=== block 1 ===
$ cat config.mk
export PLATFORM = sky130hd
export DESIGN_NAME = sync_fifo_flags
export DESIGN_NICKNAME = d
export VERILOG_FILES = /design/src/rtl/sync_fifo_flags.sv
export SDC_FILE = /design/constraint.sdc
export NUM_CORES = 1
export LEC_CHECK = 0
export CORE_ASPECT_RATIO = 1.5
export CORE_MARGIN = 2
export CORE_UTILIZATION = 55
export DETAILED_ROUTE_END_ITERATION = 10
export PLACE_DENSITY_LB_ADDON = 0.12
export SYNTH_ARGS = -nofsm -noshare
export SYNTH_HDL_FRONTEND = slang
export SYNTH_SLANG_ARGS = --single-unit
$ cat constraint.sdc
create_clock -name clk -period 3.6 [get_ports clk]
set_clock_uncertainty 0.1 [all_clocks]
set_input_delay 0.36 -clock clk [delete_from_list [all_inputs] [get_ports clk]]
set_output_delay 0.36 -clock clk [all_outputs]
set_load 0.03 [all_outputs]
$ cat src/rtl/sync_fifo_flags.sv
// ============================================================================
// Module   : sync_fifo_flags
// Purpose  : Single-clock FIFO with occupancy count, almost-full/empty
//            thresholds and sticky overflow/underflow flags.
// Option   : SYNC_FIFO_FWFT_EN selects first-word-fall-through read mode.
// Revision : 1.0  initial release
// ============================================================================
`default_nettype none

module sync_fifo_flags #(
  parameter int DEPTH     = 16,
  parameter int PTRWIDTH  = 4,
  parameter int DWIDTH    = 8,
  parameter int AFULL_TH  = 12,
  parameter int AEMPTY_TH = 2
) (
  input  logic                clk,
  input  logic                reset,
  input  logic                push,
  input  logic [DWIDTH-1:0]   wdata,
  output logic                full,
  output logic                almost_full,
  input  logic                pop,
  output logic [DWIDTH-1:0]   rdata,
  output logic                rvalid,
  output logic                empty,
  output logic                almost_empty,
  output logic [PTRWIDTH:0]   count,
  output logic                overflow,
  output logic                underflow,
  input  logic                err_clr
);

  localparam logic [PTRWIDTH:0] c_depth  = (PTRWIDTH+1)'(DEPTH);
  localparam logic [PTRWIDTH:0] c_afull  = (PTRWIDTH+1)'(AFULL_TH);
  localparam logic [PTRWIDTH:0] c_aempty = (PTRWIDTH+1)'(AEMPTY_TH);
  localparam logic [PTRWIDTH:0] c_one    = (PTRWIDTH+1)'(1);
  localparam logic [PTRWIDTH:0] c_zero   = '0;

  logic [DWIDTH-1:0]  r_mem [DEPTH];
  logic [PTRWIDTH:0]  r_wrptr;
  logic [PTRWIDTH:0]  r_rdptr;
  logic [PTRWIDTH:0]  r_count;
  logic               r_overflow;
  logic               r_underflow;

  logic               w_full;
  logic               w_empty;
  logic               w_push_acc;
  logic               w_pop_acc;

  // Flags decode only the registered count, so they lag the causing edge.
  assign w_full       = (r_count == c_depth);
  assign w_empty      = (r_count == c_zero);
  assign w_push_acc   = push && !w_full;
  assign w_pop_acc    = pop && !w_empty;

  assign full         = w_full;
  assign empty        = w_empty;
  assign almost_full  = (r_count >= c_afull);
  assign almost_empty = (r_count <= c_aempty);
  assign count        = r_count;
  assign overflow     = r_overflow;
  assign underflow    = r_underflow;

  always_ff @(posedge clk) begin
    if (reset) begin
      r_wrptr     <= c_zero;
      r_rdptr     <= c_zero;
      r_count     <= c_zero;
      r_overflow  <= 1'b0;
      r_underflow <= 1'b0;
    end else begin
      if (w_push_acc) r_wrptr <= r_wrptr + c_one;
      if (w_pop_acc)  r_rdptr <= r_rdptr + c_one;

      if (w_push_acc && !w_pop_acc)
        r_count <= r_count + c_one;
      else if (!w_push_acc && w_pop_acc)
        r_count <= r_count - c_one;

      // A new error outranks a coincident clear.
      if (push && w_full)
        r_overflow <= 1'b1;
      else if (err_clr)
        r_overflow <= 1'b0;

      if (pop && w_empty)
        r_underflow <= 1'b1;
      else if (err_clr)
        r_underflow <= 1'b0;
    end
  end

  // Storage is left uncleared on reset; the pointers make stale words unreachable.
  always_ff @(posedge clk) begin
    if (!reset && w_push_acc)
      r_mem[r_wrptr[PTRWIDTH-1:0]] <= wdata;
  end

`ifdef SYNC_FIFO_FWFT_EN
  assign rdata  = r_mem[r_rdptr[PTRWIDTH-1:0]];
  assign rvalid = !w_empty;
`else
  logic [DWIDTH-1:0]  r_rdata;
  logic               r_rvalid;

  always_ff @(posedge clk) begin
    if (reset) begin
      r_rdata  <= '0;
      r_rvalid <= 1'b0;
    end else begin
      r_rvalid <= w_pop_acc;
      if (w_pop_acc)
        r_rdata <= r_mem[r_rdptr[PTRWIDTH-1:0]];
    end
  end

  assign rdata  = r_rdata;
  assign rvalid = r_rvalid;
`endif

endmodule

`default_nettype wire
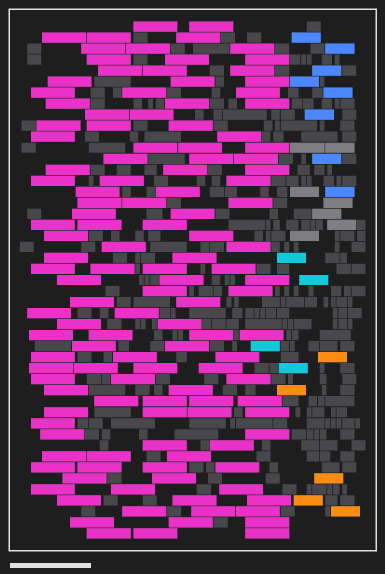
Fig. 1. Sequential cells grouped by signal name (block 1).
The bar under the picture is 20 um long. Other sequential cells in the stronger grey, the rest of the logic in the fainter grey.
legend:
  count:
    colour: orange
    flops: 5
    where: bottom right
  r_wrptr:
    colour: cyan
    flops: 4
    where: right middle
  rdata:
    colour: blue
    flops: 8
    where: top right
  r_mem:
    colour: magenta
    flops: 128
Final Util: 65.2%
fraction of area in registers: 60.7%
sequential power: 2.13 mW
Flop area: 4330 um2

==> summary.txt <==
Status = complete, no violations
Worst Hold Class = flip-flop to flip-flop
Worst Path Arrival = 2950 ps
Leak = 2.26 nW
Clock power frac = 34.7%
RSZ-0062 raised after global routing = false
GPL Wtd Cong = 0.793
R2R depth = 9
Most used cell, CP = ha_1
Register share after synthesis = 70.6%
RR Endpoint = count[4]
Ports = 33
N_taps = 147
Clock root cell = clkbuf_16
DRT met1 WL = 4970 um
Sequential power share = 42.2%
Largest stage delay, worst path = 390 ps
Worst-path fanout max = 9
Hold Fails Final Rpt = 0
Wire length on met2 = 6420 um
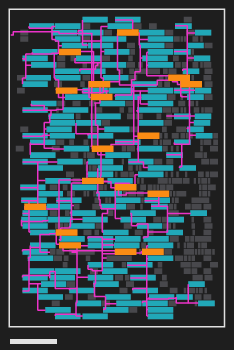
Fig. 2. Clock distribution (block 1).
The bar under the picture is 20 um long.
legend:
  clock wires:
    colour: magenta
    length: 1630 um
  cells driving clock nets:
    colour: orange
    count: 17
  flip-flops:
    colour: cyan
    count: 152
flops lie: widely spread

[worst max-delay path: cells and delay by family, from the launching register on]
kind / cells / cell delay, ps
AOI/OAI and AO/OA: 3 / 520
adders and majority gates: 2 / 560
buffers and inverters: 1 / 150
DFF: 1 / 360
muxes: 2 / 560
and+or+nand+nor: 1 / 390
[kinds of logic (layout without fill, tap and decap cells)]
group | count (synthesis) | in the layout | synth area share, %
compound gates | 53 | 53 | 5.76
xor+xnor | 9 | 9 | 1.29
fa+ha+maj | 11 | 11 | 2.37
buf+inv | 28 | 76 | 2.55
flops | 152 | 152 | 70.6
mux | 67 | 67 | 11.0
simple gates | 85 | 85 | 6.51
[worst max path at each step]
stage | startpoint | depth (start not counted) | slack [ps] | to
2_1_floorplan | count[4] | 11 | 790 | count[4]
3_3_place_gp | push | 10 | 690 | count[4]
3_5_place_dp | push | 10 | 620 | count[4]
4_1_cts | count[3] | 9 | 820 | count[4]
5_1_grt | count[3] | 9 | 630 | count[4]
6_report | count[3] | 9 | 840 | count[4]
[state kept, by name, indices dropped and copies added, names as in the netlist]
name,count
overflow,1
r_rdptr,4
rvalid,1
r_wrptr,4
underflow,1
rdata,8
count,5
r_mem,128

=== block 2 ===
Fig. 3: block 2, sequential cells grouped by signal name
The bar under the picture is 20 um long. Other sequential cells in the stronger grey, the rest of the logic in the fainter grey.
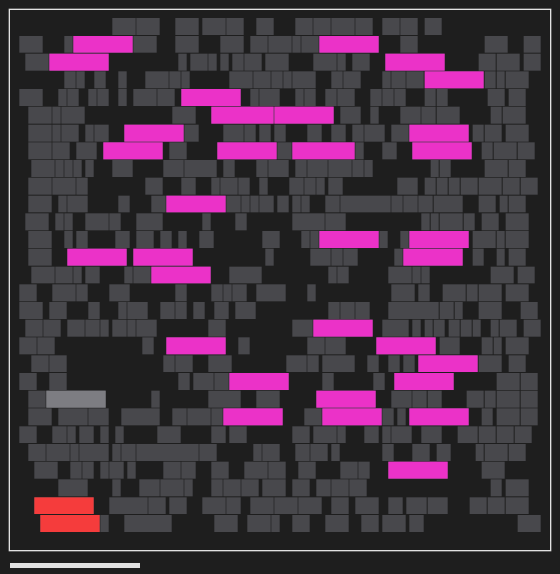
Fig. 4: block 2, clock distribution
The bar under the picture is 20 um long.
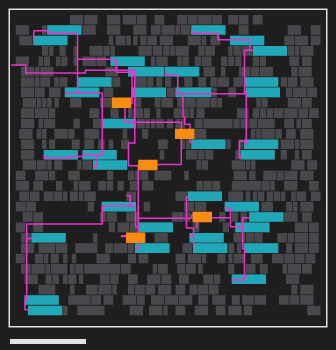
--- src/rtl/fetch_pkg.sv ---
// Shared constants, state encoding and helpers for the fetch-stage PC sequencer.
// Optional feature macro used by this slice: ADEL_CHECK_EN (fetch address-error check).
package fetch_pkg;

  // Default reset PC and exception entry point of the core
  localparam logic [31:0] DefResetPc   = 32'h0000_3000;
  localparam logic [31:0] DefExcVector = 32'h0000_4180;

  // Legal instruction-fetch window, only consulted when ADEL_CHECK_EN is defined
  localparam logic [31:0] PcMin = 32'h0000_3000;
  localparam logic [31:0] PcMax = 32'h0000_6FFC;

  // CP0 ExcCode reported for an address error on instruction fetch
  localparam logic [4:0] EXC_ADEL = 5'd4;

  // Sequencer states
  typedef enum logic [1:0] {
    StBoot  = 2'd0,
    StFetch = 2'd1,
    StHold  = 2'd2,
    StDrain = 2'd3
  } fetch_state_e;

  // Winning redirect request
  typedef struct packed {
    logic        valid;
    logic [31:0] target;
  } redirect_t;

  // True when a fetch from this address must raise AdEL instead of going to memory
  function automatic logic fetch_addr_bad(input logic [31:0] pc);
    return (pc[1:0] != 2'b00) || (pc < PcMin) || (pc > PcMax);
  endfunction

endpackage

--- src/rtl/fetch_pc_ctrl_if.sv ---
// Instruction-memory fetch handshake: req/addr from the sequencer, ack back from memory.
// The address is held stable while the request is high; an ack closes the request.
interface fetch_pc_ctrl_if;
  import fetch_pkg::*;

  logic        imem_req_o;
  logic [31:0] imem_addr_o;
  logic        imem_ack_i;

  // Fetch sequencer side
  modport master (
    output imem_req_o,
    output imem_addr_o,
    input  imem_ack_i
  );

  // Instruction memory side
  modport slave (
    input  imem_req_o,
    input  imem_addr_o,
    output imem_ack_i
  );

endinterface

--- src/rtl/pc_redirect_arb.sv ---
// Priority select of the next redirect: exception > ERET > branch/jump.
// Branches are masked while the hazard unit stalls; exceptions and ERET are not.
module pc_redirect_arb
  import fetch_pkg::*;
#(
  parameter logic [31:0] EXC_VECTOR = DefExcVector
) (
  input  logic        stall_i,
  input  logic        br_valid_i,
  input  logic [31:0] br_target_i,
  input  logic        exc_req_i,
  input  logic        eret_i,
  input  logic [31:0] epc_i,
  output redirect_t   redir_o
);

  // Only the highest-priority source is taken; lower ones are simply dropped
  always_comb begin
    redir_o.valid  = 1'b0;
    redir_o.target = '0;
    if (exc_req_i) begin
      redir_o.valid  = 1'b1;
      redir_o.target = EXC_VECTOR;
    end else if (eret_i) begin
      redir_o.valid  = 1'b1;
      redir_o.target = epc_i;
    end else if (br_valid_i && !stall_i) begin
      redir_o.valid  = 1'b1;
      redir_o.target = br_target_i;
    end
  end

endmodule

--- src/rtl/fetch_pc_ctrl.sv ---
// Fetch-stage sequencer owning the PC: sequential fetch, redirects, stall hold and
// draining of a request that was abandoned by a redirect.
// Optional feature macro: ADEL_CHECK_EN -- when defined, out-of-window or misaligned
// fetch addresses raise if_exc_o instead of issuing a memory request.
module fetch_pc_ctrl
  import fetch_pkg::*;
#(
  parameter logic [31:0] RESET_PC   = DefResetPc,
  parameter logic [31:0] EXC_VECTOR = DefExcVector
) (
  input  logic                   clk,
  input  logic                   reset,
  input  logic                   stall_i,
  input  logic                   br_valid_i,
  input  logic [31:0]            br_target_i,
  input  logic                   exc_req_i,
  input  logic                   eret_i,
  input  logic [31:0]            epc_i,
  fetch_pc_ctrl_if.master        imem,
  output logic                   if_valid_o,
  output logic [31:0]            if_pc_o,
  output logic                   flush_o,
  output logic                   if_exc_o
);

  fetch_state_e state_q, state_d;
  logic [31:0]  pc_q, pc_d;
  logic         flush_q;
  logic         imem_req;
  logic         adel_fault;
  redirect_t    redir;

  pc_redirect_arb #(
    .EXC_VECTOR (EXC_VECTOR)
  ) u_arb (
    .stall_i     (stall_i),
    .br_valid_i  (br_valid_i),
    .br_target_i (br_target_i),
    .exc_req_i   (exc_req_i),
    .eret_i      (eret_i),
    .epc_i       (epc_i),
    .redir_o     (redir)
  );

`ifdef ADEL_CHECK_EN
  assign adel_fault = fetch_addr_bad(pc_q);
`else
  assign adel_fault = 1'b0;
`endif

  // Next-state, next-PC and handshake outputs
  always_comb begin
    state_d    = state_q;
    pc_d       = pc_q;
    imem_req   = 1'b0;
    if_valid_o = 1'b0;
    if_exc_o   = 1'b0;

    unique case (state_q)
      StBoot: begin
        state_d = StFetch;
        if (redir.valid) pc_d = redir.target;
      end

      StFetch: begin
        if (adel_fault) begin
          // Faulting address: offer the AdEL to IF/ID until something redirects us
          if (redir.valid) begin
            pc_d = redir.target;
          end else begin
            if_valid_o = 1'b1;
            if_exc_o   = 1'b1;
          end
        end else begin
          imem_req = 1'b1;
          if (redir.valid) begin
            pc_d    = redir.target;
            // Without an ack the request stays open in memory and must be drained
            state_d = imem.imem_ack_i ? StFetch : StDrain;
          end else if (imem.imem_ack_i) begin
            if (stall_i) begin
              state_d = StHold;
            end else begin
              if_valid_o = 1'b1;
              pc_d       = pc_q + 32'd4;
            end
          end
        end
      end

      StHold: begin
        // pc_q still holds the captured PC, so if_pc_o stays frozen here
        if (redir.valid) begin
          pc_d    = redir.target;
          state_d = StFetch;
        end else begin
          if_valid_o = 1'b1;
          if (!stall_i) begin
            pc_d    = pc_q + 32'd4;
            state_d = StFetch;
          end
        end
      end

      StDrain: begin
        // The stale ack is discarded; a redirect here only retargets pc_q
        if (redir.valid) pc_d = redir.target;
        if (imem.imem_ack_i) state_d = StFetch;
      end
    endcase
  end

  // State, PC and flush registers; reset aborts any pending request immediately
  always_ff @(posedge clk or posedge reset) begin
    if (reset) begin
      state_q <= StBoot;
      pc_q    <= RESET_PC;
      flush_q <= 1'b0;
    end else begin
      state_q <= state_d;
      pc_q    <= pc_d;
      flush_q <= redir.valid;
    end
  end

  assign imem.imem_req_o  = imem_req;
  assign imem.imem_addr_o = pc_q;
  assign if_pc_o          = pc_q;
  assign flush_o          = flush_q;

endmodule

--- src/flat_wrapper.sv ---
// flat-port wrapper written by rule: the top's interface ports become plain ports
module fetch_pc_ctrl_flat import fetch_pkg::*;
#(
  parameter logic [31:0] RESET_PC   = DefResetPc,
  parameter logic [31:0] EXC_VECTOR = DefExcVector
)
  (clk, reset, stall_i, br_valid_i, br_target_i, exc_req_i, eret_i, epc_i, if_valid_o, if_pc_o, flush_o, if_exc_o, imem_imem_req_o, imem_imem_addr_o, imem_imem_ack_i);
  fetch_pc_ctrl_if imem_i ();
  input  logic clk;
  input  logic reset;
  input  logic stall_i;
  input  logic br_valid_i;
  input  logic [31:0] br_target_i;
  input  logic exc_req_i;
  input  logic eret_i;
  input  logic [31:0] epc_i;
  output logic if_valid_o;
  output logic [31:0] if_pc_o;
  output logic flush_o;
  output logic if_exc_o;
  output wire logic [$bits(imem_i.imem_req_o)-1:0] imem_imem_req_o;
  output wire logic [$bits(imem_i.imem_addr_o)-1:0] imem_imem_addr_o;
  input wire logic [$bits(imem_i.imem_ack_i)-1:0] imem_imem_ack_i;
  assign imem_imem_req_o = imem_i.imem_req_o;
  assign imem_imem_addr_o = imem_i.imem_addr_o;
  assign imem_i.imem_ack_i = imem_imem_ack_i;
  fetch_pc_ctrl #(.RESET_PC(RESET_PC), .EXC_VECTOR(EXC_VECTOR)) u_core (.clk(clk), .reset(reset), .stall_i(stall_i), .br_valid_i(br_valid_i), .br_target_i(br_target_i), .exc_req_i(exc_req_i), .eret_i(eret_i), .epc_i(epc_i), .imem(imem_i), .if_valid_o(if_valid_o), .if_pc_o(if_pc_o), .flush_o(flush_o), .if_exc_o(if_exc_o));
endmodule
--- config.mk ---
export PLATFORM = sky130hd
export DESIGN_NAME = fetch_pc_ctrl_flat
export DESIGN_NICKNAME = d
export VERILOG_FILES = /design/src/rtl/fetch_pkg.sv /design/src/rtl/fetch_pc_ctrl_if.sv /design/src/rtl/pc_redirect_arb.sv /design/src/rtl/fetch_pc_ctrl.sv /design/src/flat_wrapper.sv
export SDC_FILE = /design/constraint.sdc
export NUM_CORES = 1
export LEC_CHECK = 0
export CORE_UTILIZATION = 46
export CTS_CLUSTER_DIAMETER = 80
export CTS_CLUSTER_SIZE = 28
export DETAILED_ROUTE_END_ITERATION = 10
export PLACE_DENSITY = 0.85
export SLEW_MARGIN = 20
export SYNTH_ARGS = -nofsm -noshare
export SYNTH_HDL_FRONTEND = slang
export SYNTH_SLANG_ARGS = --single-unit
--- constraint.sdc ---
create_clock -name clk -period 3.4 [get_ports clk]
set_clock_uncertainty 0.1 [all_clocks]
set_input_delay 0.51 -clock clk [delete_from_list [all_inputs] [get_ports clk]]
set_output_delay 0.51 -clock clk [all_outputs]
set_load 0.1 [all_outputs]
==> summary.txt <==
Crit Path Class = flip-flop to flip-flop
Slew at the pin closest to its max-slew limit = 976 ps
Cell area leaders = dfrtp_1 (28%), buf_4 (9.0%), a21oi_1 (6.5%)
Core area = 6310 um2
Top_reg_cell synth = dfrtp_1
Via density = 5.90
Post-layout min period = 2750 ps
Flops after synth = 35
Cell Count Post-Placement = 546
Leak = 1.68 nW
Synth Area in Adders = 1.67%
Tool warnings = 28
Max-slew headroom = 34.7%
Main logic family = simple AND/OR/NAND/NOR gates
Status = complete, no violations
CTS tree = done
RSZ-0062 raised after global routing = false
Final setup vio count = 0
CP endpoint kind = flip-flop
Flop2flop setup slack = 650 ps
Clock root cell = clkbuf_8
GPL Wtd Cong = 0.882
Die width = 82.8 um
Initial core utilization = 47.5%
Worst Path Arrival = 2870 ps
Register share after synthesis = 29.3%
GRT met3 Usage = 4.26%
Mux area share = 0.667%
Met1 Usage GRT = 36.8%
Max Clk Rate = 363 MHz
Flop area = 878 um2
Area delta synth->final = 36.9%
Hold Slack = 477 ps
Inserted Diodes = 0
About Fig. 3:
legend:
  u_core.if_pc_o:
    colour: magenta
    flops: 32
  u_core.state_q:
    colour: red
    flops: 2
not coloured: 1
Final Util: 65.1%
sequential power: 0.590 mW
fraction of area in registers: 21.4%

About Fig. 4:
legend:
  flip-flops:
    colour: cyan
    count: 35
  clock wires:
    colour: magenta
    length: 488 um
  cells driving clock nets:
    colour: orange
    count: 5
flops lie: widely spread
clk ins delay skew pair: 290 ps
Clock power frac: 12.6%
Clk power: 0.300 mW

## worst max-delay path, stage by stage (launching register included)
cell and delay (ps):
dfrtp_1 400, inv_1 60, ha_1 440, o311ai_4 740, nand2_1 270, or4_1 560
o211ai_1 100
## state kept, by name, summed over array words and instances (netlist names)
name            flops
u_core.flush_o      1
u_core.if_pc_o     32
u_core.state_q      2
## power breakdown
part | internal [mW] | switching, mW
combinational | 0.365 | 1.13
clock | 0.143 | 0.157
sequential | 0.477 | 0.112
## cell type report
type	count	share of cell area, %
Multi-Input combinational cell	279	41.9
Timing Repair Buffer	145	31.4
Clock buffer	6	1.77
Tap cell	77	2.34
Clock inverter	2	0.305
Inverter	10	0.914
Sequential cell	35	21.4
## metal layers
| layer | part of all wire, % | vias to the layer above |
|---|---|---|
| met4 | 1.1 | 0 |
| li1 | - | 1555 |
| met3 | 8.6 | 11 |
| met1 | 41 | 1546 |
| met5 | 0 | - |
| met2 | 49 | 157 |
## stage by stage
stage                     power, mW  setup slack (ps)
after floorplan                1.79              34.0
after global placement         2.07               446
after detailed placement       2.09               362
after CTS                      2.39               637
after global routing           2.48               474
final                          2.38               646

=== block 3 ===
## config.mk

```make
export PLATFORM = sky130hd
export DESIGN_NAME = imem_fetch_controller_flat
export DESIGN_NICKNAME = d
export VERILOG_FILES = /design/src/rtl/imem_fetch_controller_if.sv /design/src/rtl/imem_fetch_controller.sv /design/src/flat_wrapper.sv
export SDC_FILE = /design/constraint.sdc
export NUM_CORES = 1
export LEC_CHECK = 0
export CAP_MARGIN = 20
export CELL_PAD_IN_SITES_DETAIL_PLACEMENT = 0
export CELL_PAD_IN_SITES_GLOBAL_PLACEMENT = 1
export CORE_MARGIN = 5
export CORE_UTILIZATION = 24
export CTS_BUF_LIST = sky130_fd_sc_hd__clkbuf_2 sky130_fd_sc_hd__clkbuf_4 sky130_fd_sc_hd__clkbuf_8
export DETAILED_ROUTE_END_ITERATION = 8
export PLACE_DENSITY_LB_ADDON = 0.1
export SLEW_MARGIN = 10
export SYNTH_ARGS = -nofsm -noshare
export SYNTH_HDL_FRONTEND = slang
export SYNTH_SLANG_ARGS = --single-unit
export TNS_END_PERCENT = 10
```

## constraint.sdc

```tcl
create_clock -name clk -period 2.5 [get_ports clk]
set_input_delay 0.75 -clock clk [delete_from_list [all_inputs] [get_ports clk]]
set_output_delay 0.75 -clock clk [all_outputs]
set_load 0.005 [all_outputs]
```

## src/rtl/imem_fetch_controller_if.sv

```systemverilog
// Fetch-side bus of the instruction fetch controller: memory port, redirect/halt
// controls and the valid/ready instruction stream towards decode.
interface imem_fetch_controller_if;
   logic [63:0] imem_addr;
   logic [31:0] imem_data;
   logic        redirect_valid;
   logic [63:0] redirect_pc;
   logic        halt;
   logic        inst_valid;
   logic        inst_ready;
   logic [31:0] inst_out;
   logic [63:0] inst_pc;
   logic [63:0] fetch_pc;

   modport master (
      output imem_addr, inst_valid, inst_out, inst_pc, fetch_pc,
      input  imem_data, redirect_valid, redirect_pc, halt, inst_ready
   );

   modport slave (
      input  imem_addr, inst_valid, inst_out, inst_pc, fetch_pc,
      output imem_data, redirect_valid, redirect_pc, halt, inst_ready
   );
endinterface

```

## src/rtl/imem_fetch_controller.sv

```systemverilog
// Instruction fetch controller: owns the PC, addresses a combinational word memory
// and queues {instr, pc} pairs in a small circular buffer feeding decode.
module imem_fetch_controller #(
   parameter logic [63:0] RESET_PC = 64'd0,
   parameter int unsigned DEPTH    = 2
) (
   input  logic                           clk,
   input  logic                           rst_n,
   imem_fetch_controller_if.master        bus
);
   localparam int unsigned   PW   = (DEPTH > 1) ? $clog2(DEPTH) : 1;
   localparam int unsigned   CW   = PW + 1;
   localparam logic [CW-1:0] FULL = CW'(DEPTH);

   logic [63:0]   fetch_pc_q, fetch_pc_d;
   logic [PW-1:0] rd_ptr_q, rd_ptr_d;
   logic [PW-1:0] wr_ptr_q, wr_ptr_d;
   logic [CW-1:0] count_q, count_d;
   logic [31:0]   instr_q [DEPTH];
   logic [31:0]   instr_d [DEPTH];
   logic [63:0]   pc_q    [DEPTH];
   logic [63:0]   pc_d    [DEPTH];
   logic          pop;
   logic          push;
   logic          unused_redirect_lsbs;

   assign unused_redirect_lsbs = ^bus.redirect_pc[1:0];

   always_comb begin
      pop        = (count_q != '0) & bus.inst_ready;
      // a full buffer may still capture when the head leaves in the same cycle
      push       = ~bus.redirect_valid & ~bus.halt & ((count_q < FULL) | pop);
      fetch_pc_d = fetch_pc_q;
      rd_ptr_d   = rd_ptr_q;
      wr_ptr_d   = wr_ptr_q;
      count_d    = count_q;
      instr_d    = instr_q;
      pc_d       = pc_q;
      if (bus.redirect_valid) begin
         fetch_pc_d = {bus.redirect_pc[63:2], 2'b00};
         rd_ptr_d   = '0;
         wr_ptr_d   = '0;
         count_d    = '0;
      end else begin
         if (push) begin
            instr_d[wr_ptr_q] = bus.imem_data;
            pc_d[wr_ptr_q]    = fetch_pc_q;
            wr_ptr_d          = wr_ptr_q + 1'b1;
            fetch_pc_d        = fetch_pc_q + 64'd4;
         end
         if (pop) begin
            rd_ptr_d = rd_ptr_q + 1'b1;
         end
         case ({push, pop})
            2'b10:   count_d = count_q + 1'b1;
            2'b01:   count_d = count_q - 1'b1;
            default: count_d = count_q;
         endcase
      end
   end

   always_ff @(posedge clk or negedge rst_n) begin
      if (!rst_n) begin
         fetch_pc_q <= RESET_PC;
         rd_ptr_q   <= '0;
         wr_ptr_q   <= '0;
         count_q    <= '0;
         for (int unsigned i = 0; i < DEPTH; i++) begin
            instr_q[i] <= '0;
            pc_q[i]    <= '0;
         end
      end else begin
         fetch_pc_q <= fetch_pc_d;
         rd_ptr_q   <= rd_ptr_d;
         wr_ptr_q   <= wr_ptr_d;
         count_q    <= count_d;
         instr_q    <= instr_d;
         pc_q       <= pc_d;
      end
   end

   // memory address is a pure function of the PC register
   always_comb begin
      bus.imem_addr  = {2'b00, fetch_pc_q[63:2]};
      bus.fetch_pc   = fetch_pc_q;
      bus.inst_valid = (count_q != '0);
      bus.inst_out   = (count_q != '0) ? instr_q[rd_ptr_q] : '0;
      bus.inst_pc    = (count_q != '0) ? pc_q[rd_ptr_q]    : '0;
   end
endmodule
```

## src/flat_wrapper.sv

```systemverilog
// flat-port wrapper written by rule: the top's interface ports become plain ports
module imem_fetch_controller_flat 
#(
   parameter logic [63:0] RESET_PC = 64'd0,
   parameter int unsigned DEPTH    = 2
)
  (clk, rst_n, bus_imem_addr, bus_inst_valid, bus_inst_out, bus_inst_pc, bus_fetch_pc, bus_imem_data, bus_redirect_valid, bus_redirect_pc, bus_halt, bus_inst_ready);
  imem_fetch_controller_if bus_i ();
  input  logic clk;
  input  logic rst_n;
  output wire logic [$bits(bus_i.imem_addr)-1:0] bus_imem_addr;
  output wire logic [$bits(bus_i.inst_valid)-1:0] bus_inst_valid;
  output wire logic [$bits(bus_i.inst_out)-1:0] bus_inst_out;
  output wire logic [$bits(bus_i.inst_pc)-1:0] bus_inst_pc;
  output wire logic [$bits(bus_i.fetch_pc)-1:0] bus_fetch_pc;
  input wire logic [$bits(bus_i.imem_data)-1:0] bus_imem_data;
  input wire logic [$bits(bus_i.redirect_valid)-1:0] bus_redirect_valid;
  input wire logic [$bits(bus_i.redirect_pc)-1:0] bus_redirect_pc;
  input wire logic [$bits(bus_i.halt)-1:0] bus_halt;
  input wire logic [$bits(bus_i.inst_ready)-1:0] bus_inst_ready;
  assign bus_imem_addr = bus_i.imem_addr;
  assign bus_inst_valid = bus_i.inst_valid;
  assign bus_inst_out = bus_i.inst_out;
  assign bus_inst_pc = bus_i.inst_pc;
  assign bus_fetch_pc = bus_i.fetch_pc;
  assign bus_i.imem_data = bus_imem_data;
  assign bus_i.redirect_valid = bus_redirect_valid;
  assign bus_i.redirect_pc = bus_redirect_pc;
  assign bus_i.halt = bus_halt;
  assign bus_i.inst_ready = bus_inst_ready;
  imem_fetch_controller #(.RESET_PC(RESET_PC), .DEPTH(DEPTH)) u_core (.clk(clk), .rst_n(rst_n), .bus(bus_i));
endmodule
```

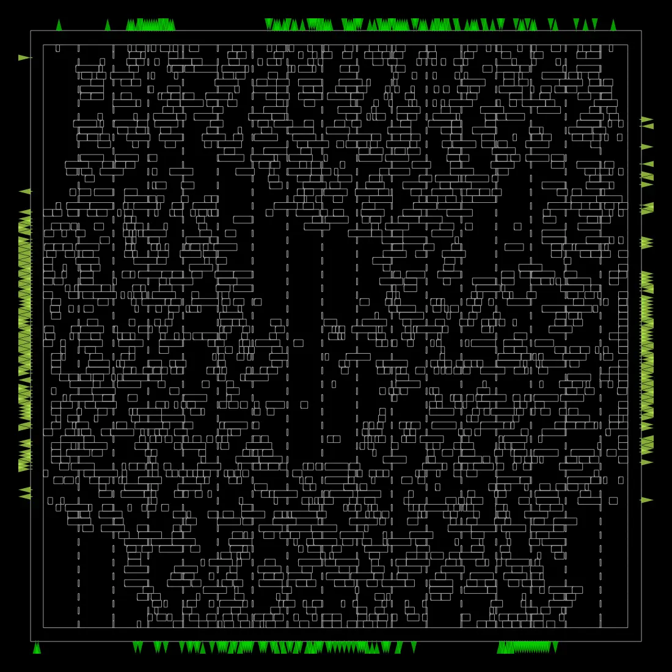
Fig. 5. Cell outlines without signal wires (block 3).
core area: 53600 um2
Final Util: 35.0%
fraction of area in registers: 34.0%

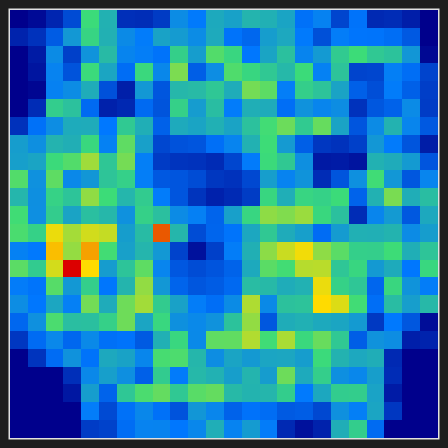
Fig. 6. Routed metal per tile (block 3).
24 x 24 tiles, from dark blue (low) to red (high), scaled to the fullest tile. Values are wire area over tile area, all layers added.
nearly empty tiles: 6.1%
fullest tile: 0.40
densest ninth of the die: left middle
tiles over half the peak: 13%

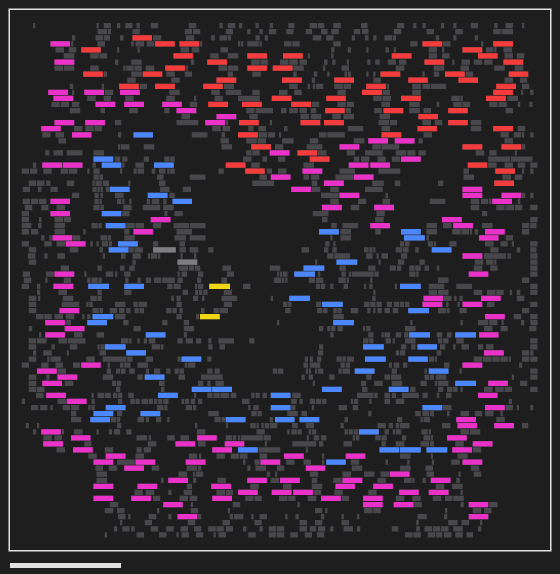
Fig. 7. Sequential cells grouped by signal name (block 3).
The bar under the picture is 50 um long. Other sequential cells in the stronger grey, the rest of the logic in the fainter grey.
legend:
  u_core.bus.fetch_pc:
    colour: blue
    flops: 62
  u_core.count_q:
    colour: yellow
    flops: 2
  u_core.instr_q:
    colour: red
    flops: 64
    where: a horizontal strip, top
  u_core.pc_q:
    colour: magenta
    flops: 124
    where: widely spread
not coloured: 2
Flop area: 6380 um2
sequential power: 5.78 mW

==> summary.txt <==
Status = finished, violations left
Violations in the final reports = negative setup slack
Hold_sp = bus_redirect_valid
Most frequent logic cell in the layout = dfrtp_1
Nets = 1638
Final std cells w/o fill = 2276
Cell Count Post-Placement = 2159
Cell area leaders = dfrtp_1 (49%), mux2_2 (16%), mux2i_1 (7.5%)
Flops after synth = 254
H-tree Lvls = 2
Avg Inst Size Synth = 11.2 um2
Leading cell type by number of instances after synthesis = dfrtp_1
Worst Path Arrival = 1880 ps
Top_reg_cell synth = dfrtp_1
Final WS setup = -131 ps
Max Root-Sink Buffers = 3
Final setup vio count = 85
Clk power = 4.83 mW
WP data required = 1750 ps
Pre-CTS setup slack = -388 ps
Synth Area in Adders = 0.0966%
Simple Share, Synth = 13.6%
Max reg flops = 124
Top cell area share = 49.1%
Post-synth EDFFs = 0
Gr usage total = 15.9%
Worst Setup SP = u_core.rd_ptr_q
Ports = 326
Worst r2r src = u_core.bus.fetch_pc[2]
Mux area share = 23.9%
Synth warnings = 0
Area delta synth->final = 45.0%
Pin count of the biggest net entering global routing = 62
Commonest cells post-synth = dfrtp_1 (254), mux2_2 (189), nor2_1 (135), mux2i_1 (97), buf_4 (76)
Clock root cell = clkbuf_8
Synthesis area per yosys = 13000 um2
## routing by layer
| layer | wire [um] | vias up | GRT usage [%] | part of all wire [%] |
|---|---|---|---|---|
| met2 | 22900 | 248 | 26.8 | 48 |
| met3 | 2190 | 77 | 3.41 | 4.6 |
| li1 | - | 4840 | - | - |
| met4 | 1040 | 12 | 4.31 | 2.2 |
| met5 | 80 | - | 0 | 0.17 |
| met1 | 21000 | 5158 | 20.8 | 45 |
## what timing repair did
| action | 4_1_cts | 5_1_grt |
|---|---|---|
| endpoints found under the hold margin | 29 | 0 |
| setup buffers | 11 | 0 |
| pin swaps | 20 | 24 |
| setup endpoints to repair | 145 | 123 |
| hold buffers | 1 | 0 |
| resized | 463 | 53 |
| gates cloned | 9 | 0 |
## layout make-up
type                    instances  area share (%)
well taps                     696            4.64
clock inverters                11           0.586
inverters                       8           0.173
diodes                          2          0.0267
repair buffers                457            23.2
multi-input cells             763            31.7
clock buffers                  85            5.66
flip-flops and latches        254            34.0

=== block 4 ===
Fig. 8: block 4, sequential cells grouped by signal name
The bar under the picture is 20 um long. Other sequential cells in the stronger grey, the rest of the logic in the fainter grey.
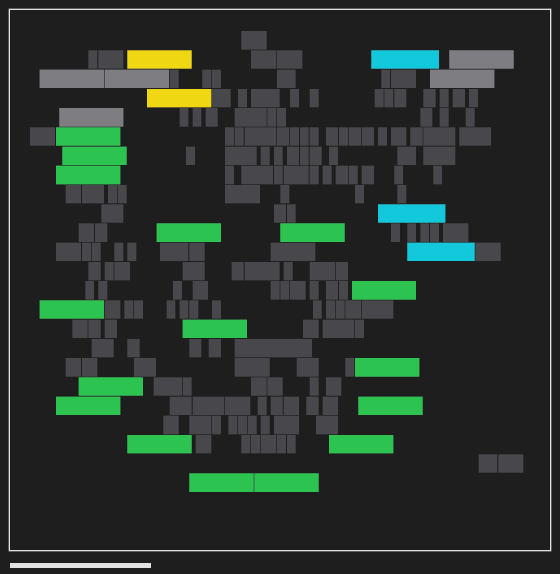
Fig. 9: block 4, clock distribution
The bar under the picture is 20 um long.
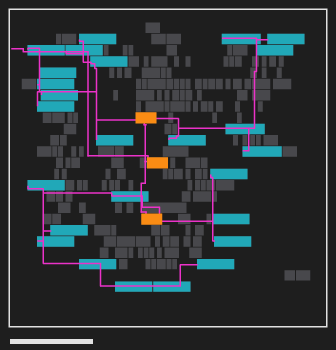
### config.mk
export PLATFORM = sky130hd
export DESIGN_NAME = reset_sequencer
export DESIGN_NICKNAME = d
export VERILOG_FILES = /design/src/rtl/reset_sequencer.sv
export SDC_FILE = /design/constraint.sdc
export NUM_CORES = 1
export LEC_CHECK = 0
export ABC_AREA = 1
export CAP_MARGIN = 20
export CORE_MARGIN = 2
export CORE_UTILIZATION = 30
export CTS_BUF_LIST = sky130_fd_sc_hd__clkbuf_4 sky130_fd_sc_hd__clkbuf_8
export DETAILED_ROUTE_END_ITERATION = 10
export PLACE_DENSITY_LB_ADDON = 0.1
export SLEW_MARGIN = 20
export SYNTH_ARGS = -nofsm -noshare
export SYNTH_HDL_FRONTEND = slang
export SYNTH_SLANG_ARGS = --single-unit
### constraint.sdc
create_clock -name clk -period 2.25 [get_ports clk]
set_input_delay 0.45 -clock clk [delete_from_list [all_inputs] [get_ports clk]]
set_output_delay 0.45 -clock clk [all_outputs]
set_load 0.02 [all_outputs]
### src/rtl/reset_sequencer.sv
// Board reset generator: qualifies PLL lock, holds, then releases stages in order.
// Registered outputs; lock input sees 2-edge sync latency; no flow control.
module reset_sequencer #(
  parameter int NUM_STAGES  = 3,
  parameter int LOCK_CYCLES = 16,
  parameter int HOLD_CYCLES = 10,
  parameter int STAGE_GAP   = 4,
  parameter int CNT_WIDTH   = 16
) (
  input  logic                  clk,
  input  logic                  reset,
  input  logic                  locked,
  input  logic                  sw_reset,
  output logic [NUM_STAGES-1:0] stage_reset,
  output logic                  ready,
  output logic [1:0]            state
);

  typedef enum logic [1:0] {
    WAIT_LOCK = 2'd0,
    HOLD      = 2'd1,
    RELEASE   = 2'd2,
    RUN       = 2'd3
  } state_t;

  localparam int IDX_W = (NUM_STAGES > 1) ? $clog2(NUM_STAGES) : 1;
  localparam logic [CNT_WIDTH-1:0] LOCK_LAST = CNT_WIDTH'(LOCK_CYCLES - 1);
  localparam logic [CNT_WIDTH-1:0] HOLD_LAST = CNT_WIDTH'(HOLD_CYCLES - 1);
  localparam logic [CNT_WIDTH-1:0] GAP_LAST  = CNT_WIDTH'(STAGE_GAP - 1);
  localparam logic [IDX_W-1:0]     LAST_IDX  = IDX_W'(NUM_STAGES - 1);

  if (NUM_STAGES < 1 || LOCK_CYCLES < 1 || HOLD_CYCLES < 1 || STAGE_GAP < 1 ||
      longint'(LOCK_CYCLES) >= (longint'(1) << CNT_WIDTH) ||
      longint'(HOLD_CYCLES) >= (longint'(1) << CNT_WIDTH) ||
      longint'(STAGE_GAP)   >= (longint'(1) << CNT_WIDTH)) begin : g_bad_params
    $error("reset_sequencer: cycle parameter out of range for CNT_WIDTH");
  end

  state_t                 state_q, state_d;
  logic [CNT_WIDTH-1:0]   cnt_q, cnt_d;
  logic [IDX_W-1:0]       idx_q, idx_d;
  logic [NUM_STAGES-1:0]  stage_q, stage_d;
  logic                   ready_q, ready_d;
  logic                   lock_meta, locked_s;
  logic                   abort;

  always_ff @(posedge clk or negedge reset) begin
    if (!reset) begin
      lock_meta <= 1'b0;
      locked_s  <= 1'b0;
      state_q   <= WAIT_LOCK;
      cnt_q     <= '0;
      idx_q     <= '0;
      stage_q   <= '1;
      ready_q   <= 1'b0;
    end else begin
      lock_meta <= locked;
      locked_s  <= lock_meta;
      state_q   <= state_d;
      cnt_q     <= cnt_d;
      idx_q     <= idx_d;
      stage_q   <= stage_d;
      ready_q   <= ready_d;
    end
  end

  // Lock loss outranks a software request; both only matter once lock is qualified.
  assign abort = (state_q != WAIT_LOCK) && (!locked_s || sw_reset);

  always_comb begin
    state_d = state_q;
    case (state_q)
      WAIT_LOCK: if (locked_s && cnt_q == LOCK_LAST) state_d = HOLD;
      HOLD: begin
        if (!locked_s)               state_d = WAIT_LOCK;
        else if (sw_reset)           state_d = HOLD;
        else if (cnt_q == HOLD_LAST) state_d = (NUM_STAGES == 1) ? RUN : RELEASE;
      end
      RELEASE: begin
        if (!locked_s)                                   state_d = WAIT_LOCK;
        else if (sw_reset)                               state_d = HOLD;
        else if (cnt_q == GAP_LAST && idx_q == LAST_IDX) state_d = RUN;
      end
      RUN: begin
        if (!locked_s)     state_d = WAIT_LOCK;
        else if (sw_reset) state_d = HOLD;
      end
      default: state_d = WAIT_LOCK;
    endcase
  end

  always_comb begin
    cnt_d   = cnt_q;
    idx_d   = idx_q;
    stage_d = stage_q;
    if (abort) begin
      cnt_d   = '0;
      idx_d   = '0;
      stage_d = '1;
    end else begin
      case (state_q)
        WAIT_LOCK: begin
          stage_d = '1;
          if (!locked_s || cnt_q == LOCK_LAST) cnt_d = '0;
          else                                 cnt_d = cnt_q + CNT_WIDTH'(1);
        end
        HOLD: begin
          if (cnt_q == HOLD_LAST) begin
            stage_d[0] = 1'b0;
            idx_d      = IDX_W'(1);
            cnt_d      = '0;
          end else begin
            cnt_d = cnt_q + CNT_WIDTH'(1);
          end
        end
        RELEASE: begin
          if (cnt_q == GAP_LAST) begin
            for (int k = 0; k < NUM_STAGES; k++)
              if (k == int'(idx_q)) stage_d[k] = 1'b0;
            idx_d = idx_q + IDX_W'(1);
            cnt_d = '0;
          end else begin
            cnt_d = cnt_q + CNT_WIDTH'(1);
          end
        end
        default: cnt_d = '0;
      endcase
    end
    ready_d = (state_d == RUN);
  end

  assign stage_reset = stage_q;
  assign ready       = ready_q;
  assign state       = state_q;

endmodule

==> summary.txt <==
Pwr top = registers
Initial DRC count = 50
Buf/Inv on CP = 1
Gate Count Post-Synth = 189
Number of remaining DRC errors = 0
P_comb = 0.0465 mW
CP endpoint kind = primary output
Initial antenna violation count = 0
Fill cells = 540
Via density = 4.39
CTS Sinks = 26
WP data required = 1800 ps
Synth warnings = 0
Final Util = 35.8%
CP Launch Type = flip-flop
Post-DRT Antenna Nets = 0
Die width = 76.4 um
Top cell area share = 36.6%
I/O Buffers = 9
Vias = 1194
Signal buffers = 10
Status = complete, no violations
Sequential power = 0.479 mW
Cell Count Post-Placement = 268
## Picture notes: Fig. 8
legend:
  stage_reset:
    colour: cyan
    flops: 3
  state:
    colour: yellow
    flops: 2
  cnt_q:
    colour: green
    flops: 16
not coloured: 5

## Picture notes: Fig. 9
legend:
  flip-flops:
    colour: cyan
    count: 26
  clock wires:
    colour: magenta
    length: 384 um
  cells driving clock nets:
    colour: orange
    count: 3
flops lie: widely spread
routed clock nets: 4
Clock power frac: 42.7%
Clk power: 0.392 mW

[path summary, 6_finish.rpt]
path                                start        endpoint  slack (ps)  cells past startpoint
max in group asynchronous           reset  stage_reset[0]        1410                      2
min                             lock_meta        locked_s         360                      0
max reg2reg                      cnt_q[0]       cnt_q[12]         580                      8
min in group asynchronous           reset        cnt_q[5]         540                      2
max                        stage_reset[2]  stage_reset[2]         380                      1
min reg2reg                     lock_meta        locked_s         360                      0
[flip-flops by register name, summed over array words and instances, names as in the netlist]
register	flops
cnt_q	16
stage_reset	3
idx_q	2
state	2
lock_meta	1
locked_s	1
ready	1
[kinds of logic after synthesis]
group / Yosys count / synth area share, %
AOI/OAI and AO/OA: 15 / 5.73
and+or+nand+nor: 106 / 34.2
DFF: 26 / 41.6
buffers and inverters: 24 / 6.21
adders and majority gates: 9 / 7.17
xor gates and xnor gates: 9 / 5.02
[routing by layer]
metal | vias to the layer above | wire [um] | global-route usage, %
met5 | - | 0 | 0
met4 | 0 | 47 | 4.36
met3 | 5 | 54 | 1.78
met2 | 10 | 1370 | 17.3
met1 | 559 | 1500 | 15.1
li1 | 620 | - | -

=== block 5 ===
File: config.mk
export PLATFORM = sky130hd
export DESIGN_NAME = mem_add_seq
export DESIGN_NICKNAME = d
export VERILOG_FILES = /design/src/rtl/mem_add_seq.sv
export SDC_FILE = /design/constraint.sdc
export NUM_CORES = 1
export LEC_CHECK = 0
export CORE_AREA = 2 2 104 106
export CTS_CLUSTER_DIAMETER = 200
export DETAILED_ROUTE_END_ITERATION = 16
export DIE_AREA = 0 0 106 108
export GPL_ROUTABILITY_DRIVEN = 0
export MAX_ROUTING_LAYER = met4
export PLACE_DENSITY = 0.54
export SYNTH_ARGS = -nofsm -noshare
export SYNTH_HDL_FRONTEND = slang
export SYNTH_SLANG_ARGS = --single-unit
File: constraint.sdc
create_clock -name clk -period 2.9 [get_ports clk]
set_clock_uncertainty 0.1 [all_clocks]
set_input_delay 0.87 -clock clk [delete_from_list [all_inputs] [get_ports clk]]
set_output_delay 0.87 -clock clk [all_outputs]
set_load 0.01 [all_outputs]
File: src/rtl/mem_add_seq.sv
// Multicycle add-and-store controller for the lab 5 data memory: fetches two
// operands and a destination pointer, adds them, and writes the sum back.
module mem_add_seq #(
  parameter int AW       = 8,
  parameter int DW       = 16,
  parameter int ADDR_A   = 48,
  parameter int ADDR_B   = 49,
  parameter int ADDR_PTR = 50
) (
  input  logic          clk,
  input  logic          reset,
  input  logic          start,
  input  logic [DW-1:0] mem_rdata,
  output logic [AW-1:0] mem_addr,
  output logic [DW-1:0] mem_wdata,
  output logic          mem_we,
  output logic          busy,
  output logic          done,
  output logic [DW-1:0] result,
  output logic          carry
);

  typedef enum logic [2:0] {
    IDLE,
    LD_A,
    LD_B,
    LD_P,
    ADD,
    WR,
    DONE
  } state_t;

  state_t        state;
  state_t        state_next;
  logic [DW-1:0] op_a;
  logic [DW-1:0] op_b;
  logic [AW-1:0] ptr;

  // The pointer word only supplies an address; its upper bits are dropped.
  logic unused_ptr_hi;
  assign unused_ptr_hi = ^mem_rdata[DW-1:AW];

  always_ff @(posedge clk) begin
    if (reset) begin
      state  <= IDLE;
      op_a   <= '0;
      op_b   <= '0;
      ptr    <= '0;
      result <= '0;
      carry  <= 1'b0;
    end else begin
      state <= state_next;
      case (state)
        LD_A:    op_a <= mem_rdata;
        LD_B:    op_b <= mem_rdata;
        LD_P:    ptr  <= mem_rdata[AW-1:0];
        ADD:     {carry, result} <= {1'b0, op_a} + {1'b0, op_b};
        default: ;
      endcase
    end
  end

  always_comb begin
    state_next = state;
    mem_addr   = '0;
    busy       = 1'b0;
    done       = 1'b0;
    case (state)
      IDLE: begin
        if (start) state_next = LD_A;
      end
      LD_A: begin
        mem_addr   = AW'(ADDR_A);
        busy       = 1'b1;
        state_next = LD_B;
      end
      LD_B: begin
        mem_addr   = AW'(ADDR_B);
        busy       = 1'b1;
        state_next = LD_P;
      end
      LD_P: begin
        mem_addr   = AW'(ADDR_PTR);
        busy       = 1'b1;
        state_next = ADD;
      end
      ADD: begin
        busy       = 1'b1;
        state_next = WR;
      end
      WR: begin
        mem_addr   = ptr;
        busy       = 1'b1;
        state_next = DONE;
      end
      DONE: begin
        done       = 1'b1;
        state_next = IDLE;
      end
      default: state_next = IDLE;
    endcase
  end

  // Reset on the WR edge must suppress the write, not just the next state.
  assign mem_we    = (state == WR) && !reset;
  assign mem_wdata = result;

endmodule

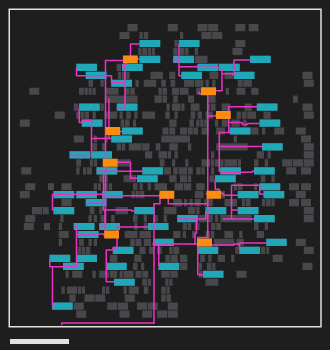
Fig. 10. Clock distribution (block 5).
The bar under the picture is 20 um long.
legend:
  flip-flops:
    colour: cyan
    count: 60
  cells driving clock nets:
    colour: orange
    count: 9
  clock wires:
    colour: magenta
    length: 808 um
routed clock nets: 10
Clk power: 0.907 mW
clk ins delay skew pair: 340 ps
Clock power frac: 44.0%

==> summary.txt <==
Gr usage total = 14.2%
CP endpoint kind = primary output
Post-Synth AOI/OAI Area = 19.4%
I/O Buffers = 62
Die Ht = 108 um
Total gr overflow = 0
Final Max-Slew Violation Tally = 0
Status = complete, no violations
GRT met3 Usage = 2.95%
Sw frac = 24.1%
Pin count of the biggest net entering global routing = 63
Placed Area = 3680 um2
Top sig layer = met4
Post-DRT Antenna Nets = 0
Final Util = 38.4%
Simple Share, Synth = 21.1%
Leading cell type by number of instances after synthesis = nand2_1
Comb pwr share = 13.4%
Initial DRC count = 98
Xor/xnor share = 2.90%
Worst r2r src = op_a[0]
Top cell area share = 39.8%
Hold_sp = op_a[8]
Final Power = 2.06 mW
Avg Inst Size Synth = 7.99 um2
Worst Path Arrival = 1780 ps
Number of remaining DRC errors = 0
Worst ir drop on vdd = 0.220 mV
Cell Chain, Critical Path = buf_2 -> nor3_1 -> clkdlybuf4s50_1
CTS buffer count = 9
CTS clock-pin slew for the worst setup and hold paths = 60 ps
Pint = 1.56 mW
Met1 Usage GRT = 18.2%
Inserted Diodes = 0
DR WL/cell = 13.3 um
Worst Setup SP = reset
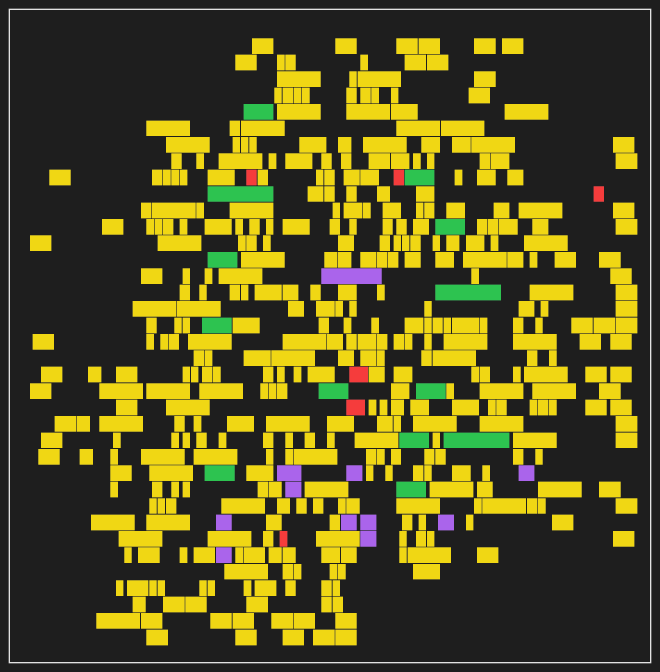
Fig. 11. Drive-strength map (block 5).
legend:
  drive 2:
    colour: red
    cells: 6
    share: 1.4%
  drive 3 to 4:
    colour: purple
    cells: 11
    share: 2.6%
  drive 6 and up:
    colour: green
    cells: 13
    share: 3.0%
  drive 1 or less:
    colour: yellow
    cells: 399
    share: 93%

## cell usage in the layout, fill, tap and decap left out, types with 2 or more instances in the layout
cell and instances:
dfxtp_1 60, o21ai_0 5, clkdlybuf4s50_1 61, nor3b_1 2, a211oi_1 4, nand3b_1 3, and2_1 4, nor3_1 7
nand3_1 4, mux2i_1 8, o31ai_1 2, xnor2_1 5, a21o_1 5, a211o_1 3, bufinv_16 3, nand2_1 91
o211ai_1 2, a21oi_1 55, ha_1 16, or3_1 2, xor2_1 5, buf_4 9, a22o_1 3, nor2_1 27
nand2b_1 6, inv_1 3, clkinv_2 2, o21ai_1 2, nor4b_1 2, clkbuf_8 10
## power by group through the flow
stage | Sequential [mW] | Combinational, mW | Clock [mW]
2_1_floorplan | 0.894 | 0.166 | 0
3_3_place_gp | 0.895 | 0.273 | 0
3_5_place_dp | 0.897 | 0.274 | 0
4_1_cts | 0.878 | 0.276 | 0.929
5_1_grt | 0.883 | 0.305 | 0.960
6_report | 0.878 | 0.275 | 0.907
## state kept, by name (all words and copies together) (netlist names)
| name | cells |
|---|---|
| mem_wdata | 16 |
| op_a | 16 |
| op_b | 16 |
| ptr | 8 |
| state | 3 |
| carry | 1 |

=== block 6 ===
Fig. 12: block 6, clock distribution
The bar under the picture is 20 um long.
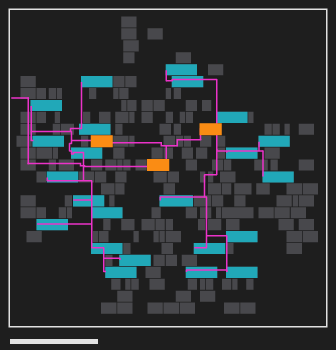
Fig. 13: block 6, cell outlines without signal wires
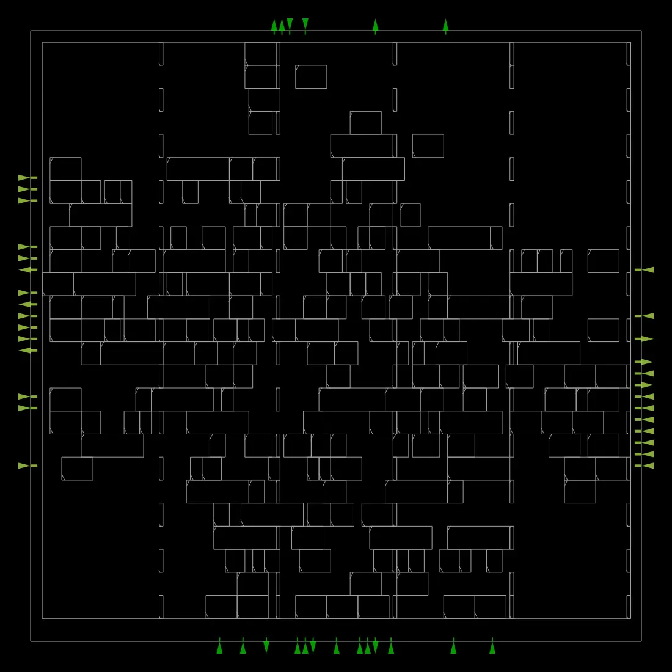
Fig. 14: block 6, routed metal per tile
14 x 14 tiles, from dark blue (low) to red (high), scaled to the fullest tile. Values are wire area over tile area, all layers added.
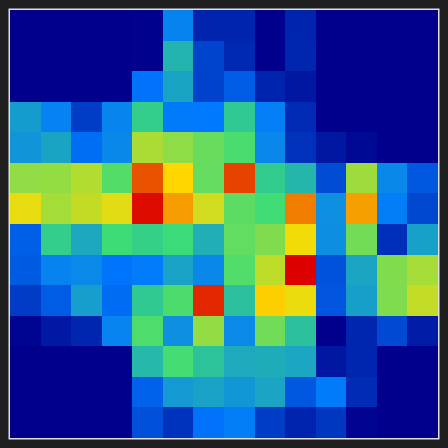
## src/rtl/ristretto_irq_sequencer_if.sv

```systemverilog
// ============================================================================
// Module      : ristretto_irq_sequencer_if
// Description : Interrupt-source, TCU-handshake and claim-status bundle.
// Revision    : 1.0
// ============================================================================
`default_nettype none

interface ristretto_irq_sequencer_if #(
    parameter int NumSources = 8,
    parameter int IdWidth    = 3
);
    logic [NumSources-1:0] irq_src_i;
    logic [NumSources-1:0] irq_enable_i;
    logic [NumSources-1:0] irq_edge_i;
    logic [1:0]            tcu_trap_detected_i;
    logic [4:0]            tcu_mcause_i;
    logic                  complete_i;
    logic                  ext_intr_o;
    logic [IdWidth-1:0]    claim_id_o;
    logic                  claim_valid_o;
    logic [NumSources-1:0] pending_o;

    modport slave (
        input  irq_src_i, irq_enable_i, irq_edge_i,
        input  tcu_trap_detected_i, tcu_mcause_i, complete_i,
        output ext_intr_o, claim_id_o, claim_valid_o, pending_o
    );

    modport master (
        output irq_src_i, irq_enable_i, irq_edge_i,
        output tcu_trap_detected_i, tcu_mcause_i, complete_i,
        input  ext_intr_o, claim_id_o, claim_valid_o, pending_o
    );
endinterface

`default_nettype wire

```

## src/rtl/ristretto_irq_sequencer.sv

```systemverilog
// ============================================================================
// Module      : ristretto_irq_sequencer
// Description : Fixed-priority external interrupt sequencer feeding the TCU.
// Revision    : 1.0
// ============================================================================
`default_nettype none

module ristretto_irq_sequencer #(
    parameter int NumSources = 8,
    parameter int IdWidth    = 3
) (
    input  wire logic                    clk_i,
    input  wire logic                    rst_i,
    ristretto_irq_sequencer_if.slave     bus
);

    localparam logic [1:0] C_TRAP_IRQ = 2'b01;
    localparam logic [4:0] C_MEXT_INT = 5'd11;

    typedef enum logic [1:0] {
        ST_IDLE    = 2'd0,
        ST_REQ     = 2'd1,
        ST_SERVICE = 2'd2
    } state_t;

    state_t                r_state;
    state_t                w_state_nxt;
    logic [NumSources-1:0] r_src_q;
    logic [NumSources-1:0] r_pending;
    logic                  r_arm;
    logic [IdWidth-1:0]    r_claim_id;
    logic [IdWidth-1:0]    w_claim_id_nxt;
    logic                  r_claim_valid;
    logic                  w_claim_valid_nxt;

    logic [NumSources-1:0] w_edge;
    logic [NumSources-1:0] w_set;
    logic [NumSources-1:0] w_clr;
    logic [NumSources-1:0] w_active;
    logic [IdWidth-1:0]    w_winner;
    logic                  w_ack;

    // r_arm masks the first post-reset cycle so a line already high during
    // reset is not mistaken for a fresh rising edge.
    assign w_edge   = bus.irq_src_i & ~r_src_q & bus.irq_edge_i & {NumSources{r_arm}};
    assign w_set    = w_edge | (bus.irq_src_i & ~bus.irq_edge_i);
    assign w_active = r_pending & bus.irq_enable_i;
    assign w_ack    = (bus.tcu_trap_detected_i == C_TRAP_IRQ) &&
                      (bus.tcu_mcause_i == C_MEXT_INT);

    always_comb begin
        w_winner = '0;
        for (int i = NumSources - 1; i >= 0; i--) begin
            if (w_active[i]) begin
                w_winner = IdWidth'(i);
            end
        end
    end

    always_ff @(posedge clk_i) begin
        if (rst_i) begin
            r_state       <= ST_IDLE;
            r_src_q       <= '0;
            r_pending     <= '0;
            r_arm         <= 1'b0;
            r_claim_id    <= '0;
            r_claim_valid <= 1'b0;
        end else begin
            r_state       <= w_state_nxt;
            r_src_q       <= bus.irq_src_i;
            r_pending     <= (r_pending & ~w_clr) | w_set;
            r_arm         <= 1'b1;
            r_claim_id    <= w_claim_id_nxt;
            r_claim_valid <= w_claim_valid_nxt;
        end
    end

    always_comb begin
        w_state_nxt       = r_state;
        w_claim_id_nxt    = r_claim_id;
        w_claim_valid_nxt = r_claim_valid;
        w_clr             = '0;
        case (r_state)
            ST_IDLE: begin
                if (|w_active) begin
                    w_state_nxt    = ST_REQ;
                    w_claim_id_nxt = w_winner;
                end
            end
            ST_REQ: begin
                // A withdrawn enable takes precedence over a same-cycle ack.
                if (!bus.irq_enable_i[r_claim_id]) begin
                    w_state_nxt = ST_IDLE;
                end else if (w_ack) begin
                    w_state_nxt       = ST_SERVICE;
                    w_clr[r_claim_id] = 1'b1;
                    w_claim_valid_nxt = 1'b1;
                end
            end
            ST_SERVICE: begin
                if (bus.complete_i) begin
                    w_state_nxt       = ST_IDLE;
                    w_claim_valid_nxt = 1'b0;
                end
            end
            default: begin
                w_state_nxt       = ST_IDLE;
                w_claim_valid_nxt = 1'b0;
            end
        endcase
    end

    assign bus.ext_intr_o    = (r_state == ST_REQ);
    assign bus.claim_id_o    = r_claim_id;
    assign bus.claim_valid_o = r_claim_valid;
    assign bus.pending_o     = r_pending;

endmodule

`default_nettype wire

```

## src/flat_wrapper.sv

```systemverilog
// flat-port wrapper written by rule: the top's interface ports become plain ports
module ristretto_irq_sequencer_flat 
#(
    parameter int NumSources = 8,
    parameter int IdWidth    = 3
)
  (clk_i, rst_i, bus_irq_src_i, bus_irq_enable_i, bus_irq_edge_i, bus_tcu_trap_detected_i, bus_tcu_mcause_i, bus_complete_i, bus_ext_intr_o, bus_claim_id_o, bus_claim_valid_o, bus_pending_o);
  ristretto_irq_sequencer_if #(.NumSources(NumSources), .IdWidth(IdWidth)) bus_i ();
  input  wire logic clk_i;
  input  wire logic rst_i;
  input wire logic [$bits(bus_i.irq_src_i)-1:0] bus_irq_src_i;
  input wire logic [$bits(bus_i.irq_enable_i)-1:0] bus_irq_enable_i;
  input wire logic [$bits(bus_i.irq_edge_i)-1:0] bus_irq_edge_i;
  input wire logic [$bits(bus_i.tcu_trap_detected_i)-1:0] bus_tcu_trap_detected_i;
  input wire logic [$bits(bus_i.tcu_mcause_i)-1:0] bus_tcu_mcause_i;
  input wire logic [$bits(bus_i.complete_i)-1:0] bus_complete_i;
  output wire logic [$bits(bus_i.ext_intr_o)-1:0] bus_ext_intr_o;
  output wire logic [$bits(bus_i.claim_id_o)-1:0] bus_claim_id_o;
  output wire logic [$bits(bus_i.claim_valid_o)-1:0] bus_claim_valid_o;
  output wire logic [$bits(bus_i.pending_o)-1:0] bus_pending_o;
  assign bus_i.irq_src_i = bus_irq_src_i;
  assign bus_i.irq_enable_i = bus_irq_enable_i;
  assign bus_i.irq_edge_i = bus_irq_edge_i;
  assign bus_i.tcu_trap_detected_i = bus_tcu_trap_detected_i;
  assign bus_i.tcu_mcause_i = bus_tcu_mcause_i;
  assign bus_i.complete_i = bus_complete_i;
  assign bus_ext_intr_o = bus_i.ext_intr_o;
  assign bus_claim_id_o = bus_i.claim_id_o;
  assign bus_claim_valid_o = bus_i.claim_valid_o;
  assign bus_pending_o = bus_i.pending_o;
  ristretto_irq_sequencer #(.NumSources(NumSources), .IdWidth(IdWidth)) u_core (.clk_i(clk_i), .rst_i(rst_i), .bus(bus_i));
endmodule
```

## config.mk

```make
export PLATFORM = sky130hd
export DESIGN_NAME = ristretto_irq_sequencer_flat
export DESIGN_NICKNAME = d
export VERILOG_FILES = /design/src/rtl/ristretto_irq_sequencer_if.sv /design/src/rtl/ristretto_irq_sequencer.sv /design/src/flat_wrapper.sv
export SDC_FILE = /design/constraint.sdc
export NUM_CORES = 1
export LEC_CHECK = 0
export CAP_MARGIN = 30
export CELL_PAD_IN_SITES_DETAIL_PLACEMENT = 0
export CELL_PAD_IN_SITES_GLOBAL_PLACEMENT = 2
export CORE_UTILIZATION = 22
export DETAILED_ROUTE_END_ITERATION = 8
export HOLD_SLACK_MARGIN = 0.06
export PLACE_DENSITY = 0.88
export SLEW_MARGIN = 30
export SYNTH_ARGS = -nofsm -noshare
export SYNTH_HDL_FRONTEND = slang
export SYNTH_SLANG_ARGS = --single-unit
export TNS_END_PERCENT = 100
```

## constraint.sdc

```tcl
create_clock -name clk_i -period 1.64 [get_ports clk_i]
set_input_delay 0.328 -clock clk_i [delete_from_list [all_inputs] [get_ports clk_i]]
set_output_delay 0.328 -clock clk_i [all_outputs]
set_load 0.01 [all_outputs]
```

==> summary.txt <==
Status = complete, no violations
Post-synth top area cell = dfxtp_1
Max-slew headroom = 78.2%
CP max stage cell = clkdlybuf4s50_1
Pin count of the biggest net entering global routing = 13
Fraction of layout cells with a size suffix above 1 = 15.5%
WP data required = 1310 ps
Fraction of area in multi-input gates = 32.4%
Wire length on met2 = 1450 um
Clock power frac = 24.6%
Cell Chain, Critical Path = clkdlybuf4s50_1
Hold Slack = 470 ps
Pint = 1.03 mW
Crit Path Class = flip-flop to primary output
Final Power = 1.44 mW
Initial DRC count = 46
Die Ht = 72.1 um
Pre-CTS setup slack = -163 ps
Gate Area = 587 um2
GRT busiest layer = met2
Hold_buf cts = 0
Synthesis area per yosys = 1080 um2
Syn Std Cell Area = 1080 um2
Final Max-Slew Violation Tally = 0
Worst ir drop on vdd = 0.626 mV
RSZ-0062 raised after global routing = false
Hold worst-path end = u_core.bus.claim_valid_o
Notes on Fig. 12 above:
legend:
  cells driving clock nets:
    colour: orange
    count: 3
  clock wires:
    colour: magenta
    length: 303 um
  flip-flops:
    colour: cyan
    count: 23
routed clock nets: 4

Notes on Fig. 13 above:
fraction of area in registers: 25.5%
Fill cells: 487
core area: 4720 um2
n_taps: 67
Final Util: 38.3%

Notes on Fig. 14 above:
mean over tiles: 0.093
densest ninth of the die: middle
nearly empty tiles: 29%
emptiest ninth of the die: top right
vias: 1169
DR WL/cell: 11.7 um
total wire length: 3050 um
gr usage total: 12.3%

## placed cells by master, fill, tap and decap left out, types with 2 or more instances in the layout
cell type        instances
clkdlybuf4s50_1         45
dfxtp_1                 22
buf_4                   19
nand2_1                 17
a21oi_1                 12
o21ai_0                 10
nor2b_1                  8
nand2b_1                 6
o41ai_1                  6
nor2_1                   4
a22oi_1                  4
nand3_1                  4
inv_1                    3
clkbuf_8                 3
or2b_1                   2
o211ai_1                 2
or2_2                    2
o21ai_2                  2
nor3_1                   2
a32o_1                   2
o31ai_1                  2
## worst reg2reg max path, cell delays in order (launching register included)
cell,delay (ps)
dfxtp_1,350
nand2b_1,180
buf_4,180
or4_4,530
o21ai_2,120
## power groups by stage
stage / Clock (mW) / Combinational [mW] / Sequential (mW)
after floorplan: 0 / 0.185 / 0.658
after global placement: 0 / 0.449 / 0.652
after detailed placement: 0 / 0.451 / 0.653
after CTS: 0.367 / 0.450 / 0.640
after global routing: 0.402 / 0.488 / 0.648
final: 0.353 / 0.444 / 0.640
## cells in the mapped netlist, drive strengths merged, types with 3 or more instances
cell,n
a22oi,4
o21ai,13
nand2b,6
dfxtp,23
nand3,5
nor2,4
clkbuf,3
nor2b,8
inv,3
o41ai,6
a21oi,12
nand2,17

=== block 7 ===
**config.mk**
```make
export PLATFORM = sky130hd
export DESIGN_NAME = vga_timing_out_flat
export DESIGN_NICKNAME = d
export VERILOG_FILES = /design/src/rtl/vga_timing_out_if.sv /design/src/rtl/vga_timing_out.sv /design/src/flat_wrapper.sv
export SDC_FILE = /design/constraint.sdc
export NUM_CORES = 1
export LEC_CHECK = 0
export ABC_CLOCK_PERIOD_IN_PS = 2600
export CORE_MARGIN = 5
export CORE_UTILIZATION = 32
export CTS_BUF_LIST = sky130_fd_sc_hd__clkbuf_4 sky130_fd_sc_hd__clkbuf_8 sky130_fd_sc_hd__clkbuf_16
export CTS_CLUSTER_SIZE = 14
export DETAILED_ROUTE_END_ITERATION = 8
export HOLD_SLACK_MARGIN = 0.03
export PLACE_DENSITY = 0.51
export SKIP_LAST_GASP = 1
export SLEW_MARGIN = 10
export SYNTH_ARGS = -nofsm -noshare
export SYNTH_HDL_FRONTEND = slang
export SYNTH_SLANG_ARGS = --single-unit
```
**constraint.sdc**
```tcl
create_clock -name clk -period 2.6 [get_ports clk]
set_input_delay 0.26 -clock clk [delete_from_list [all_inputs] [get_ports clk]]
set_output_delay 0.26 -clock clk [all_outputs]
set_load 0.01 [all_outputs]
```
**src/rtl/vga_timing_out_if.sv**
```systemverilog
// Raster-side signal bundle for vga_timing_out: pixel request/return and VGA pins.
// The slave modport is the timing generator; the master is the pixel source/sink.
`timescale 1ns/1ps
interface vga_timing_out_if #(
    parameter int BPP = 1,
    parameter int XW  = 10,
    parameter int YW  = 10
);
    logic           enable;
    logic [BPP-1:0] pix_red;
    logic [BPP-1:0] pix_grn;
    logic [BPP-1:0] pix_blu;
    logic [XW-1:0]  xpos;
    logic [YW-1:0]  ypos;
    logic           pix_req;
    logic           line_start;
    logic           frame_start;
    logic [BPP-1:0] vga_red;
    logic [BPP-1:0] vga_grn;
    logic [BPP-1:0] vga_blu;
    logic           vga_hsync;
    logic           vga_vsync;
    logic           vga_active;

    modport slave (
        input  enable, pix_red, pix_grn, pix_blu,
        output xpos, ypos, pix_req, line_start, frame_start,
        output vga_red, vga_grn, vga_blu, vga_hsync, vga_vsync, vga_active
    );

    modport master (
        output enable, pix_red, pix_grn, pix_blu,
        input  xpos, ypos, pix_req, line_start, frame_start,
        input  vga_red, vga_grn, vga_blu, vga_hsync, vga_vsync, vga_active
    );
endinterface

```
**src/rtl/vga_timing_out.sv**
```systemverilog
// VGA raster timing generator: position counters, pixel request, and a delay line
// that aligns sync/active with pixel data returned PIPE clocks after the request.
`timescale 1ns/1ps
module vga_timing_out #(
    parameter int H_ACTIVE = 640,
    parameter int H_FRONT  = 16,
    parameter int H_SYNC   = 96,
    parameter int H_BACK   = 48,
    parameter int V_ACTIVE = 480,
    parameter int V_FRONT  = 10,
    parameter int V_SYNC   = 2,
    parameter int V_BACK   = 33,
    parameter bit HS_NEG   = 1'b1,
    parameter bit VS_NEG   = 1'b1,
    parameter int BPP      = 1,
    parameter int PIPE     = 2
) (
    input  logic              clk,
    input  logic              reset,
    vga_timing_out_if.slave   bus
);
    localparam int H_TOTAL  = H_ACTIVE + H_FRONT + H_SYNC + H_BACK;
    localparam int V_TOTAL  = V_ACTIVE + V_FRONT + V_SYNC + V_BACK;
    localparam int XW       = $clog2(H_TOTAL);
    localparam int YW       = $clog2(V_TOTAL);
    localparam int HS_START = H_ACTIVE + H_FRONT;
    localparam int HS_END   = H_ACTIVE + H_FRONT + H_SYNC;
    localparam int VS_START = V_ACTIVE + V_FRONT;
    localparam int VS_END   = V_ACTIVE + V_FRONT + V_SYNC;
    localparam logic [XW-1:0] X_LAST = XW'(H_TOTAL - 1);
    localparam logic [YW-1:0] Y_LAST = YW'(V_TOTAL - 1);

    logic [XW-1:0]  xpos_q;
    logic [YW-1:0]  ypos_q;
    logic           visible;
    logic           act_raw;
    logic           hs_raw;
    logic           vs_raw;
    logic [PIPE:0]  act_sr;
    logic [PIPE:0]  hs_sr;
    logic [PIPE:0]  vs_sr;
    logic [BPP-1:0] red_q;
    logic [BPP-1:0] grn_q;
    logic [BPP-1:0] blu_q;

    always_ff @(posedge clk or posedge reset) begin
        if (reset) begin
            xpos_q <= '0;
            ypos_q <= '0;
        end else if (!bus.enable) begin
            xpos_q <= '0;
            ypos_q <= '0;
        end else if (xpos_q == X_LAST) begin
            xpos_q <= '0;
            ypos_q <= (ypos_q == Y_LAST) ? '0 : ypos_q + 1'b1;
        end else begin
            xpos_q <= xpos_q + 1'b1;
        end
    end

    // Raw timing is gated by enable so a disabled raster drains to blank.
    always_comb begin
        visible = (int'(xpos_q) < H_ACTIVE) && (int'(ypos_q) < V_ACTIVE);
        act_raw = bus.enable && visible;
        hs_raw  = bus.enable && (int'(xpos_q) >= HS_START) && (int'(xpos_q) < HS_END);
        vs_raw  = bus.enable && (int'(ypos_q) >= VS_START) && (int'(ypos_q) < VS_END);
    end

    always_ff @(posedge clk or posedge reset) begin
        if (reset) begin
            act_sr <= '0;
            hs_sr  <= '0;
            vs_sr  <= '0;
        end else begin
            act_sr <= {act_sr[PIPE-1:0], act_raw};
            hs_sr  <= {hs_sr[PIPE-1:0], hs_raw};
            vs_sr  <= {vs_sr[PIPE-1:0], vs_raw};
        end
    end

    // Stage PIPE-1 holds the active bit of the request whose data arrives this cycle.
    always_ff @(posedge clk or posedge reset) begin
        if (reset) begin
            red_q <= '0;
            grn_q <= '0;
            blu_q <= '0;
        end else if (act_sr[PIPE-1]) begin
            red_q <= bus.pix_red;
            grn_q <= bus.pix_grn;
            blu_q <= bus.pix_blu;
        end else begin
            red_q <= '0;
            grn_q <= '0;
            blu_q <= '0;
        end
    end

    assign bus.xpos        = xpos_q;
    assign bus.ypos        = ypos_q;
    assign bus.pix_req     = visible;
    assign bus.line_start  = bus.enable && !reset && (xpos_q == '0);
    assign bus.frame_start = bus.enable && !reset && (xpos_q == '0) && (ypos_q == '0);
    assign bus.vga_red     = red_q;
    assign bus.vga_grn     = grn_q;
    assign bus.vga_blu     = blu_q;
    assign bus.vga_active  = act_sr[PIPE];
    assign bus.vga_hsync   = hs_sr[PIPE] ^ HS_NEG;
    assign bus.vga_vsync   = vs_sr[PIPE] ^ VS_NEG;
endmodule

```
**src/flat_wrapper.sv**
```systemverilog
// flat-port wrapper written by rule: the top's interface ports become plain ports
module vga_timing_out_flat 
#(
    parameter int H_ACTIVE = 640,
    parameter int H_FRONT  = 16,
    parameter int H_SYNC   = 96,
    parameter int H_BACK   = 48,
    parameter int V_ACTIVE = 480,
    parameter int V_FRONT  = 10,
    parameter int V_SYNC   = 2,
    parameter int V_BACK   = 33,
    parameter bit HS_NEG   = 1'b1,
    parameter bit VS_NEG   = 1'b1,
    parameter int BPP      = 1,
    parameter int PIPE     = 2
)
  (clk, reset, bus_enable, bus_pix_red, bus_pix_grn, bus_pix_blu, bus_xpos, bus_ypos, bus_pix_req, bus_line_start, bus_frame_start, bus_vga_red, bus_vga_grn, bus_vga_blu, bus_vga_hsync, bus_vga_vsync, bus_vga_active);
  vga_timing_out_if #(.BPP(BPP)) bus_i ();
  input  logic clk;
  input  logic reset;
  input wire logic [$bits(bus_i.enable)-1:0] bus_enable;
  input wire logic [$bits(bus_i.pix_red)-1:0] bus_pix_red;
  input wire logic [$bits(bus_i.pix_grn)-1:0] bus_pix_grn;
  input wire logic [$bits(bus_i.pix_blu)-1:0] bus_pix_blu;
  output wire logic [$bits(bus_i.xpos)-1:0] bus_xpos;
  output wire logic [$bits(bus_i.ypos)-1:0] bus_ypos;
  output wire logic [$bits(bus_i.pix_req)-1:0] bus_pix_req;
  output wire logic [$bits(bus_i.line_start)-1:0] bus_line_start;
  output wire logic [$bits(bus_i.frame_start)-1:0] bus_frame_start;
  output wire logic [$bits(bus_i.vga_red)-1:0] bus_vga_red;
  output wire logic [$bits(bus_i.vga_grn)-1:0] bus_vga_grn;
  output wire logic [$bits(bus_i.vga_blu)-1:0] bus_vga_blu;
  output wire logic [$bits(bus_i.vga_hsync)-1:0] bus_vga_hsync;
  output wire logic [$bits(bus_i.vga_vsync)-1:0] bus_vga_vsync;
  output wire logic [$bits(bus_i.vga_active)-1:0] bus_vga_active;
  assign bus_i.enable = bus_enable;
  assign bus_i.pix_red = bus_pix_red;
  assign bus_i.pix_grn = bus_pix_grn;
  assign bus_i.pix_blu = bus_pix_blu;
  assign bus_xpos = bus_i.xpos;
  assign bus_ypos = bus_i.ypos;
  assign bus_pix_req = bus_i.pix_req;
  assign bus_line_start = bus_i.line_start;
  assign bus_frame_start = bus_i.frame_start;
  assign bus_vga_red = bus_i.vga_red;
  assign bus_vga_grn = bus_i.vga_grn;
  assign bus_vga_blu = bus_i.vga_blu;
  assign bus_vga_hsync = bus_i.vga_hsync;
  assign bus_vga_vsync = bus_i.vga_vsync;
  assign bus_vga_active = bus_i.vga_active;
  vga_timing_out #(.H_ACTIVE(H_ACTIVE), .H_FRONT(H_FRONT), .H_SYNC(H_SYNC), .H_BACK(H_BACK), .V_ACTIVE(V_ACTIVE), .V_FRONT(V_FRONT), .V_SYNC(V_SYNC), .V_BACK(V_BACK), .HS_NEG(HS_NEG), .VS_NEG(VS_NEG), .BPP(BPP), .PIPE(PIPE)) u_core (.clk(clk), .reset(reset), .bus(bus_i));
endmodule
```
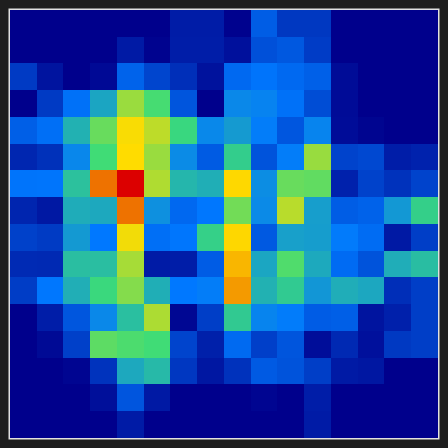
Fig. 15. Routed metal per tile (block 7).
16 x 16 tiles, from dark blue (low) to red (high), scaled to the fullest tile. Values are wire area over tile area, all layers added.
nearly empty tiles: 26%
mean over tiles: 0.095
tiles over half the peak: 11%
emptiest ninth of the die: top right

==> summary.txt <==
CTS tree = done
Clock root cell = clkbuf_8
Initial antenna violation count = 0
I/O Buffers = 34
Final Max-Slew Violation Tally = 0
Avg Inst Size Synth = 10.1 um2
Worst clock skew = 6.26 ps
Pint = 0.785 mW
FP Rows = 25
Met3 wire len = 240 um
Nets = 207
NonClk Buf Share = 21.3%
Inverters = 8
Final WS setup = 65.5 ps
Total gr overflow = 0
Final Util = 45.1%
Die width = 78.8 um
Top cell area share = 52.8%
Initial core utilization = 32.5%
RSZ-0062 raised after global routing = true
Main logic family = simple AND/OR/NAND/NOR gates
Final std cells w/o fill = 252
Initial DRC count = 94
Cell Chain, Critical Path = nor4_2 -> nand3_1 -> nor4b_4 -> buf_4 -> buf_4 -> clkdlybuf4s50_1
N_taps = 54
Status = complete, no violations
GRT met3 Usage = 4.20%
-- power groups by stage --
stage / combinational [mW] / sequential [mW] / clock [mW]
after floorplan: 0.0313 / 0.525 / 0
after global placement: 0.0791 / 0.521 / 0
after detailed placement: 0.0795 / 0.522 / 0
after CTS: 0.0832 / 0.512 / 0.425
after global routing: 0.0911 / 0.514 / 0.447
final: 0.0825 / 0.512 / 0.412
-- final timing paths --
path	startpoint	endpoint	slack [ps]
setup / recovery	u_core.bus.xpos[7]	bus_line_start	70
hold / removal	u_core.hs_sr[1]	u_core.hs_sr[2]	350
setup reg to reg	u_core.bus.ypos[0]	u_core.bus.ypos[5]	470
hold reg to reg	u_core.hs_sr[1]	u_core.hs_sr[2]	350
max in group asynchronous	reset	u_core.bus.xpos[4]	1910
min in group asynchronous	reset	u_core.bus.xpos[5]	440
-- sequential cells by signal, indices dropped and copies added (netlist names) --
name / count
u_core.bus.ypos: 10
u_core.bus.vga_grn: 1
u_core.vs_sr: 3
u_core.bus.xpos: 10
u_core.bus.vga_blu: 1
u_core.hs_sr: 3
u_core.bus.vga_red: 1
u_core.act_sr: 3

=== block 8 ===
Fig. 16: block 8, sequential cells grouped by signal name
The bar under the picture is 10 um long. Other sequential cells in the stronger grey, the rest of the logic in the fainter grey.
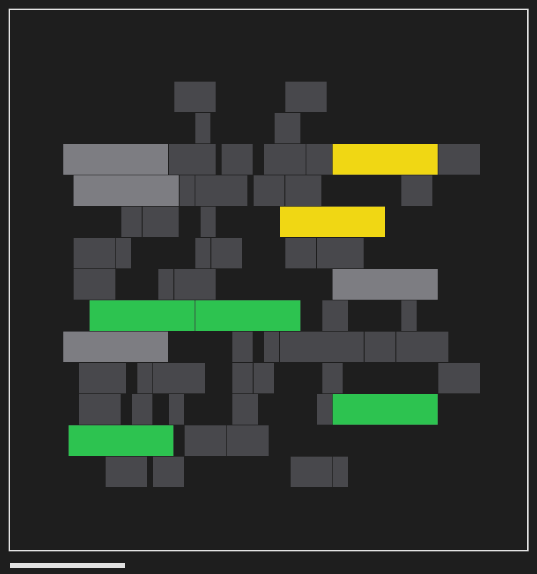
`src/rtl/seq_mul_pkg.sv`:
```
// -----------------------------------------------------------------------------
// seq_mul_pkg
// Shared definitions for the sequential repeated-addition multiplier:
//   DEFAULT_WIDTH    - default operand width in bits (product is 2x this)
//   seq_mul_state_t  - control FSM state encoding
// -----------------------------------------------------------------------------
package seq_mul_pkg;

    localparam int DEFAULT_WIDTH = 2;

    typedef enum logic [1:0] {
        S_IDLE,
        S_ACC,
        S_DONE
    } seq_mul_state_t;

endpackage : seq_mul_pkg

```
`src/rtl/seq_mul_datapath.sv`:
```
// -----------------------------------------------------------------------------
// seq_mul_datapath
// Operand registers, product accumulator, adder, down-counter and zero flag.
//
// Ports:
//   clk      in   system clock
//   rst_n    in   asynchronous active-low reset (clears all registers)
//   load     in   capture a/b and clear the product
//   acc_en   in   accumulate one step (only takes effect while zero=0)
//   a        in   [WIDTH-1:0]   multiplicand
//   b        in   [WIDTH-1:0]   multiplier / iteration count
//   product  out  [2*WIDTH-1:0] accumulator, held between operations
//   zero     out  remaining iteration count is zero
// -----------------------------------------------------------------------------
module seq_mul_datapath
    import seq_mul_pkg::*;
#(
    parameter int WIDTH = DEFAULT_WIDTH
) (
    input  logic               clk,
    input  logic               rst_n,
    input  logic               load,
    input  logic               acc_en,
    input  logic [WIDTH-1:0]   a,
    input  logic [WIDTH-1:0]   b,
    output logic [2*WIDTH-1:0] product,
    output logic               zero
);

    logic [WIDTH-1:0] reg_a;
    logic [WIDTH-1:0] reg_b;

    assign zero = (reg_b == '0);

    // NOTE: registered state is always written with non-blocking (<=) so every
    // flop samples the pre-edge values of the others.
    always_ff @(posedge clk or negedge rst_n) begin
        if (!rst_n) begin
            reg_a   <= '0;
            reg_b   <= '0;
            product <= '0;
        end else if (load) begin
            reg_a   <= a;
            reg_b   <= b;
            product <= '0;
        end else if (acc_en && !zero) begin
            // Gating on !zero keeps the down-counter from ever wrapping.
            product <= product + {{WIDTH{1'b0}}, reg_a};
            reg_b   <= reg_b - WIDTH'(1);
        end
    end

endmodule : seq_mul_datapath

```
`src/rtl/seq_mul_core.sv`:
```
// -----------------------------------------------------------------------------
// seq_mul_core
// Sequential unsigned multiplier: product = a * b by adding a into an
// accumulator b times. Operands are latched when start is seen in IDLE; the
// result is flagged by a one-cycle done strobe and held until the next load.
//
// Ports:
//   clk      in   system clock
//   rst_n    in   asynchronous active-low reset (aborts any operation)
//   start    in   request a multiply; only looked at in IDLE
//   a        in   [WIDTH-1:0]   multiplicand
//   b        in   [WIDTH-1:0]   multiplier (iteration count)
//   product  out  [2*WIDTH-1:0] result, valid while done=1
//   done     out  one-cycle completion strobe
//   busy     out  high while accumulating
// -----------------------------------------------------------------------------
module seq_mul_core
    import seq_mul_pkg::*;
#(
    parameter int WIDTH = DEFAULT_WIDTH
) (
    input  logic               clk,
    input  logic               rst_n,
    input  logic               start,
    input  logic [WIDTH-1:0]   a,
    input  logic [WIDTH-1:0]   b,
    output logic [2*WIDTH-1:0] product,
    output logic               done,
    output logic               busy
);

    seq_mul_state_t state_q;
    seq_mul_state_t state_d;
    logic           load;
    logic           acc_en;
    logic           zero;

    seq_mul_datapath #(
        .WIDTH (WIDTH)
    ) u_datapath (
        .clk     (clk),
        .rst_n   (rst_n),
        .load    (load),
        .acc_en  (acc_en),
        .a       (a),
        .b       (b),
        .product (product),
        .zero    (zero)
    );

    always_ff @(posedge clk or negedge rst_n) begin
        if (!rst_n) begin
            state_q <= S_IDLE;
        end else begin
            state_q <= state_d;
        end
    end

    // NOTE: every signal driven here gets a default first, so no path through
    // the case can leave one unassigned and infer a latch.
    always_comb begin
        state_d = state_q;
        load    = 1'b0;
        acc_en  = 1'b0;
        unique case (state_q)
            S_IDLE: begin
                if (start) begin
                    load    = 1'b1;
                    state_d = S_ACC;
                end
            end
            S_ACC: begin
                acc_en = 1'b1;
                if (zero) begin
                    state_d = S_DONE;
                end
            end
            S_DONE: begin
                state_d = S_IDLE;
            end
            default: begin
                state_d = S_IDLE;
            end
        endcase
    end

    // Moore outputs decoded straight from the state register.
    assign done = (state_q == S_DONE);
    assign busy = (state_q == S_ACC);

endmodule : seq_mul_core

```
`config.mk`:
```
export PLATFORM = sky130hd
export DESIGN_NAME = seq_mul_core
export DESIGN_NICKNAME = d
export VERILOG_FILES = /design/src/rtl/seq_mul_pkg.sv /design/src/rtl/seq_mul_datapath.sv /design/src/rtl/seq_mul_core.sv
export SDC_FILE = /design/constraint.sdc
export NUM_CORES = 1
export LEC_CHECK = 0
export CAP_MARGIN = 25
export CORE_AREA = 4 4 41 43
export DETAILED_ROUTE_END_ITERATION = 10
export DIE_AREA = 0 0 45 47
export GPL_TIMING_DRIVEN = 0
export SETUP_SLACK_MARGIN = 0.3
export SLEW_MARGIN = 20
export SYNTH_ARGS = -nofsm -noshare
export SYNTH_HDL_FRONTEND = slang
export SYNTH_SLANG_ARGS = --single-unit
```
`constraint.sdc`:
```
create_clock -name clk -period 3.3 [get_ports clk]
set_input_delay 0.66 -clock clk [delete_from_list [all_inputs] [get_ports clk]]
set_output_delay 0.66 -clock clk [all_outputs]
set_load 0.02 [all_outputs]
```
==> summary.txt <==
Die Ht = 47 um
DRT met1 WL = 450 um
Status = complete, no violations
Sequential power = 0.218 mW
RR Endpoint = u_datapath.reg_a[0]
Syn Std Cell Area = 499 um2
Worst Setup SP = state_q[0]
# Cells Yosys = 46
Flops after synth = 10
Initial DRC count = 3
FP Rows = 13
Clk ins delay skew pair = 260 ps
Gr usage total = 11.5%
CTS tree = done
Hold_buf cts = 0
## Picture notes: Fig. 16
legend:
  u_datapath.product:
    colour: green
    flops: 4
  state_q:
    colour: yellow
    flops: 2
not coloured: 4

through the flow:
stage | cell area, um2 | hold slack, ps | utilization (%)
global placement | 638 | 477 | 49.0
global route | 661 | 543 | 50.8
detailed placement | 638 | 465 | 49.0
floorplan | 499 | 364 | -
CTS | 661 | 487 | 50.8
finish | 661 | 480 | 50.8
cells in the mapped netlist:
master    n  area share (%)
nand2_1   7             5.3
or3b_2    1             1.8
ha_1      3             7.5
a21o_1    1             1.5
o22ai_1   1             1.3
inv_1     5             3.8
xnor2_1   1             1.8
and2_1    1             1.3
nor2b_1   1             1.3
nand3_1   1             1.0
dfrtp_1  10              50
fa_1      1             4.0
a21oi_1   2             2.0
or3_1     1             1.3
o21ai_0   3             3.0
nor3b_1   2             3.0
and2b_1   1             1.5
mux2i_1   1             2.0
mux2_2    1             2.3
or3b_4    1             2.3
o221a_2   1             2.3
worst max-delay path, delay by kind of cell, from the launching register on:
family	cells	cell delay, ps
buffers and inverters	1	590
flip-flops	1	420
AND/OR/NAND/NOR	1	200
layout make-up:
type / count / area [um2]
clock buffers: 3 / 22.5
fillers: 122 / 641
inverters: 5 / 18.8
multi-input cells: 31 / 230
flip-flops and latches: 10 / 250
well taps: 15 / 18.8
repair buffers: 12 / 120

=== block 9 ===
Fig. 17: block 9, cell outlines without signal wires
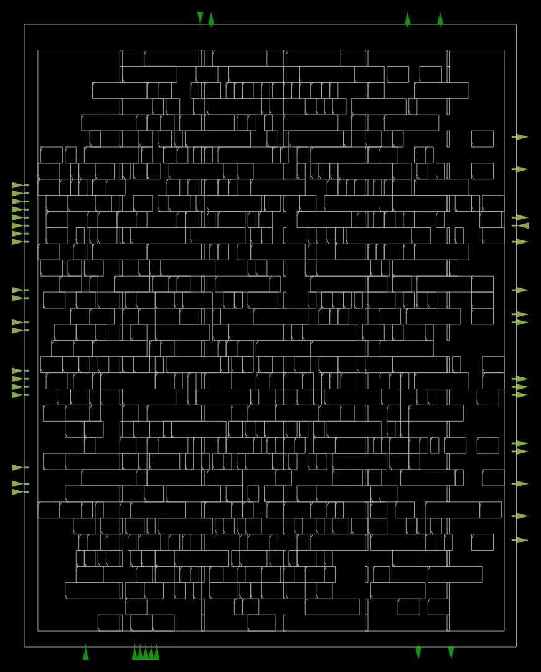
Fig. 18: block 9, sequential cells grouped by signal name
The bar under the picture is 20 um long. Other sequential cells in the stronger grey, the rest of the logic in the fainter grey.
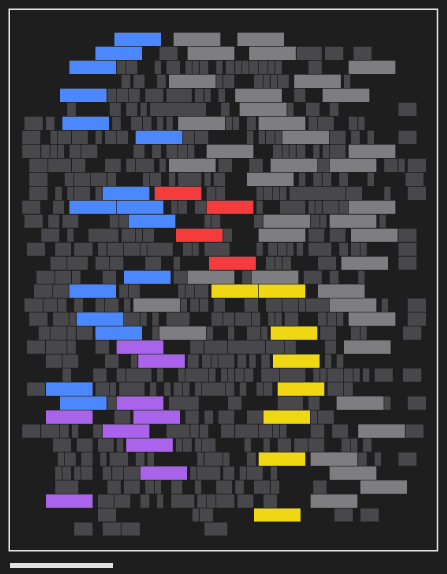
File: config.mk
export PLATFORM = sky130hd
export DESIGN_NAME = seq_signed_divider
export DESIGN_NICKNAME = d
export VERILOG_FILES = /design/src/rtl/seq_signed_divider.sv
export SDC_FILE = /design/constraint.sdc
export NUM_CORES = 1
export LEC_CHECK = 0
export CAP_MARGIN = 10
export CORE_AREA = 2 2 81 103
export DETAILED_ROUTE_END_ITERATION = 12
export DIE_AREA = 0 0 83 105
export HOLD_SLACK_MARGIN = 0.06
export PLACE_DENSITY = 0.77
export SLEW_MARGIN = 20
export SYNTH_ARGS = -nofsm -noshare
export SYNTH_HDL_FRONTEND = slang
export SYNTH_SLANG_ARGS = --single-unit
File: constraint.sdc
create_clock -name clk -period 6.1 [get_ports clk]
set_input_delay 1.22 -clock clk [delete_from_list [all_inputs] [get_ports clk]]
set_output_delay 1.22 -clock clk [all_outputs]
set_load 0.1 [all_outputs]
File: src/rtl/seq_signed_divider.sv
// Iterative signed divider: a 2N-bit dividend divided by an N-bit divisor.
// The quotient truncates toward zero and the remainder takes the dividend's
// sign. A restoring shift/subtract loop on the operand magnitudes runs for
// exactly 2N cycles, with a start/busy/done handshake. The quotient output is
// the low N bits of the signed 2N-bit quotient, so it wraps when overflow is set.
module seq_signed_divider #(
   parameter int N = 8
) (
   input  logic           clk,
   input  logic           reset,
   input  logic           start,
   input  logic [2*N-1:0] dividend,
   input  logic [N-1:0]   divisor,
   output logic           busy,
   output logic           done,
   output logic [N-1:0]   quotient,
   output logic [N-1:0]   remainder,
   output logic           overflow,
   output logic           div_zero
);

   localparam int CW = $clog2(2*N);
   localparam logic [CW-1:0] LAST_ITER = CW'(2*N-1);
   // 2^(N-1): the largest quotient magnitude that can still be negative.
   localparam logic [2*N-1:0] QLIM = {{N{1'b0}}, 1'b1, {(N-1){1'b0}}};

   typedef enum logic [1:0] {IDLE, DIV, FIN} state_t;

   state_t         state_reg, state_next;
   logic           sd_reg, sd_next;      // dividend sign
   logic           sv_reg, sv_next;      // divisor sign
   // Unsigned dividend magnitude. 2^(2N-1) fits in 2N unsigned bits, and the
   // loop shifts bits out at the top.
   logic [2*N-1:0] dvd_reg, dvd_next;
   logic [N:0]     dvs_reg, dvs_next;    // divisor magnitude (holds 2^(N-1))
   logic [N:0]     rem_reg, rem_next;    // partial remainder
   logic [2*N-1:0] quo_reg, quo_next;    // unsigned quotient magnitude
   logic [CW-1:0]  cnt_reg, cnt_next;
   logic           done_reg, done_next;
   logic [N-1:0]   quotient_reg, quotient_next;
   logic [N-1:0]   remainder_reg, remainder_next;
   logic           overflow_reg, overflow_next;
   logic           div_zero_reg, div_zero_next;

   // Datapath helpers
   logic [2*N-1:0] dvd_abs;
   logic [N:0]     dvs_ext, dvs_abs;
   logic [N:0]     rem_shift;
   logic [N+1:0]   trial;
   logic [2*N-1:0] q_signed;
   logic [N:0]     r_signed;
   logic           q_neg, q_ovf, dz;
   logic           unused_bits;

   assign dvd_abs   = dividend[2*N-1] ? -dividend : dividend;
   assign dvs_ext   = {divisor[N-1], divisor};
   assign dvs_abs   = divisor[N-1] ? -dvs_ext : dvs_ext;
   // The remainder stays below |divisor| <= 2^(N-1), so its top bit is always
   // clear and dropping it in the shift loses nothing.
   assign rem_shift = {rem_reg[N-1:0], dvd_reg[2*N-1]};
   assign trial     = {1'b0, rem_shift} - {1'b0, dvs_reg};
   assign q_neg     = sd_reg ^ sv_reg;
   assign q_signed  = q_neg ? -quo_reg : quo_reg;
   assign r_signed  = sd_reg ? -rem_reg : rem_reg;
   assign q_ovf     = q_neg ? (quo_reg > QLIM) : (quo_reg >= QLIM);
   assign dz        = (dvs_reg == '0);
   assign unused_bits = ^{rem_reg[N], r_signed[N], q_signed[2*N-1:N]};

   // Register all state, with an asynchronous return to the reset values.
   always_ff @(posedge clk or posedge reset) begin
      if (reset) begin
         state_reg     <= IDLE;
         sd_reg        <= 1'b0;
         sv_reg        <= 1'b0;
         dvd_reg       <= '0;
         dvs_reg       <= '0;
         rem_reg       <= '0;
         quo_reg       <= '0;
         cnt_reg       <= '0;
         done_reg      <= 1'b0;
         quotient_reg  <= '0;
         remainder_reg <= '0;
         overflow_reg  <= 1'b0;
         div_zero_reg  <= 1'b0;
      end else begin
         state_reg     <= state_next;
         sd_reg        <= sd_next;
         sv_reg        <= sv_next;
         dvd_reg       <= dvd_next;
         dvs_reg       <= dvs_next;
         rem_reg       <= rem_next;
         quo_reg       <= quo_next;
         cnt_reg       <= cnt_next;
         done_reg      <= done_next;
         quotient_reg  <= quotient_next;
         remainder_reg <= remainder_next;
         overflow_reg  <= overflow_next;
         div_zero_reg  <= div_zero_next;
      end
   end

   // Next-state logic: accept the operands, iterate once per cycle, then sign-fix the result.
   always_comb begin
      state_next     = state_reg;
      sd_next        = sd_reg;
      sv_next        = sv_reg;
      dvd_next       = dvd_reg;
      dvs_next       = dvs_reg;
      rem_next       = rem_reg;
      quo_next       = quo_reg;
      cnt_next       = cnt_reg;
      done_next      = 1'b0;
      quotient_next  = quotient_reg;
      remainder_next = remainder_reg;
      overflow_next  = overflow_reg;
      div_zero_next  = div_zero_reg;
      unique case (state_reg)
         IDLE: begin
            if (start) begin
               sd_next    = dividend[2*N-1];
               sv_next    = divisor[N-1];
               dvd_next   = dvd_abs;
               dvs_next   = dvs_abs;
               rem_next   = '0;
               quo_next   = '0;
               cnt_next   = '0;
               state_next = DIV;
            end
         end
         DIV: begin
            dvd_next = {dvd_reg[2*N-2:0], 1'b0};
            quo_next = {quo_reg[2*N-2:0], ~trial[N+1]};
            rem_next = trial[N+1] ? rem_shift : trial[N:0];
            cnt_next = cnt_reg + CW'(1);
            if (cnt_reg == LAST_ITER) begin
               state_next = FIN;
            end
         end
         FIN: begin
            if (dz) begin
               quotient_next  = '0;
               remainder_next = '0;
               overflow_next  = 1'b0;
            end else begin
               quotient_next  = q_signed[N-1:0];
               remainder_next = r_signed[N-1:0];
               overflow_next  = q_ovf;
            end
            div_zero_next = dz;
            done_next     = 1'b1;
            state_next    = IDLE;
         end
         default: state_next = IDLE;
      endcase
   end

   assign busy      = (state_reg != IDLE);
   assign done      = done_reg;
   assign quotient  = quotient_reg;
   assign remainder = remainder_reg;
   assign overflow  = overflow_reg;
   assign div_zero  = div_zero_reg;

endmodule

==> summary.txt <==
Flops after synth = 76
Slew at the pin closest to its max-slew limit = 985 ps
Signal buffers = 52
Commonest cells post-synth = nand2_1 (89), dfrtp_1 (76), o21ai_0 (51), nand3_1 (24), clkbuf_1 (21)
Nets = 550
Area-dominant class = multi-input combinational cells
Sw frac = 48.8%
Post-CTS setup buffers = 0
Worst Hold Class = flip-flop to flip-flop
Hold worst-path end = remainder[2]
CTS clock-pin slew for the worst setup and hold paths = 80 ps
Initial antenna violation count = 0
Vias = 3530
CP max stage cell = clkdlybuf4s50_1
Syn nets = 510
Clk power = 0.428 mW
Post-route cell area = 4930 um2
Status = complete, no violations
About Fig. 17:
Fill cells: 650
FP Rows: 36

About Fig. 18:
legend:
  rem_reg:
    colour: yellow
    flops: 8
  dvd_reg:
    colour: blue
    flops: 16
  dvs_reg:
    colour: purple
    flops: 9
  cnt_reg:
    colour: red
    flops: 4
    where: middle
not coloured: 39

[how the worst max path moves through the flow]
stage                        to  depth (start not counted)  slack, ps
finish                     busy                          3       2720
global route               busy                          3       2610
CTS                        busy                          3       2690
detailed placement  dvd_reg[15]                          6       2690
global placement    dvd_reg[15]                          6       2790
floorplan            cnt_reg[0]                          1       2940
[metal layers]
metal	track usage (%)	vias to the layer above
met2	37.0	75
met5	0	-
li1	-	1741
met1	25.1	1705
met3	4.58	9
met4	7.38	0
[logic make-up after synthesis]
family,after synthesis
buffers and inverters,44
multiplexers,3
XOR/XNOR,33
AND/OR/NAND/NOR,176
flip-flops,76
adder cells (fa/ha/maj),15
AND-OR/OR-AND,121
[stage by stage]
stage	hold slack [ps]	worst slack [ps]	cells	util, %
2_1_floorplan	450	2940	468	-
3_3_place_gp	462	2790	592	61.1
3_5_place_dp	469	2690	592	61.1
4_1_cts	488	2690	608	64.0
5_1_grt	509	2610	608	64.0
6_report	479	2720	608	64.0
[tightest hold or removal path: stages (launching register included)]
cell,delay [ps]
dfrtp_1,350
nand2_1,40
o21ai_0,60

=== block 10 ===
## src/rtl/alu_control_mdu_pkg.sv

```systemverilog
// Shared encodings for the ALU control decoder and the iterative multiply/divide unit.
package alu_control_mdu_pkg;

  localparam int unsigned FUNCT_WIDTH = 6;

  // Non-R-type ALUOp class codes
  localparam int unsigned ALUOP_ADDI = 0;
  localparam int unsigned ALUOP_ORI  = 1;
  localparam int unsigned ALUOP_LUI  = 2;
  localparam int unsigned ALUOP_ANDI = 3;
  localparam int unsigned ALUOP_BEQ  = 4;
  localparam int unsigned ALUOP_LW   = 5;
  localparam int unsigned ALUOP_SW   = 6;

  localparam logic [FUNCT_WIDTH-1:0] FN_AND   = 6'b100100;
  localparam logic [FUNCT_WIDTH-1:0] FN_OR    = 6'b100101;
  localparam logic [FUNCT_WIDTH-1:0] FN_NOR   = 6'b100111;
  localparam logic [FUNCT_WIDTH-1:0] FN_ADD   = 6'b100000;
  localparam logic [FUNCT_WIDTH-1:0] FN_SUB   = 6'b100010;
  localparam logic [FUNCT_WIDTH-1:0] FN_SLL   = 6'b000000;
  localparam logic [FUNCT_WIDTH-1:0] FN_SRL   = 6'b000010;
  localparam logic [FUNCT_WIDTH-1:0] FN_SLT   = 6'b101010;
  localparam logic [FUNCT_WIDTH-1:0] FN_MFHI  = 6'b010000;
  localparam logic [FUNCT_WIDTH-1:0] FN_MFLO  = 6'b010010;
  localparam logic [FUNCT_WIDTH-1:0] FN_MULT  = 6'b011000;
  localparam logic [FUNCT_WIDTH-1:0] FN_MULTU = 6'b011001;
  localparam logic [FUNCT_WIDTH-1:0] FN_DIV   = 6'b011010;
  localparam logic [FUNCT_WIDTH-1:0] FN_DIVU  = 6'b011011;

  localparam logic [3:0] OPC_AND  = 4'b0000;
  localparam logic [3:0] OPC_OR   = 4'b0001;
  localparam logic [3:0] OPC_NOR  = 4'b0010;
  localparam logic [3:0] OPC_ADD  = 4'b0011;
  localparam logic [3:0] OPC_SUB  = 4'b0100;
  localparam logic [3:0] OPC_LUI  = 4'b0101;
  localparam logic [3:0] OPC_SLL  = 4'b0110;
  localparam logic [3:0] OPC_SRL  = 4'b0111;
  localparam logic [3:0] OPC_SLT  = 4'b1000;
  localparam logic [3:0] OPC_BAD  = 4'b1001;
  localparam logic [3:0] OPC_MFHI = 4'b1010;
  localparam logic [3:0] OPC_MFLO = 4'b1011;
  localparam logic [3:0] OPC_PASS = 4'b1100;

  typedef enum logic [1:0] {
    S_IDLE = 2'd0,
    S_RUN  = 2'd1,
    S_FIX  = 2'd2
  } mdu_state_e;

  // MULT/MULTU/DIV/DIVU occupy 011000..011011
  function automatic logic is_mdu_funct(input logic [FUNCT_WIDTH-1:0] fn);
    return fn[5:2] == 4'b0110;
  endfunction

endpackage

```

## src/rtl/alu_control_mdu_iter.sv

```systemverilog
// Iterative multiply/divide datapath: one shift-add or restoring-subtract step per cycle on
// operand magnitudes, followed by a sign-fix cycle that writes HI/LO.
module alu_control_mdu_iter
  import alu_control_mdu_pkg::*;
#(
  parameter int unsigned DATA_WIDTH = 32
) (
  input  logic                  clk,
  input  logic                  reset,
  input  logic                  start,
  input  logic                  op_div,
  input  logic                  op_signed,
  input  logic [DATA_WIDTH-1:0] src_a,
  input  logic [DATA_WIDTH-1:0] src_b,
  output logic [DATA_WIDTH-1:0] hi,
  output logic [DATA_WIDTH-1:0] lo,
  output logic                  busy,
  output logic                  done
);

  localparam int unsigned W  = DATA_WIDTH;
  localparam int unsigned CW = $clog2(DATA_WIDTH + 1);

  mdu_state_e     state, state_d;
  logic [CW-1:0]  cnt, cnt_d;
  // acc: partial product high half / remainder; sh: multiplier / quotient
  logic [W-1:0]   acc, acc_d, sh, sh_d, opnd, opnd_d;
  logic           is_div, is_div_d, neg_lo, neg_lo_d, neg_hi, neg_hi_d;
  logic [W-1:0]   hi_d, lo_d;
  logic           busy_d, done_d;
  logic [W-1:0]   mag_a, mag_b;
  logic [W:0]     sum, diff;

  always_comb begin
    mag_a = (op_signed && src_a[W-1]) ? -src_a : src_a;
    mag_b = (op_signed && src_b[W-1]) ? -src_b : src_b;
    sum   = {1'b0, acc} + {1'b0, opnd};
    diff  = {acc, sh[W-1]} - {1'b0, opnd};
  end

  always_comb begin
    state_d  = state;
    cnt_d    = cnt;
    acc_d    = acc;
    sh_d     = sh;
    opnd_d   = opnd;
    is_div_d = is_div;
    neg_lo_d = neg_lo;
    neg_hi_d = neg_hi;
    hi_d     = hi;
    lo_d     = lo;
    done_d   = 1'b0;
    case (state)
      S_IDLE: begin
        if (start) begin
          is_div_d = op_div;
          cnt_d    = '0;
          if (op_div && (src_b == '0)) begin
            // divide by zero skips the iterations and lands the fixed result in FIX
            acc_d    = src_a;
            sh_d     = '1;
            neg_lo_d = 1'b0;
            neg_hi_d = 1'b0;
            state_d  = S_FIX;
          end else begin
            acc_d    = '0;
            sh_d     = op_div ? mag_a : mag_b;
            opnd_d   = op_div ? mag_b : mag_a;
            neg_lo_d = op_signed & (src_a[W-1] ^ src_b[W-1]);
            neg_hi_d = op_signed & src_a[W-1];
            state_d  = S_RUN;
          end
        end
      end
      S_RUN: begin
        if (is_div) begin
          if (!diff[W]) begin
            acc_d = diff[W-1:0];
            sh_d  = {sh[W-2:0], 1'b1};
          end else begin
            acc_d = {acc[W-2:0], sh[W-1]};
            sh_d  = {sh[W-2:0], 1'b0};
          end
        end else if (sh[0]) begin
          {acc_d, sh_d} = {sum, sh[W-1:1]};
        end else begin
          {acc_d, sh_d} = {1'b0, acc, sh[W-1:1]};
        end
        cnt_d = cnt + CW'(1);
        if (cnt == CW'(W - 1)) state_d = S_FIX;
      end
      S_FIX: begin
        if (is_div) begin
          lo_d = neg_lo ? -sh : sh;
          hi_d = neg_hi ? -acc : acc;
        end else begin
          {hi_d, lo_d} = neg_lo ? -{acc, sh} : {acc, sh};
        end
        done_d  = 1'b1;
        cnt_d   = '0;
        state_d = S_IDLE;
      end
      default: state_d = S_IDLE;
    endcase
    busy_d = (state_d != S_IDLE);
  end

  always_ff @(posedge clk or posedge reset) begin
    if (reset) begin
      state  <= S_IDLE;
      cnt    <= '0;
      acc    <= '0;
      sh     <= '0;
      opnd   <= '0;
      is_div <= 1'b0;
      neg_lo <= 1'b0;
      neg_hi <= 1'b0;
      hi     <= '0;
      lo     <= '0;
      busy   <= 1'b0;
      done   <= 1'b0;
    end else begin
      state  <= state_d;
      cnt    <= cnt_d;
      acc    <= acc_d;
      sh     <= sh_d;
      opnd   <= opnd_d;
      is_div <= is_div_d;
      neg_lo <= neg_lo_d;
      neg_hi <= neg_hi_d;
      hi     <= hi_d;
      lo     <= lo_d;
      busy   <= busy_d;
      done   <= done_d;
    end
  end

endmodule

```

## src/rtl/alu_control_mdu.sv

```systemverilog
// ALU control decoder with an attached iterative multiply/divide unit and its hazard stall.
module alu_control_mdu
  import alu_control_mdu_pkg::*;
#(
  parameter int unsigned DATA_WIDTH  = 32,
  parameter int unsigned ALUOP_WIDTH = 3,
  parameter int unsigned OP_WIDTH    = 4
) (
  input  logic                   clk,
  input  logic                   reset,
  input  logic                   issue_valid,
  input  logic [ALUOP_WIDTH-1:0] ALUOp,
  input  logic [5:0]             ALUFunction,
  input  logic [DATA_WIDTH-1:0]  src_a,
  input  logic [DATA_WIDTH-1:0]  src_b,
  output logic [OP_WIDTH-1:0]    ALUOperation,
  output logic [DATA_WIDTH-1:0]  hi,
  output logic [DATA_WIDTH-1:0]  lo,
  output logic                   mdu_busy,
  output logic                   mdu_done,
  output logic                   stall
);

  logic       rtype, mdu_op, mf_op, start;
  logic [3:0] op_c;

  assign rtype  = (ALUOp == {ALUOP_WIDTH{1'b1}});
  assign mdu_op = rtype & is_mdu_funct(ALUFunction);
  assign mf_op  = rtype & ((ALUFunction == FN_MFHI) | (ALUFunction == FN_MFLO));
  assign stall  = issue_valid & (mdu_op | mf_op) & mdu_busy;
  assign start  = issue_valid & mdu_op & ~stall;

  // Operation decode
  always_comb begin
    op_c = OPC_BAD;
    if (rtype) begin
      case (ALUFunction)
        FN_AND:  op_c = OPC_AND;
        FN_OR:   op_c = OPC_OR;
        FN_NOR:  op_c = OPC_NOR;
        FN_ADD:  op_c = OPC_ADD;
        FN_SUB:  op_c = OPC_SUB;
        FN_SLL:  op_c = OPC_SLL;
        FN_SRL:  op_c = OPC_SRL;
        FN_SLT:  op_c = OPC_SLT;
        FN_MFHI: op_c = OPC_MFHI;
        FN_MFLO: op_c = OPC_MFLO;
        FN_MULT, FN_MULTU, FN_DIV, FN_DIVU: op_c = OPC_PASS;
        default: op_c = OPC_BAD;
      endcase
    end else begin
      case (ALUOp)
        ALUOP_WIDTH'(ALUOP_ADDI): op_c = OPC_ADD;
        ALUOP_WIDTH'(ALUOP_ORI):  op_c = OPC_OR;
        ALUOP_WIDTH'(ALUOP_LUI):  op_c = OPC_LUI;
        ALUOP_WIDTH'(ALUOP_ANDI): op_c = OPC_AND;
        ALUOP_WIDTH'(ALUOP_BEQ):  op_c = OPC_SUB;
        ALUOP_WIDTH'(ALUOP_LW):   op_c = OPC_ADD;
        ALUOP_WIDTH'(ALUOP_SW):   op_c = OPC_ADD;
        default:                  op_c = OPC_BAD;
      endcase
    end
  end

  assign ALUOperation = OP_WIDTH'(op_c);

  alu_control_mdu_iter #(
    .DATA_WIDTH(DATA_WIDTH)
  ) u_iter (
    .clk      (clk),
    .reset    (reset),
    .start    (start),
    .op_div   (ALUFunction[1]),
    .op_signed(~ALUFunction[0]),
    .src_a    (src_a),
    .src_b    (src_b),
    .hi       (hi),
    .lo       (lo),
    .busy     (mdu_busy),
    .done     (mdu_done)
  );

endmodule

```

## config.mk

```make
export PLATFORM = sky130hd
export DESIGN_NAME = alu_control_mdu
export DESIGN_NICKNAME = d
export VERILOG_FILES = /design/src/rtl/alu_control_mdu_pkg.sv /design/src/rtl/alu_control_mdu_iter.sv /design/src/rtl/alu_control_mdu.sv
export SDC_FILE = /design/constraint.sdc
export NUM_CORES = 1
export LEC_CHECK = 0
export ABC_CLOCK_PERIOD_IN_PS = 11600
export CAP_MARGIN = 20
export CORE_MARGIN = 4
export CORE_UTILIZATION = 25
export CTS_CLUSTER_SIZE = 28
export DETAILED_ROUTE_END_ITERATION = 6
export SLEW_MARGIN = 15
export SYNTH_ARGS = -nofsm -noshare
export SYNTH_HDL_FRONTEND = slang
export SYNTH_SLANG_ARGS = --single-unit
export TNS_END_PERCENT = 50
```

## constraint.sdc

```tcl
create_clock -name clk -period 11.6 [get_ports clk]
set_input_delay 2.32 -clock clk [delete_from_list [all_inputs] [get_ports clk]]
set_output_delay 2.32 -clock clk [all_outputs]
set_load 0.005 [all_outputs]
```

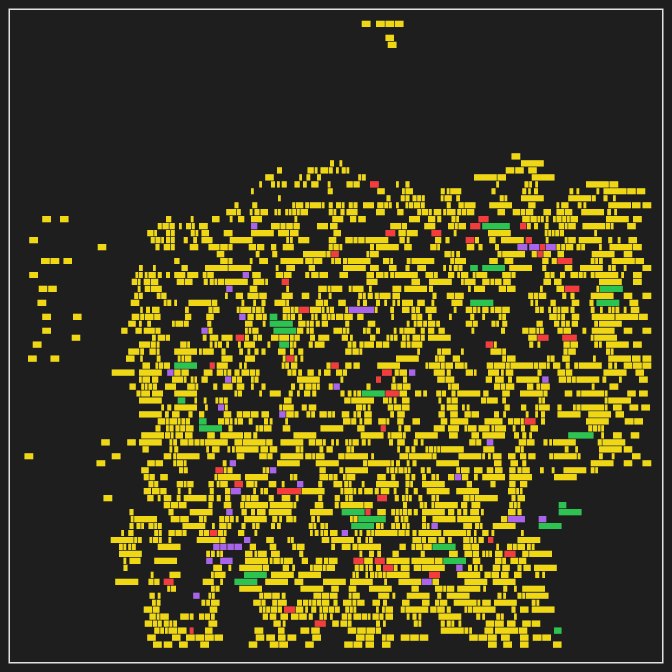
Fig. 19. Drive-strength map (block 10).
legend:
  drive 3 to 4:
    colour: purple
    cells: 37
    share: 1.8%
  drive 2:
    colour: red
    cells: 43
    share: 2.1%
  drive 1 or less:
    colour: yellow
    cells: 1915
    share: 95%
  drive 6 and up:
    colour: green
    cells: 27
    share: 1.3%

==> area by class of cell <==
class,instances,area [um2]
well taps,782,978
repair buffers,171,1660
diodes,2,5.00
clock buffers,19,433
clock inverters,13,155
flip-flops and latches,173,4330
multi-input cells,1569,10100
inverters,77,294
fillers,6423,42300
==> worst max-delay path: stages <==
cell             delay (ps)
buf_2                    80
buf_4                   590
clkinv_1                660
ha_1                    490
nor3_1                   40
a21oi_1                 120
nor2_1                   50
a21oi_1                 160
a21oi_1                  90
a21oi_1                 130
clkdlybuf4s50_1         510
==> layer usage <==
layer | global-route usage [%] | up-vias
met5 | 0 | -
met4 | 5.50 | 2
met3 | 4.60 | 95
met2 | 28.9 | 633
met1 | 24.3 | 7463
li1 | - | 7195
==> cells by family (layout without fill, tap and decap cells) <==
family,count (synthesis),after routing,share of synthesized area (%)
flip-flops,173,173,28.5
AND-OR/OR-AND,652,652,27.1
XOR/XNOR,161,161,9.30
multiplexers,71,71,4.77
other,0,2,0
AND/OR/NAND/NOR,611,611,19.1
buffers and inverters,192,280,4.99
adder cells (fa/ha/maj),74,74,6.20
==> summary.txt <==
Met3 wire len = 4970 um
Final Max-Slew Violation Tally = 0
DR WL/cell = 21.5 um
Die area = 64700 um2
Wire length on met2 = 27200 um
CTS tree = done
Pin count of the biggest net entering global routing = 116
Max Clk Rate = 132 MHz
Total wire length = 60200 um
Pint = 2.00 mW
Clock root cell = clkbuf_16
CTS clock-pin slew for the worst setup and hold paths = 60 ps
Switch Pwr = 1.92 mW
Post-DRT Antenna Nets = 0
Top sig layer = met5
# Cells Yosys = 1934
Commonest cells post-synth = nand2_1 (247), o21ai_0 (211), dfrtp_1 (173), a21oi_1 (162), nor2_1 (135)
Gate Count Post-Synth = 1934
Status = complete, no violations
Pwr top = combinational cells
Final Power = 3.91 mW
Worst Setup EP = ALUOperation[0]
Hpwl dp = 46900 um
Final std cells w/o fill = 2806
H-tree Lvls = 4
Final Util = 29.8%
Clk power = 0.602 mW
Gr usage total = 18.1%
Comb pwr share = 56.3%
Hold Fails Final Rpt = 0
RSZ-0062 raised after global routing = false

=== block 11 ===
`config.mk`:
```
export PLATFORM = sky130hd
export DESIGN_NAME = text_write_scheduler
export DESIGN_NICKNAME = d
export VERILOG_FILES = /design/src/rtl/text_write_scheduler.sv
export SDC_FILE = /design/constraint.sdc
export NUM_CORES = 1
export LEC_CHECK = 0
export CAP_MARGIN = 10
export CORE_MARGIN = 5
export CORE_UTILIZATION = 40
export CTS_CLUSTER_SIZE = 25
export DETAILED_ROUTE_END_ITERATION = 8
export GPL_TIMING_DRIVEN = 0
export PLACE_DENSITY = 0.54
export SLEW_MARGIN = 0
export SYNTH_ARGS = -nofsm -noshare
export SYNTH_HDL_FRONTEND = slang
export SYNTH_SLANG_ARGS = --single-unit
```
`constraint.sdc`:
```
create_clock -name cpu_clk -period 5.12 [get_ports cpu_clk]
set_clock_uncertainty 0.15 [all_clocks]
set_input_delay 0.512 -clock cpu_clk [delete_from_list [all_inputs] [get_ports cpu_clk]]
set_output_delay 0.512 -clock cpu_clk [all_outputs]
set_load 0.02 [all_outputs]
```
`src/rtl/text_write_scheduler.sv`:
```
// Buffers CPU character-RAM writes in a FIFO and commits them, or a full-screen clear, one per cycle
// inside the commit window. Define TEXT_WRITE_VBLANK_GATE_EN to open that window only during vBlank.
module text_write_scheduler #(
  parameter int TEXTADDR_WIDTH = 14,
  parameter int N_CELLS        = 16080,
  parameter int FIFO_DEPTH     = 16,
  parameter int LEVEL_WIDTH    = 5
) (
  input  logic                      cpu_clk,
  input  logic                      rst_n,
  input  logic                      vBlank,
  input  logic                      req_valid,
  output logic                      req_ready,
  input  logic [TEXTADDR_WIDTH-1:0] req_addr,
  input  logic [15:0]               req_data,
  input  logic                      clr_start,
  input  logic [15:0]               clr_data,
  output logic                      busy,
  output logic [LEVEL_WIDTH-1:0]    fifo_level,
  output logic                      ram_we,
  output logic [TEXTADDR_WIDTH-1:0] ram_addr,
  output logic [15:0]               ram_data
);
  localparam int PTR_W = $clog2(FIFO_DEPTH);
  localparam logic [TEXTADDR_WIDTH-1:0] LAST_CELL = TEXTADDR_WIDTH'(N_CELLS - 1);
  localparam logic [LEVEL_WIDTH-1:0]    FULL_LEVEL = LEVEL_WIDTH'(FIFO_DEPTH);

  typedef enum logic [1:0] {IDLE, DRAIN, CLEAR} state_t;

  state_t                    state_q, state_d;
  logic [PTR_W-1:0]          wrPtr_q, wrPtr_d, rdPtr_q, rdPtr_d;
  logic [LEVEL_WIDTH-1:0]    level_q, level_d;
  logic                      clrPend_q, clrPend_d;
  logic [TEXTADDR_WIDTH-1:0] clrAddr_q, clrAddr_d;
  logic [15:0]               clrData_q, clrData_d;
  logic                      ramWe_q, ramWe_d;
  logic [TEXTADDR_WIDTH-1:0] ramAddr_q, ramAddr_d;
  logic [15:0]               ramData_q, ramData_d;
  logic                      reqReady_q, reqReady_d;
  logic                      busy_q, busy_d;
  logic [TEXTADDR_WIDTH+15:0] mem_q [FIFO_DEPTH];
  logic [TEXTADDR_WIDTH+15:0] head;
  logic                      push, pop, win;

`ifdef TEXT_WRITE_VBLANK_GATE_EN
  logic vbMeta_q, vbSync_q;

  always_ff @(posedge cpu_clk) begin
    if (!rst_n) begin
      vbMeta_q <= 1'b0;
      vbSync_q <= 1'b0;
    end else begin
      vbMeta_q <= vBlank;
      vbSync_q <= vbMeta_q;
    end
  end

  assign win = vbSync_q;
`else
  logic unusedVblank;
  assign unusedVblank = vBlank;
  assign win = 1'b1;
`endif

  assign push = req_valid & reqReady_q;
  assign head = mem_q[rdPtr_q];

  always_ff @(posedge cpu_clk) begin
    if (push) begin
      mem_q[wrPtr_q] <= {req_addr, req_data};
    end
  end

  always_comb begin
    state_d   = state_q;
    wrPtr_d   = wrPtr_q;
    rdPtr_d   = rdPtr_q;
    clrPend_d = clrPend_q;
    clrAddr_d = clrAddr_q;
    clrData_d = clrData_q;
    ramWe_d   = 1'b0;
    ramAddr_d = ramAddr_q;
    ramData_d = ramData_q;
    pop       = 1'b0;

    case (state_q)
      IDLE: begin
        if (win && level_q != '0) begin
          state_d = DRAIN;
        end else if (win && clrPend_q) begin
          state_d = CLEAR;
        end
      end
      DRAIN: begin
        if (win && level_q != '0) begin
          pop       = 1'b1;
          ramWe_d   = 1'b1;
          ramAddr_d = head[TEXTADDR_WIDTH+15:16];
          ramData_d = head[15:0];
        end
      end
      CLEAR: begin
        if (win) begin
          ramWe_d   = 1'b1;
          ramAddr_d = clrAddr_q;
          ramData_d = clrData_q;
          if (clrAddr_q == LAST_CELL) begin
            clrAddr_d = '0;
            clrPend_d = 1'b0;
            state_d   = IDLE;
          end else begin
            clrAddr_d = clrAddr_q + 1'b1;
          end
        end
      end
      default: state_d = IDLE;
    endcase

    if (push) begin
      wrPtr_d = wrPtr_q + 1'b1;
    end
    if (pop) begin
      rdPtr_d = rdPtr_q + 1'b1;
    end
    level_d = level_q + LEVEL_WIDTH'(push) - LEVEL_WIDTH'(pop);

    if (state_q == DRAIN && (!win || level_d == '0)) begin
      state_d = IDLE;
    end

    // The pending flag stays set through CLEAR, so it blocks both new requests and a second clr_start.
    if (clr_start && !clrPend_q) begin
      clrPend_d = 1'b1;
      clrData_d = clr_data;
      clrAddr_d = '0;
    end

    reqReady_d = (level_d < FULL_LEVEL) && !clrPend_d;
    busy_d     = (level_d != '0) || clrPend_d || ramWe_d;
  end

  always_ff @(posedge cpu_clk) begin
    if (!rst_n) begin
      state_q    <= IDLE;
      wrPtr_q    <= '0;
      rdPtr_q    <= '0;
      level_q    <= '0;
      clrPend_q  <= 1'b0;
      clrAddr_q  <= '0;
      clrData_q  <= '0;
      ramWe_q    <= 1'b0;
      ramAddr_q  <= '0;
      ramData_q  <= '0;
      reqReady_q <= 1'b0;
      busy_q     <= 1'b0;
    end else begin
      state_q    <= state_d;
      wrPtr_q    <= wrPtr_d;
      rdPtr_q    <= rdPtr_d;
      level_q    <= level_d;
      clrPend_q  <= clrPend_d;
      clrAddr_q  <= clrAddr_d;
      clrData_q  <= clrData_d;
      ramWe_q    <= ramWe_d;
      ramAddr_q  <= ramAddr_d;
      ramData_q  <= ramData_d;
      reqReady_q <= reqReady_d;
      busy_q     <= busy_d;
    end
  end

  assign req_ready  = reqReady_q;
  assign busy       = busy_q;
  assign fifo_level = level_q;
  assign ram_we     = ramWe_q;
  assign ram_addr   = ramAddr_q;
  assign ram_data   = ramData_q;

endmodule
```
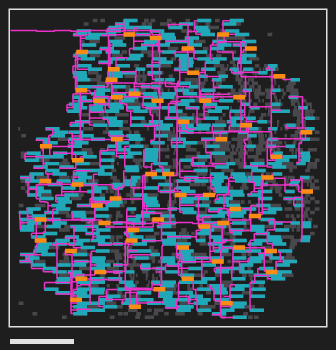
Fig. 20. Clock distribution (block 11).
The bar under the picture is 50 um long.
legend:
  clock wires:
    colour: magenta
    length: 6770 um
  cells driving clock nets:
    colour: orange
    count: 58
  flip-flops:
    colour: cyan
    count: 563
routed clock nets: 59
flops lie: widely spread
Clk power: 4.32 mW
Clock power frac: 36.9%
clk ins delay skew pair: 630 ps

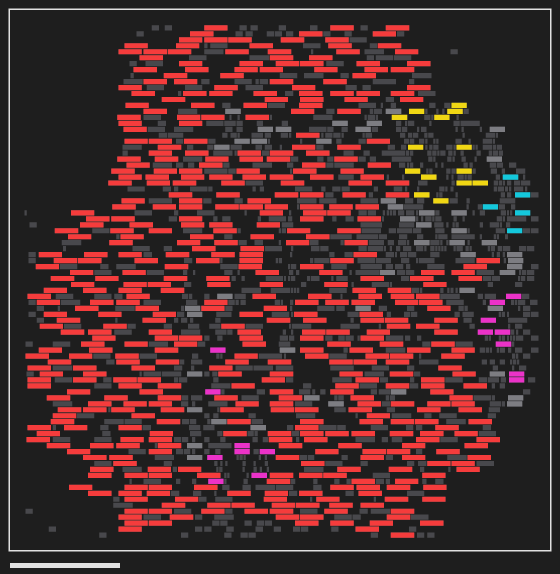
Fig. 21. Sequential cells grouped by signal name (block 11).
The bar under the picture is 50 um long. Other sequential cells in the stronger grey, the rest of the logic in the fainter grey.
legend:
  clrAddr_q:
    colour: yellow
    flops: 14
    where: top right
  clrData_q:
    colour: magenta
    flops: 16
  mem_q:
    colour: red
    flops: 480
  fifo_level:
    colour: cyan
    flops: 5
not coloured: 48

final timing paths:
check	slack, ps	from	depth (start not counted)	to
max	1040	fifo_level[3]	16	state_q[1]
min	300	clr_data[8]	3	clrData_q[8]
max reg2reg	1040	fifo_level[3]	16	state_q[1]
min reg2reg	310	clrData_q[4]	2	clrData_q[4]
critical path: stages, from the launching register on:
cell and delay, ps:
dfxtp_1 330, inv_1 80, ha_1 150, or4b_1 490, nand2_1 270, buf_4 270
buf_2 410, nand2_1 90, nand2_1 80, ha_1 160, inv_1 60, fa_1 420
nand2b_1 160, a21oi_1 170, or3_1 140, a21oi_1 120, a2111oi_0 390
per-layer routing:
layer	routed length [um]	vias to the layer above	track usage, %
met1	25100	6351	27.1
met3	3520	72	3.36
met4	1030	0	4.38
met5	0	-	0
li1	-	5349	-
met2	27500	369	30.8
registers in the layout, indices dropped and copies added, names as in the netlist, named ones only:
signal      cells
ram_data       16
ram_addr       14
fifo_level      5
rdPtr_q         4
wrPtr_q         4
clrPend_q       1
mem_q         480
ram_we          1
clrData_q      16
state_q         2
clrAddr_q      14
busy            1
req_ready       1
==> summary.txt <==
Sequential power = 5.27 mW
Cell area leaders = edfxtp_1 (65%), mux4_2 (9.2%), dfxtp_1 (7.4%)
Number of remaining DRC errors = 0
Main logic family = multiplexers
Post-synth EDFFs = 480
Fill cells = 4635
RSZ-0062 raised after global routing = false
Mux area share = 13.5%
Avg Inst Size Synth = 18.0 um2
Leak = 8.26 nW
Initial DRC count = 1067
Status = complete, no violations
Synthesis area per yosys = 22300 um2
Pre-CTS setup slack = 1070 ps
Cell Count Post-Placement = 2100
Tool warnings = 33
Hold Fails Final Rpt = 0
CTS buffer count = 58
Most numerous logic cells after layout = edfxtp_1 (480), mux4_2 (91), clkdlybuf4s50_1 (86)
PostCTS Resize Cnt = 0
Vias in the first global route = 12560
Leading cell type by number of instances after synthesis = edfxtp_1
Die area = 60600 um2
Most frequent logic cell in the layout = edfxtp_1
Commonest cells post-synth = edfxtp_1 (480), mux4_2 (91), dfxtp_1 (83), nand2_1 (59), nor2_1 (56)
FP Rows = 86
Max-slew headroom = 22.8%
Simple Share, Synth = 3.79%


==> screenshots <==
Routed metal per tile.
panel A
15 x 15 tiles, from dark blue (low) to red (high), scaled to the fullest tile. Values are wire area over tile area, all layers added.
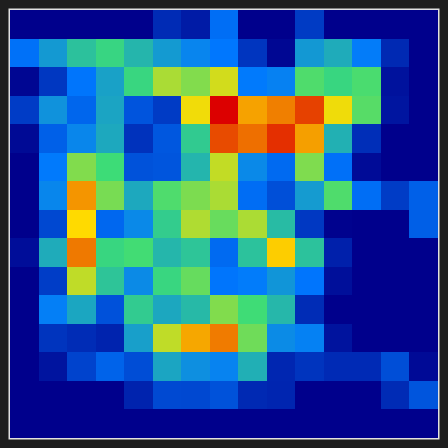
panel B
17 x 17 tiles, from dark blue (low) to red (high), scaled to the fullest tile. Values are wire area over tile area, all layers added.
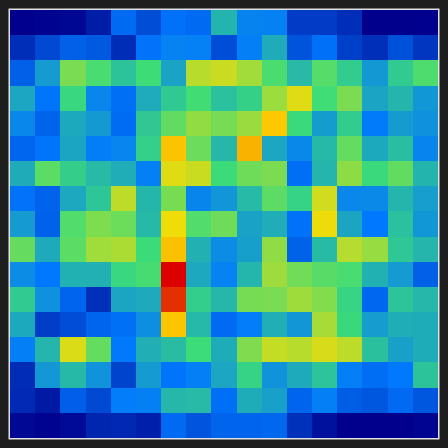
panel C
25 x 25 tiles, from dark blue (low) to red (high), scaled to the fullest tile. Values are wire area over tile area, all layers added.
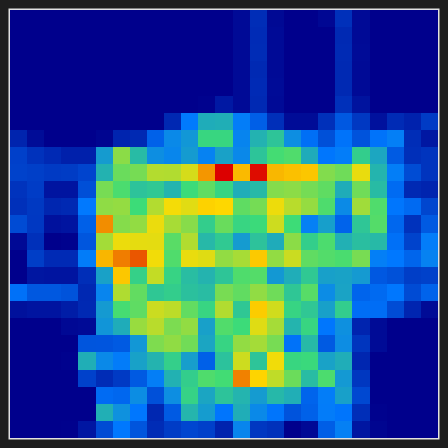
panel D
21 x 22 tiles, from dark blue (low) to red (high), scaled to the fullest tile. Values are wire area over tile area, all layers added.
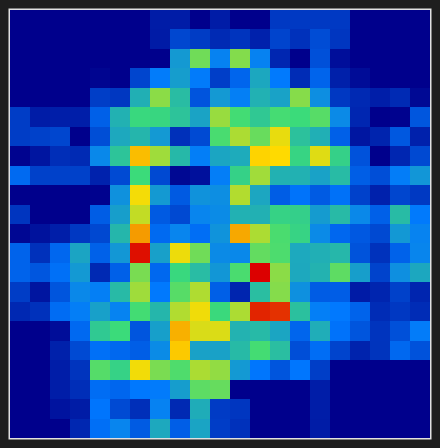
panel E
17 x 21 tiles, from dark blue (low) to red (high), scaled to the fullest tile. Values are wire area over tile area, all layers added.
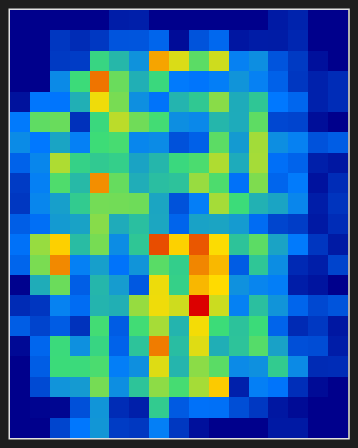
panel F
9 x 9 tiles, from dark blue (low) to red (high), scaled to the fullest tile. Values are wire area over tile area, all layers added.
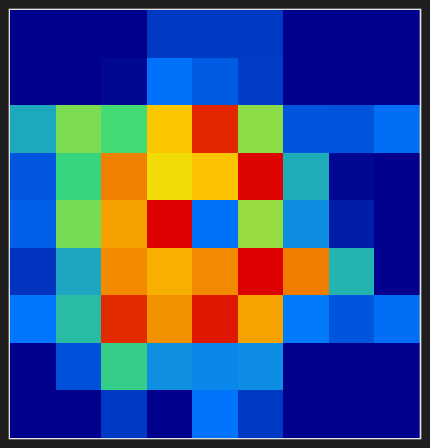
Panel E comes from block 9.
Panel F comes from block 8.
Panel C comes from block 10.
Panel A comes from block 4.
Panel B comes from block 2.
Panel D comes from block 5.


==> gallery <==
Cell outlines without signal wires.
(a)
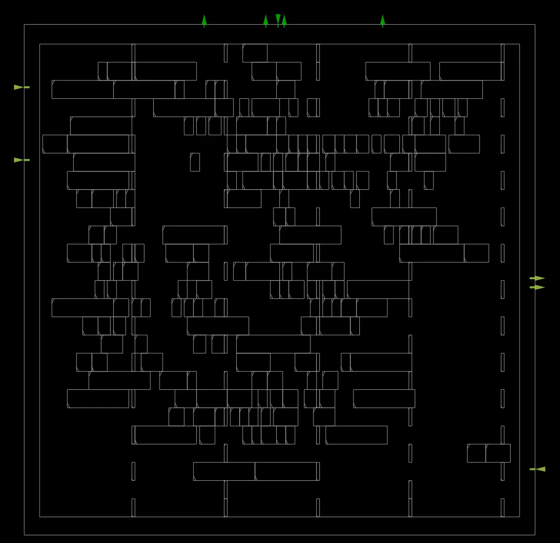
(b)
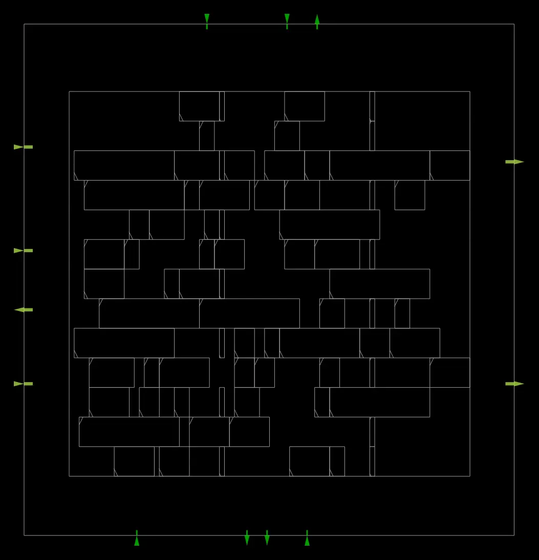
(c)
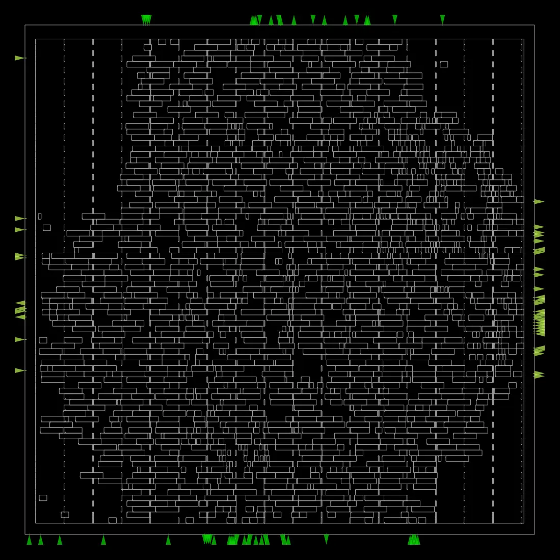
(d)
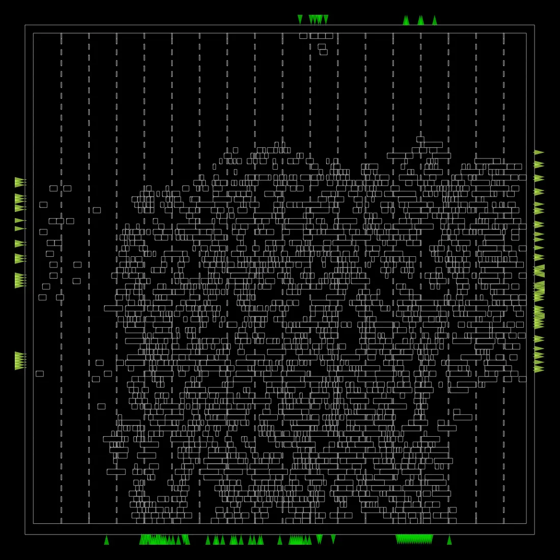
(e)
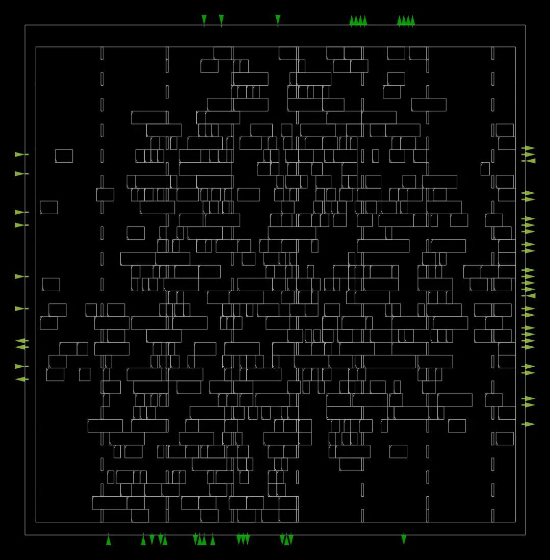
(f)
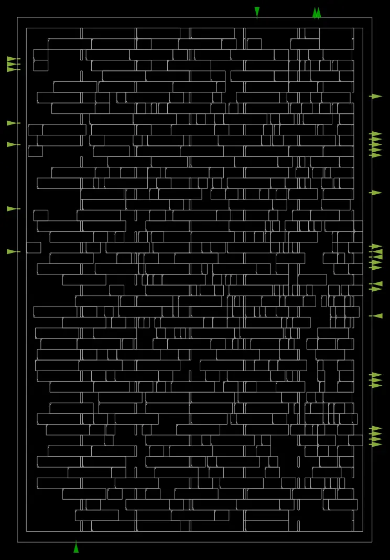
(b): block 8
(f): block 1
(a): block 4
(e): block 5
(c): block 11
(d): block 10
Of these, fewest sequential cells: (b)
Of these, highest utilization: (f)

Power figures rest on the tool's default switching activity, not on a simulated workload.
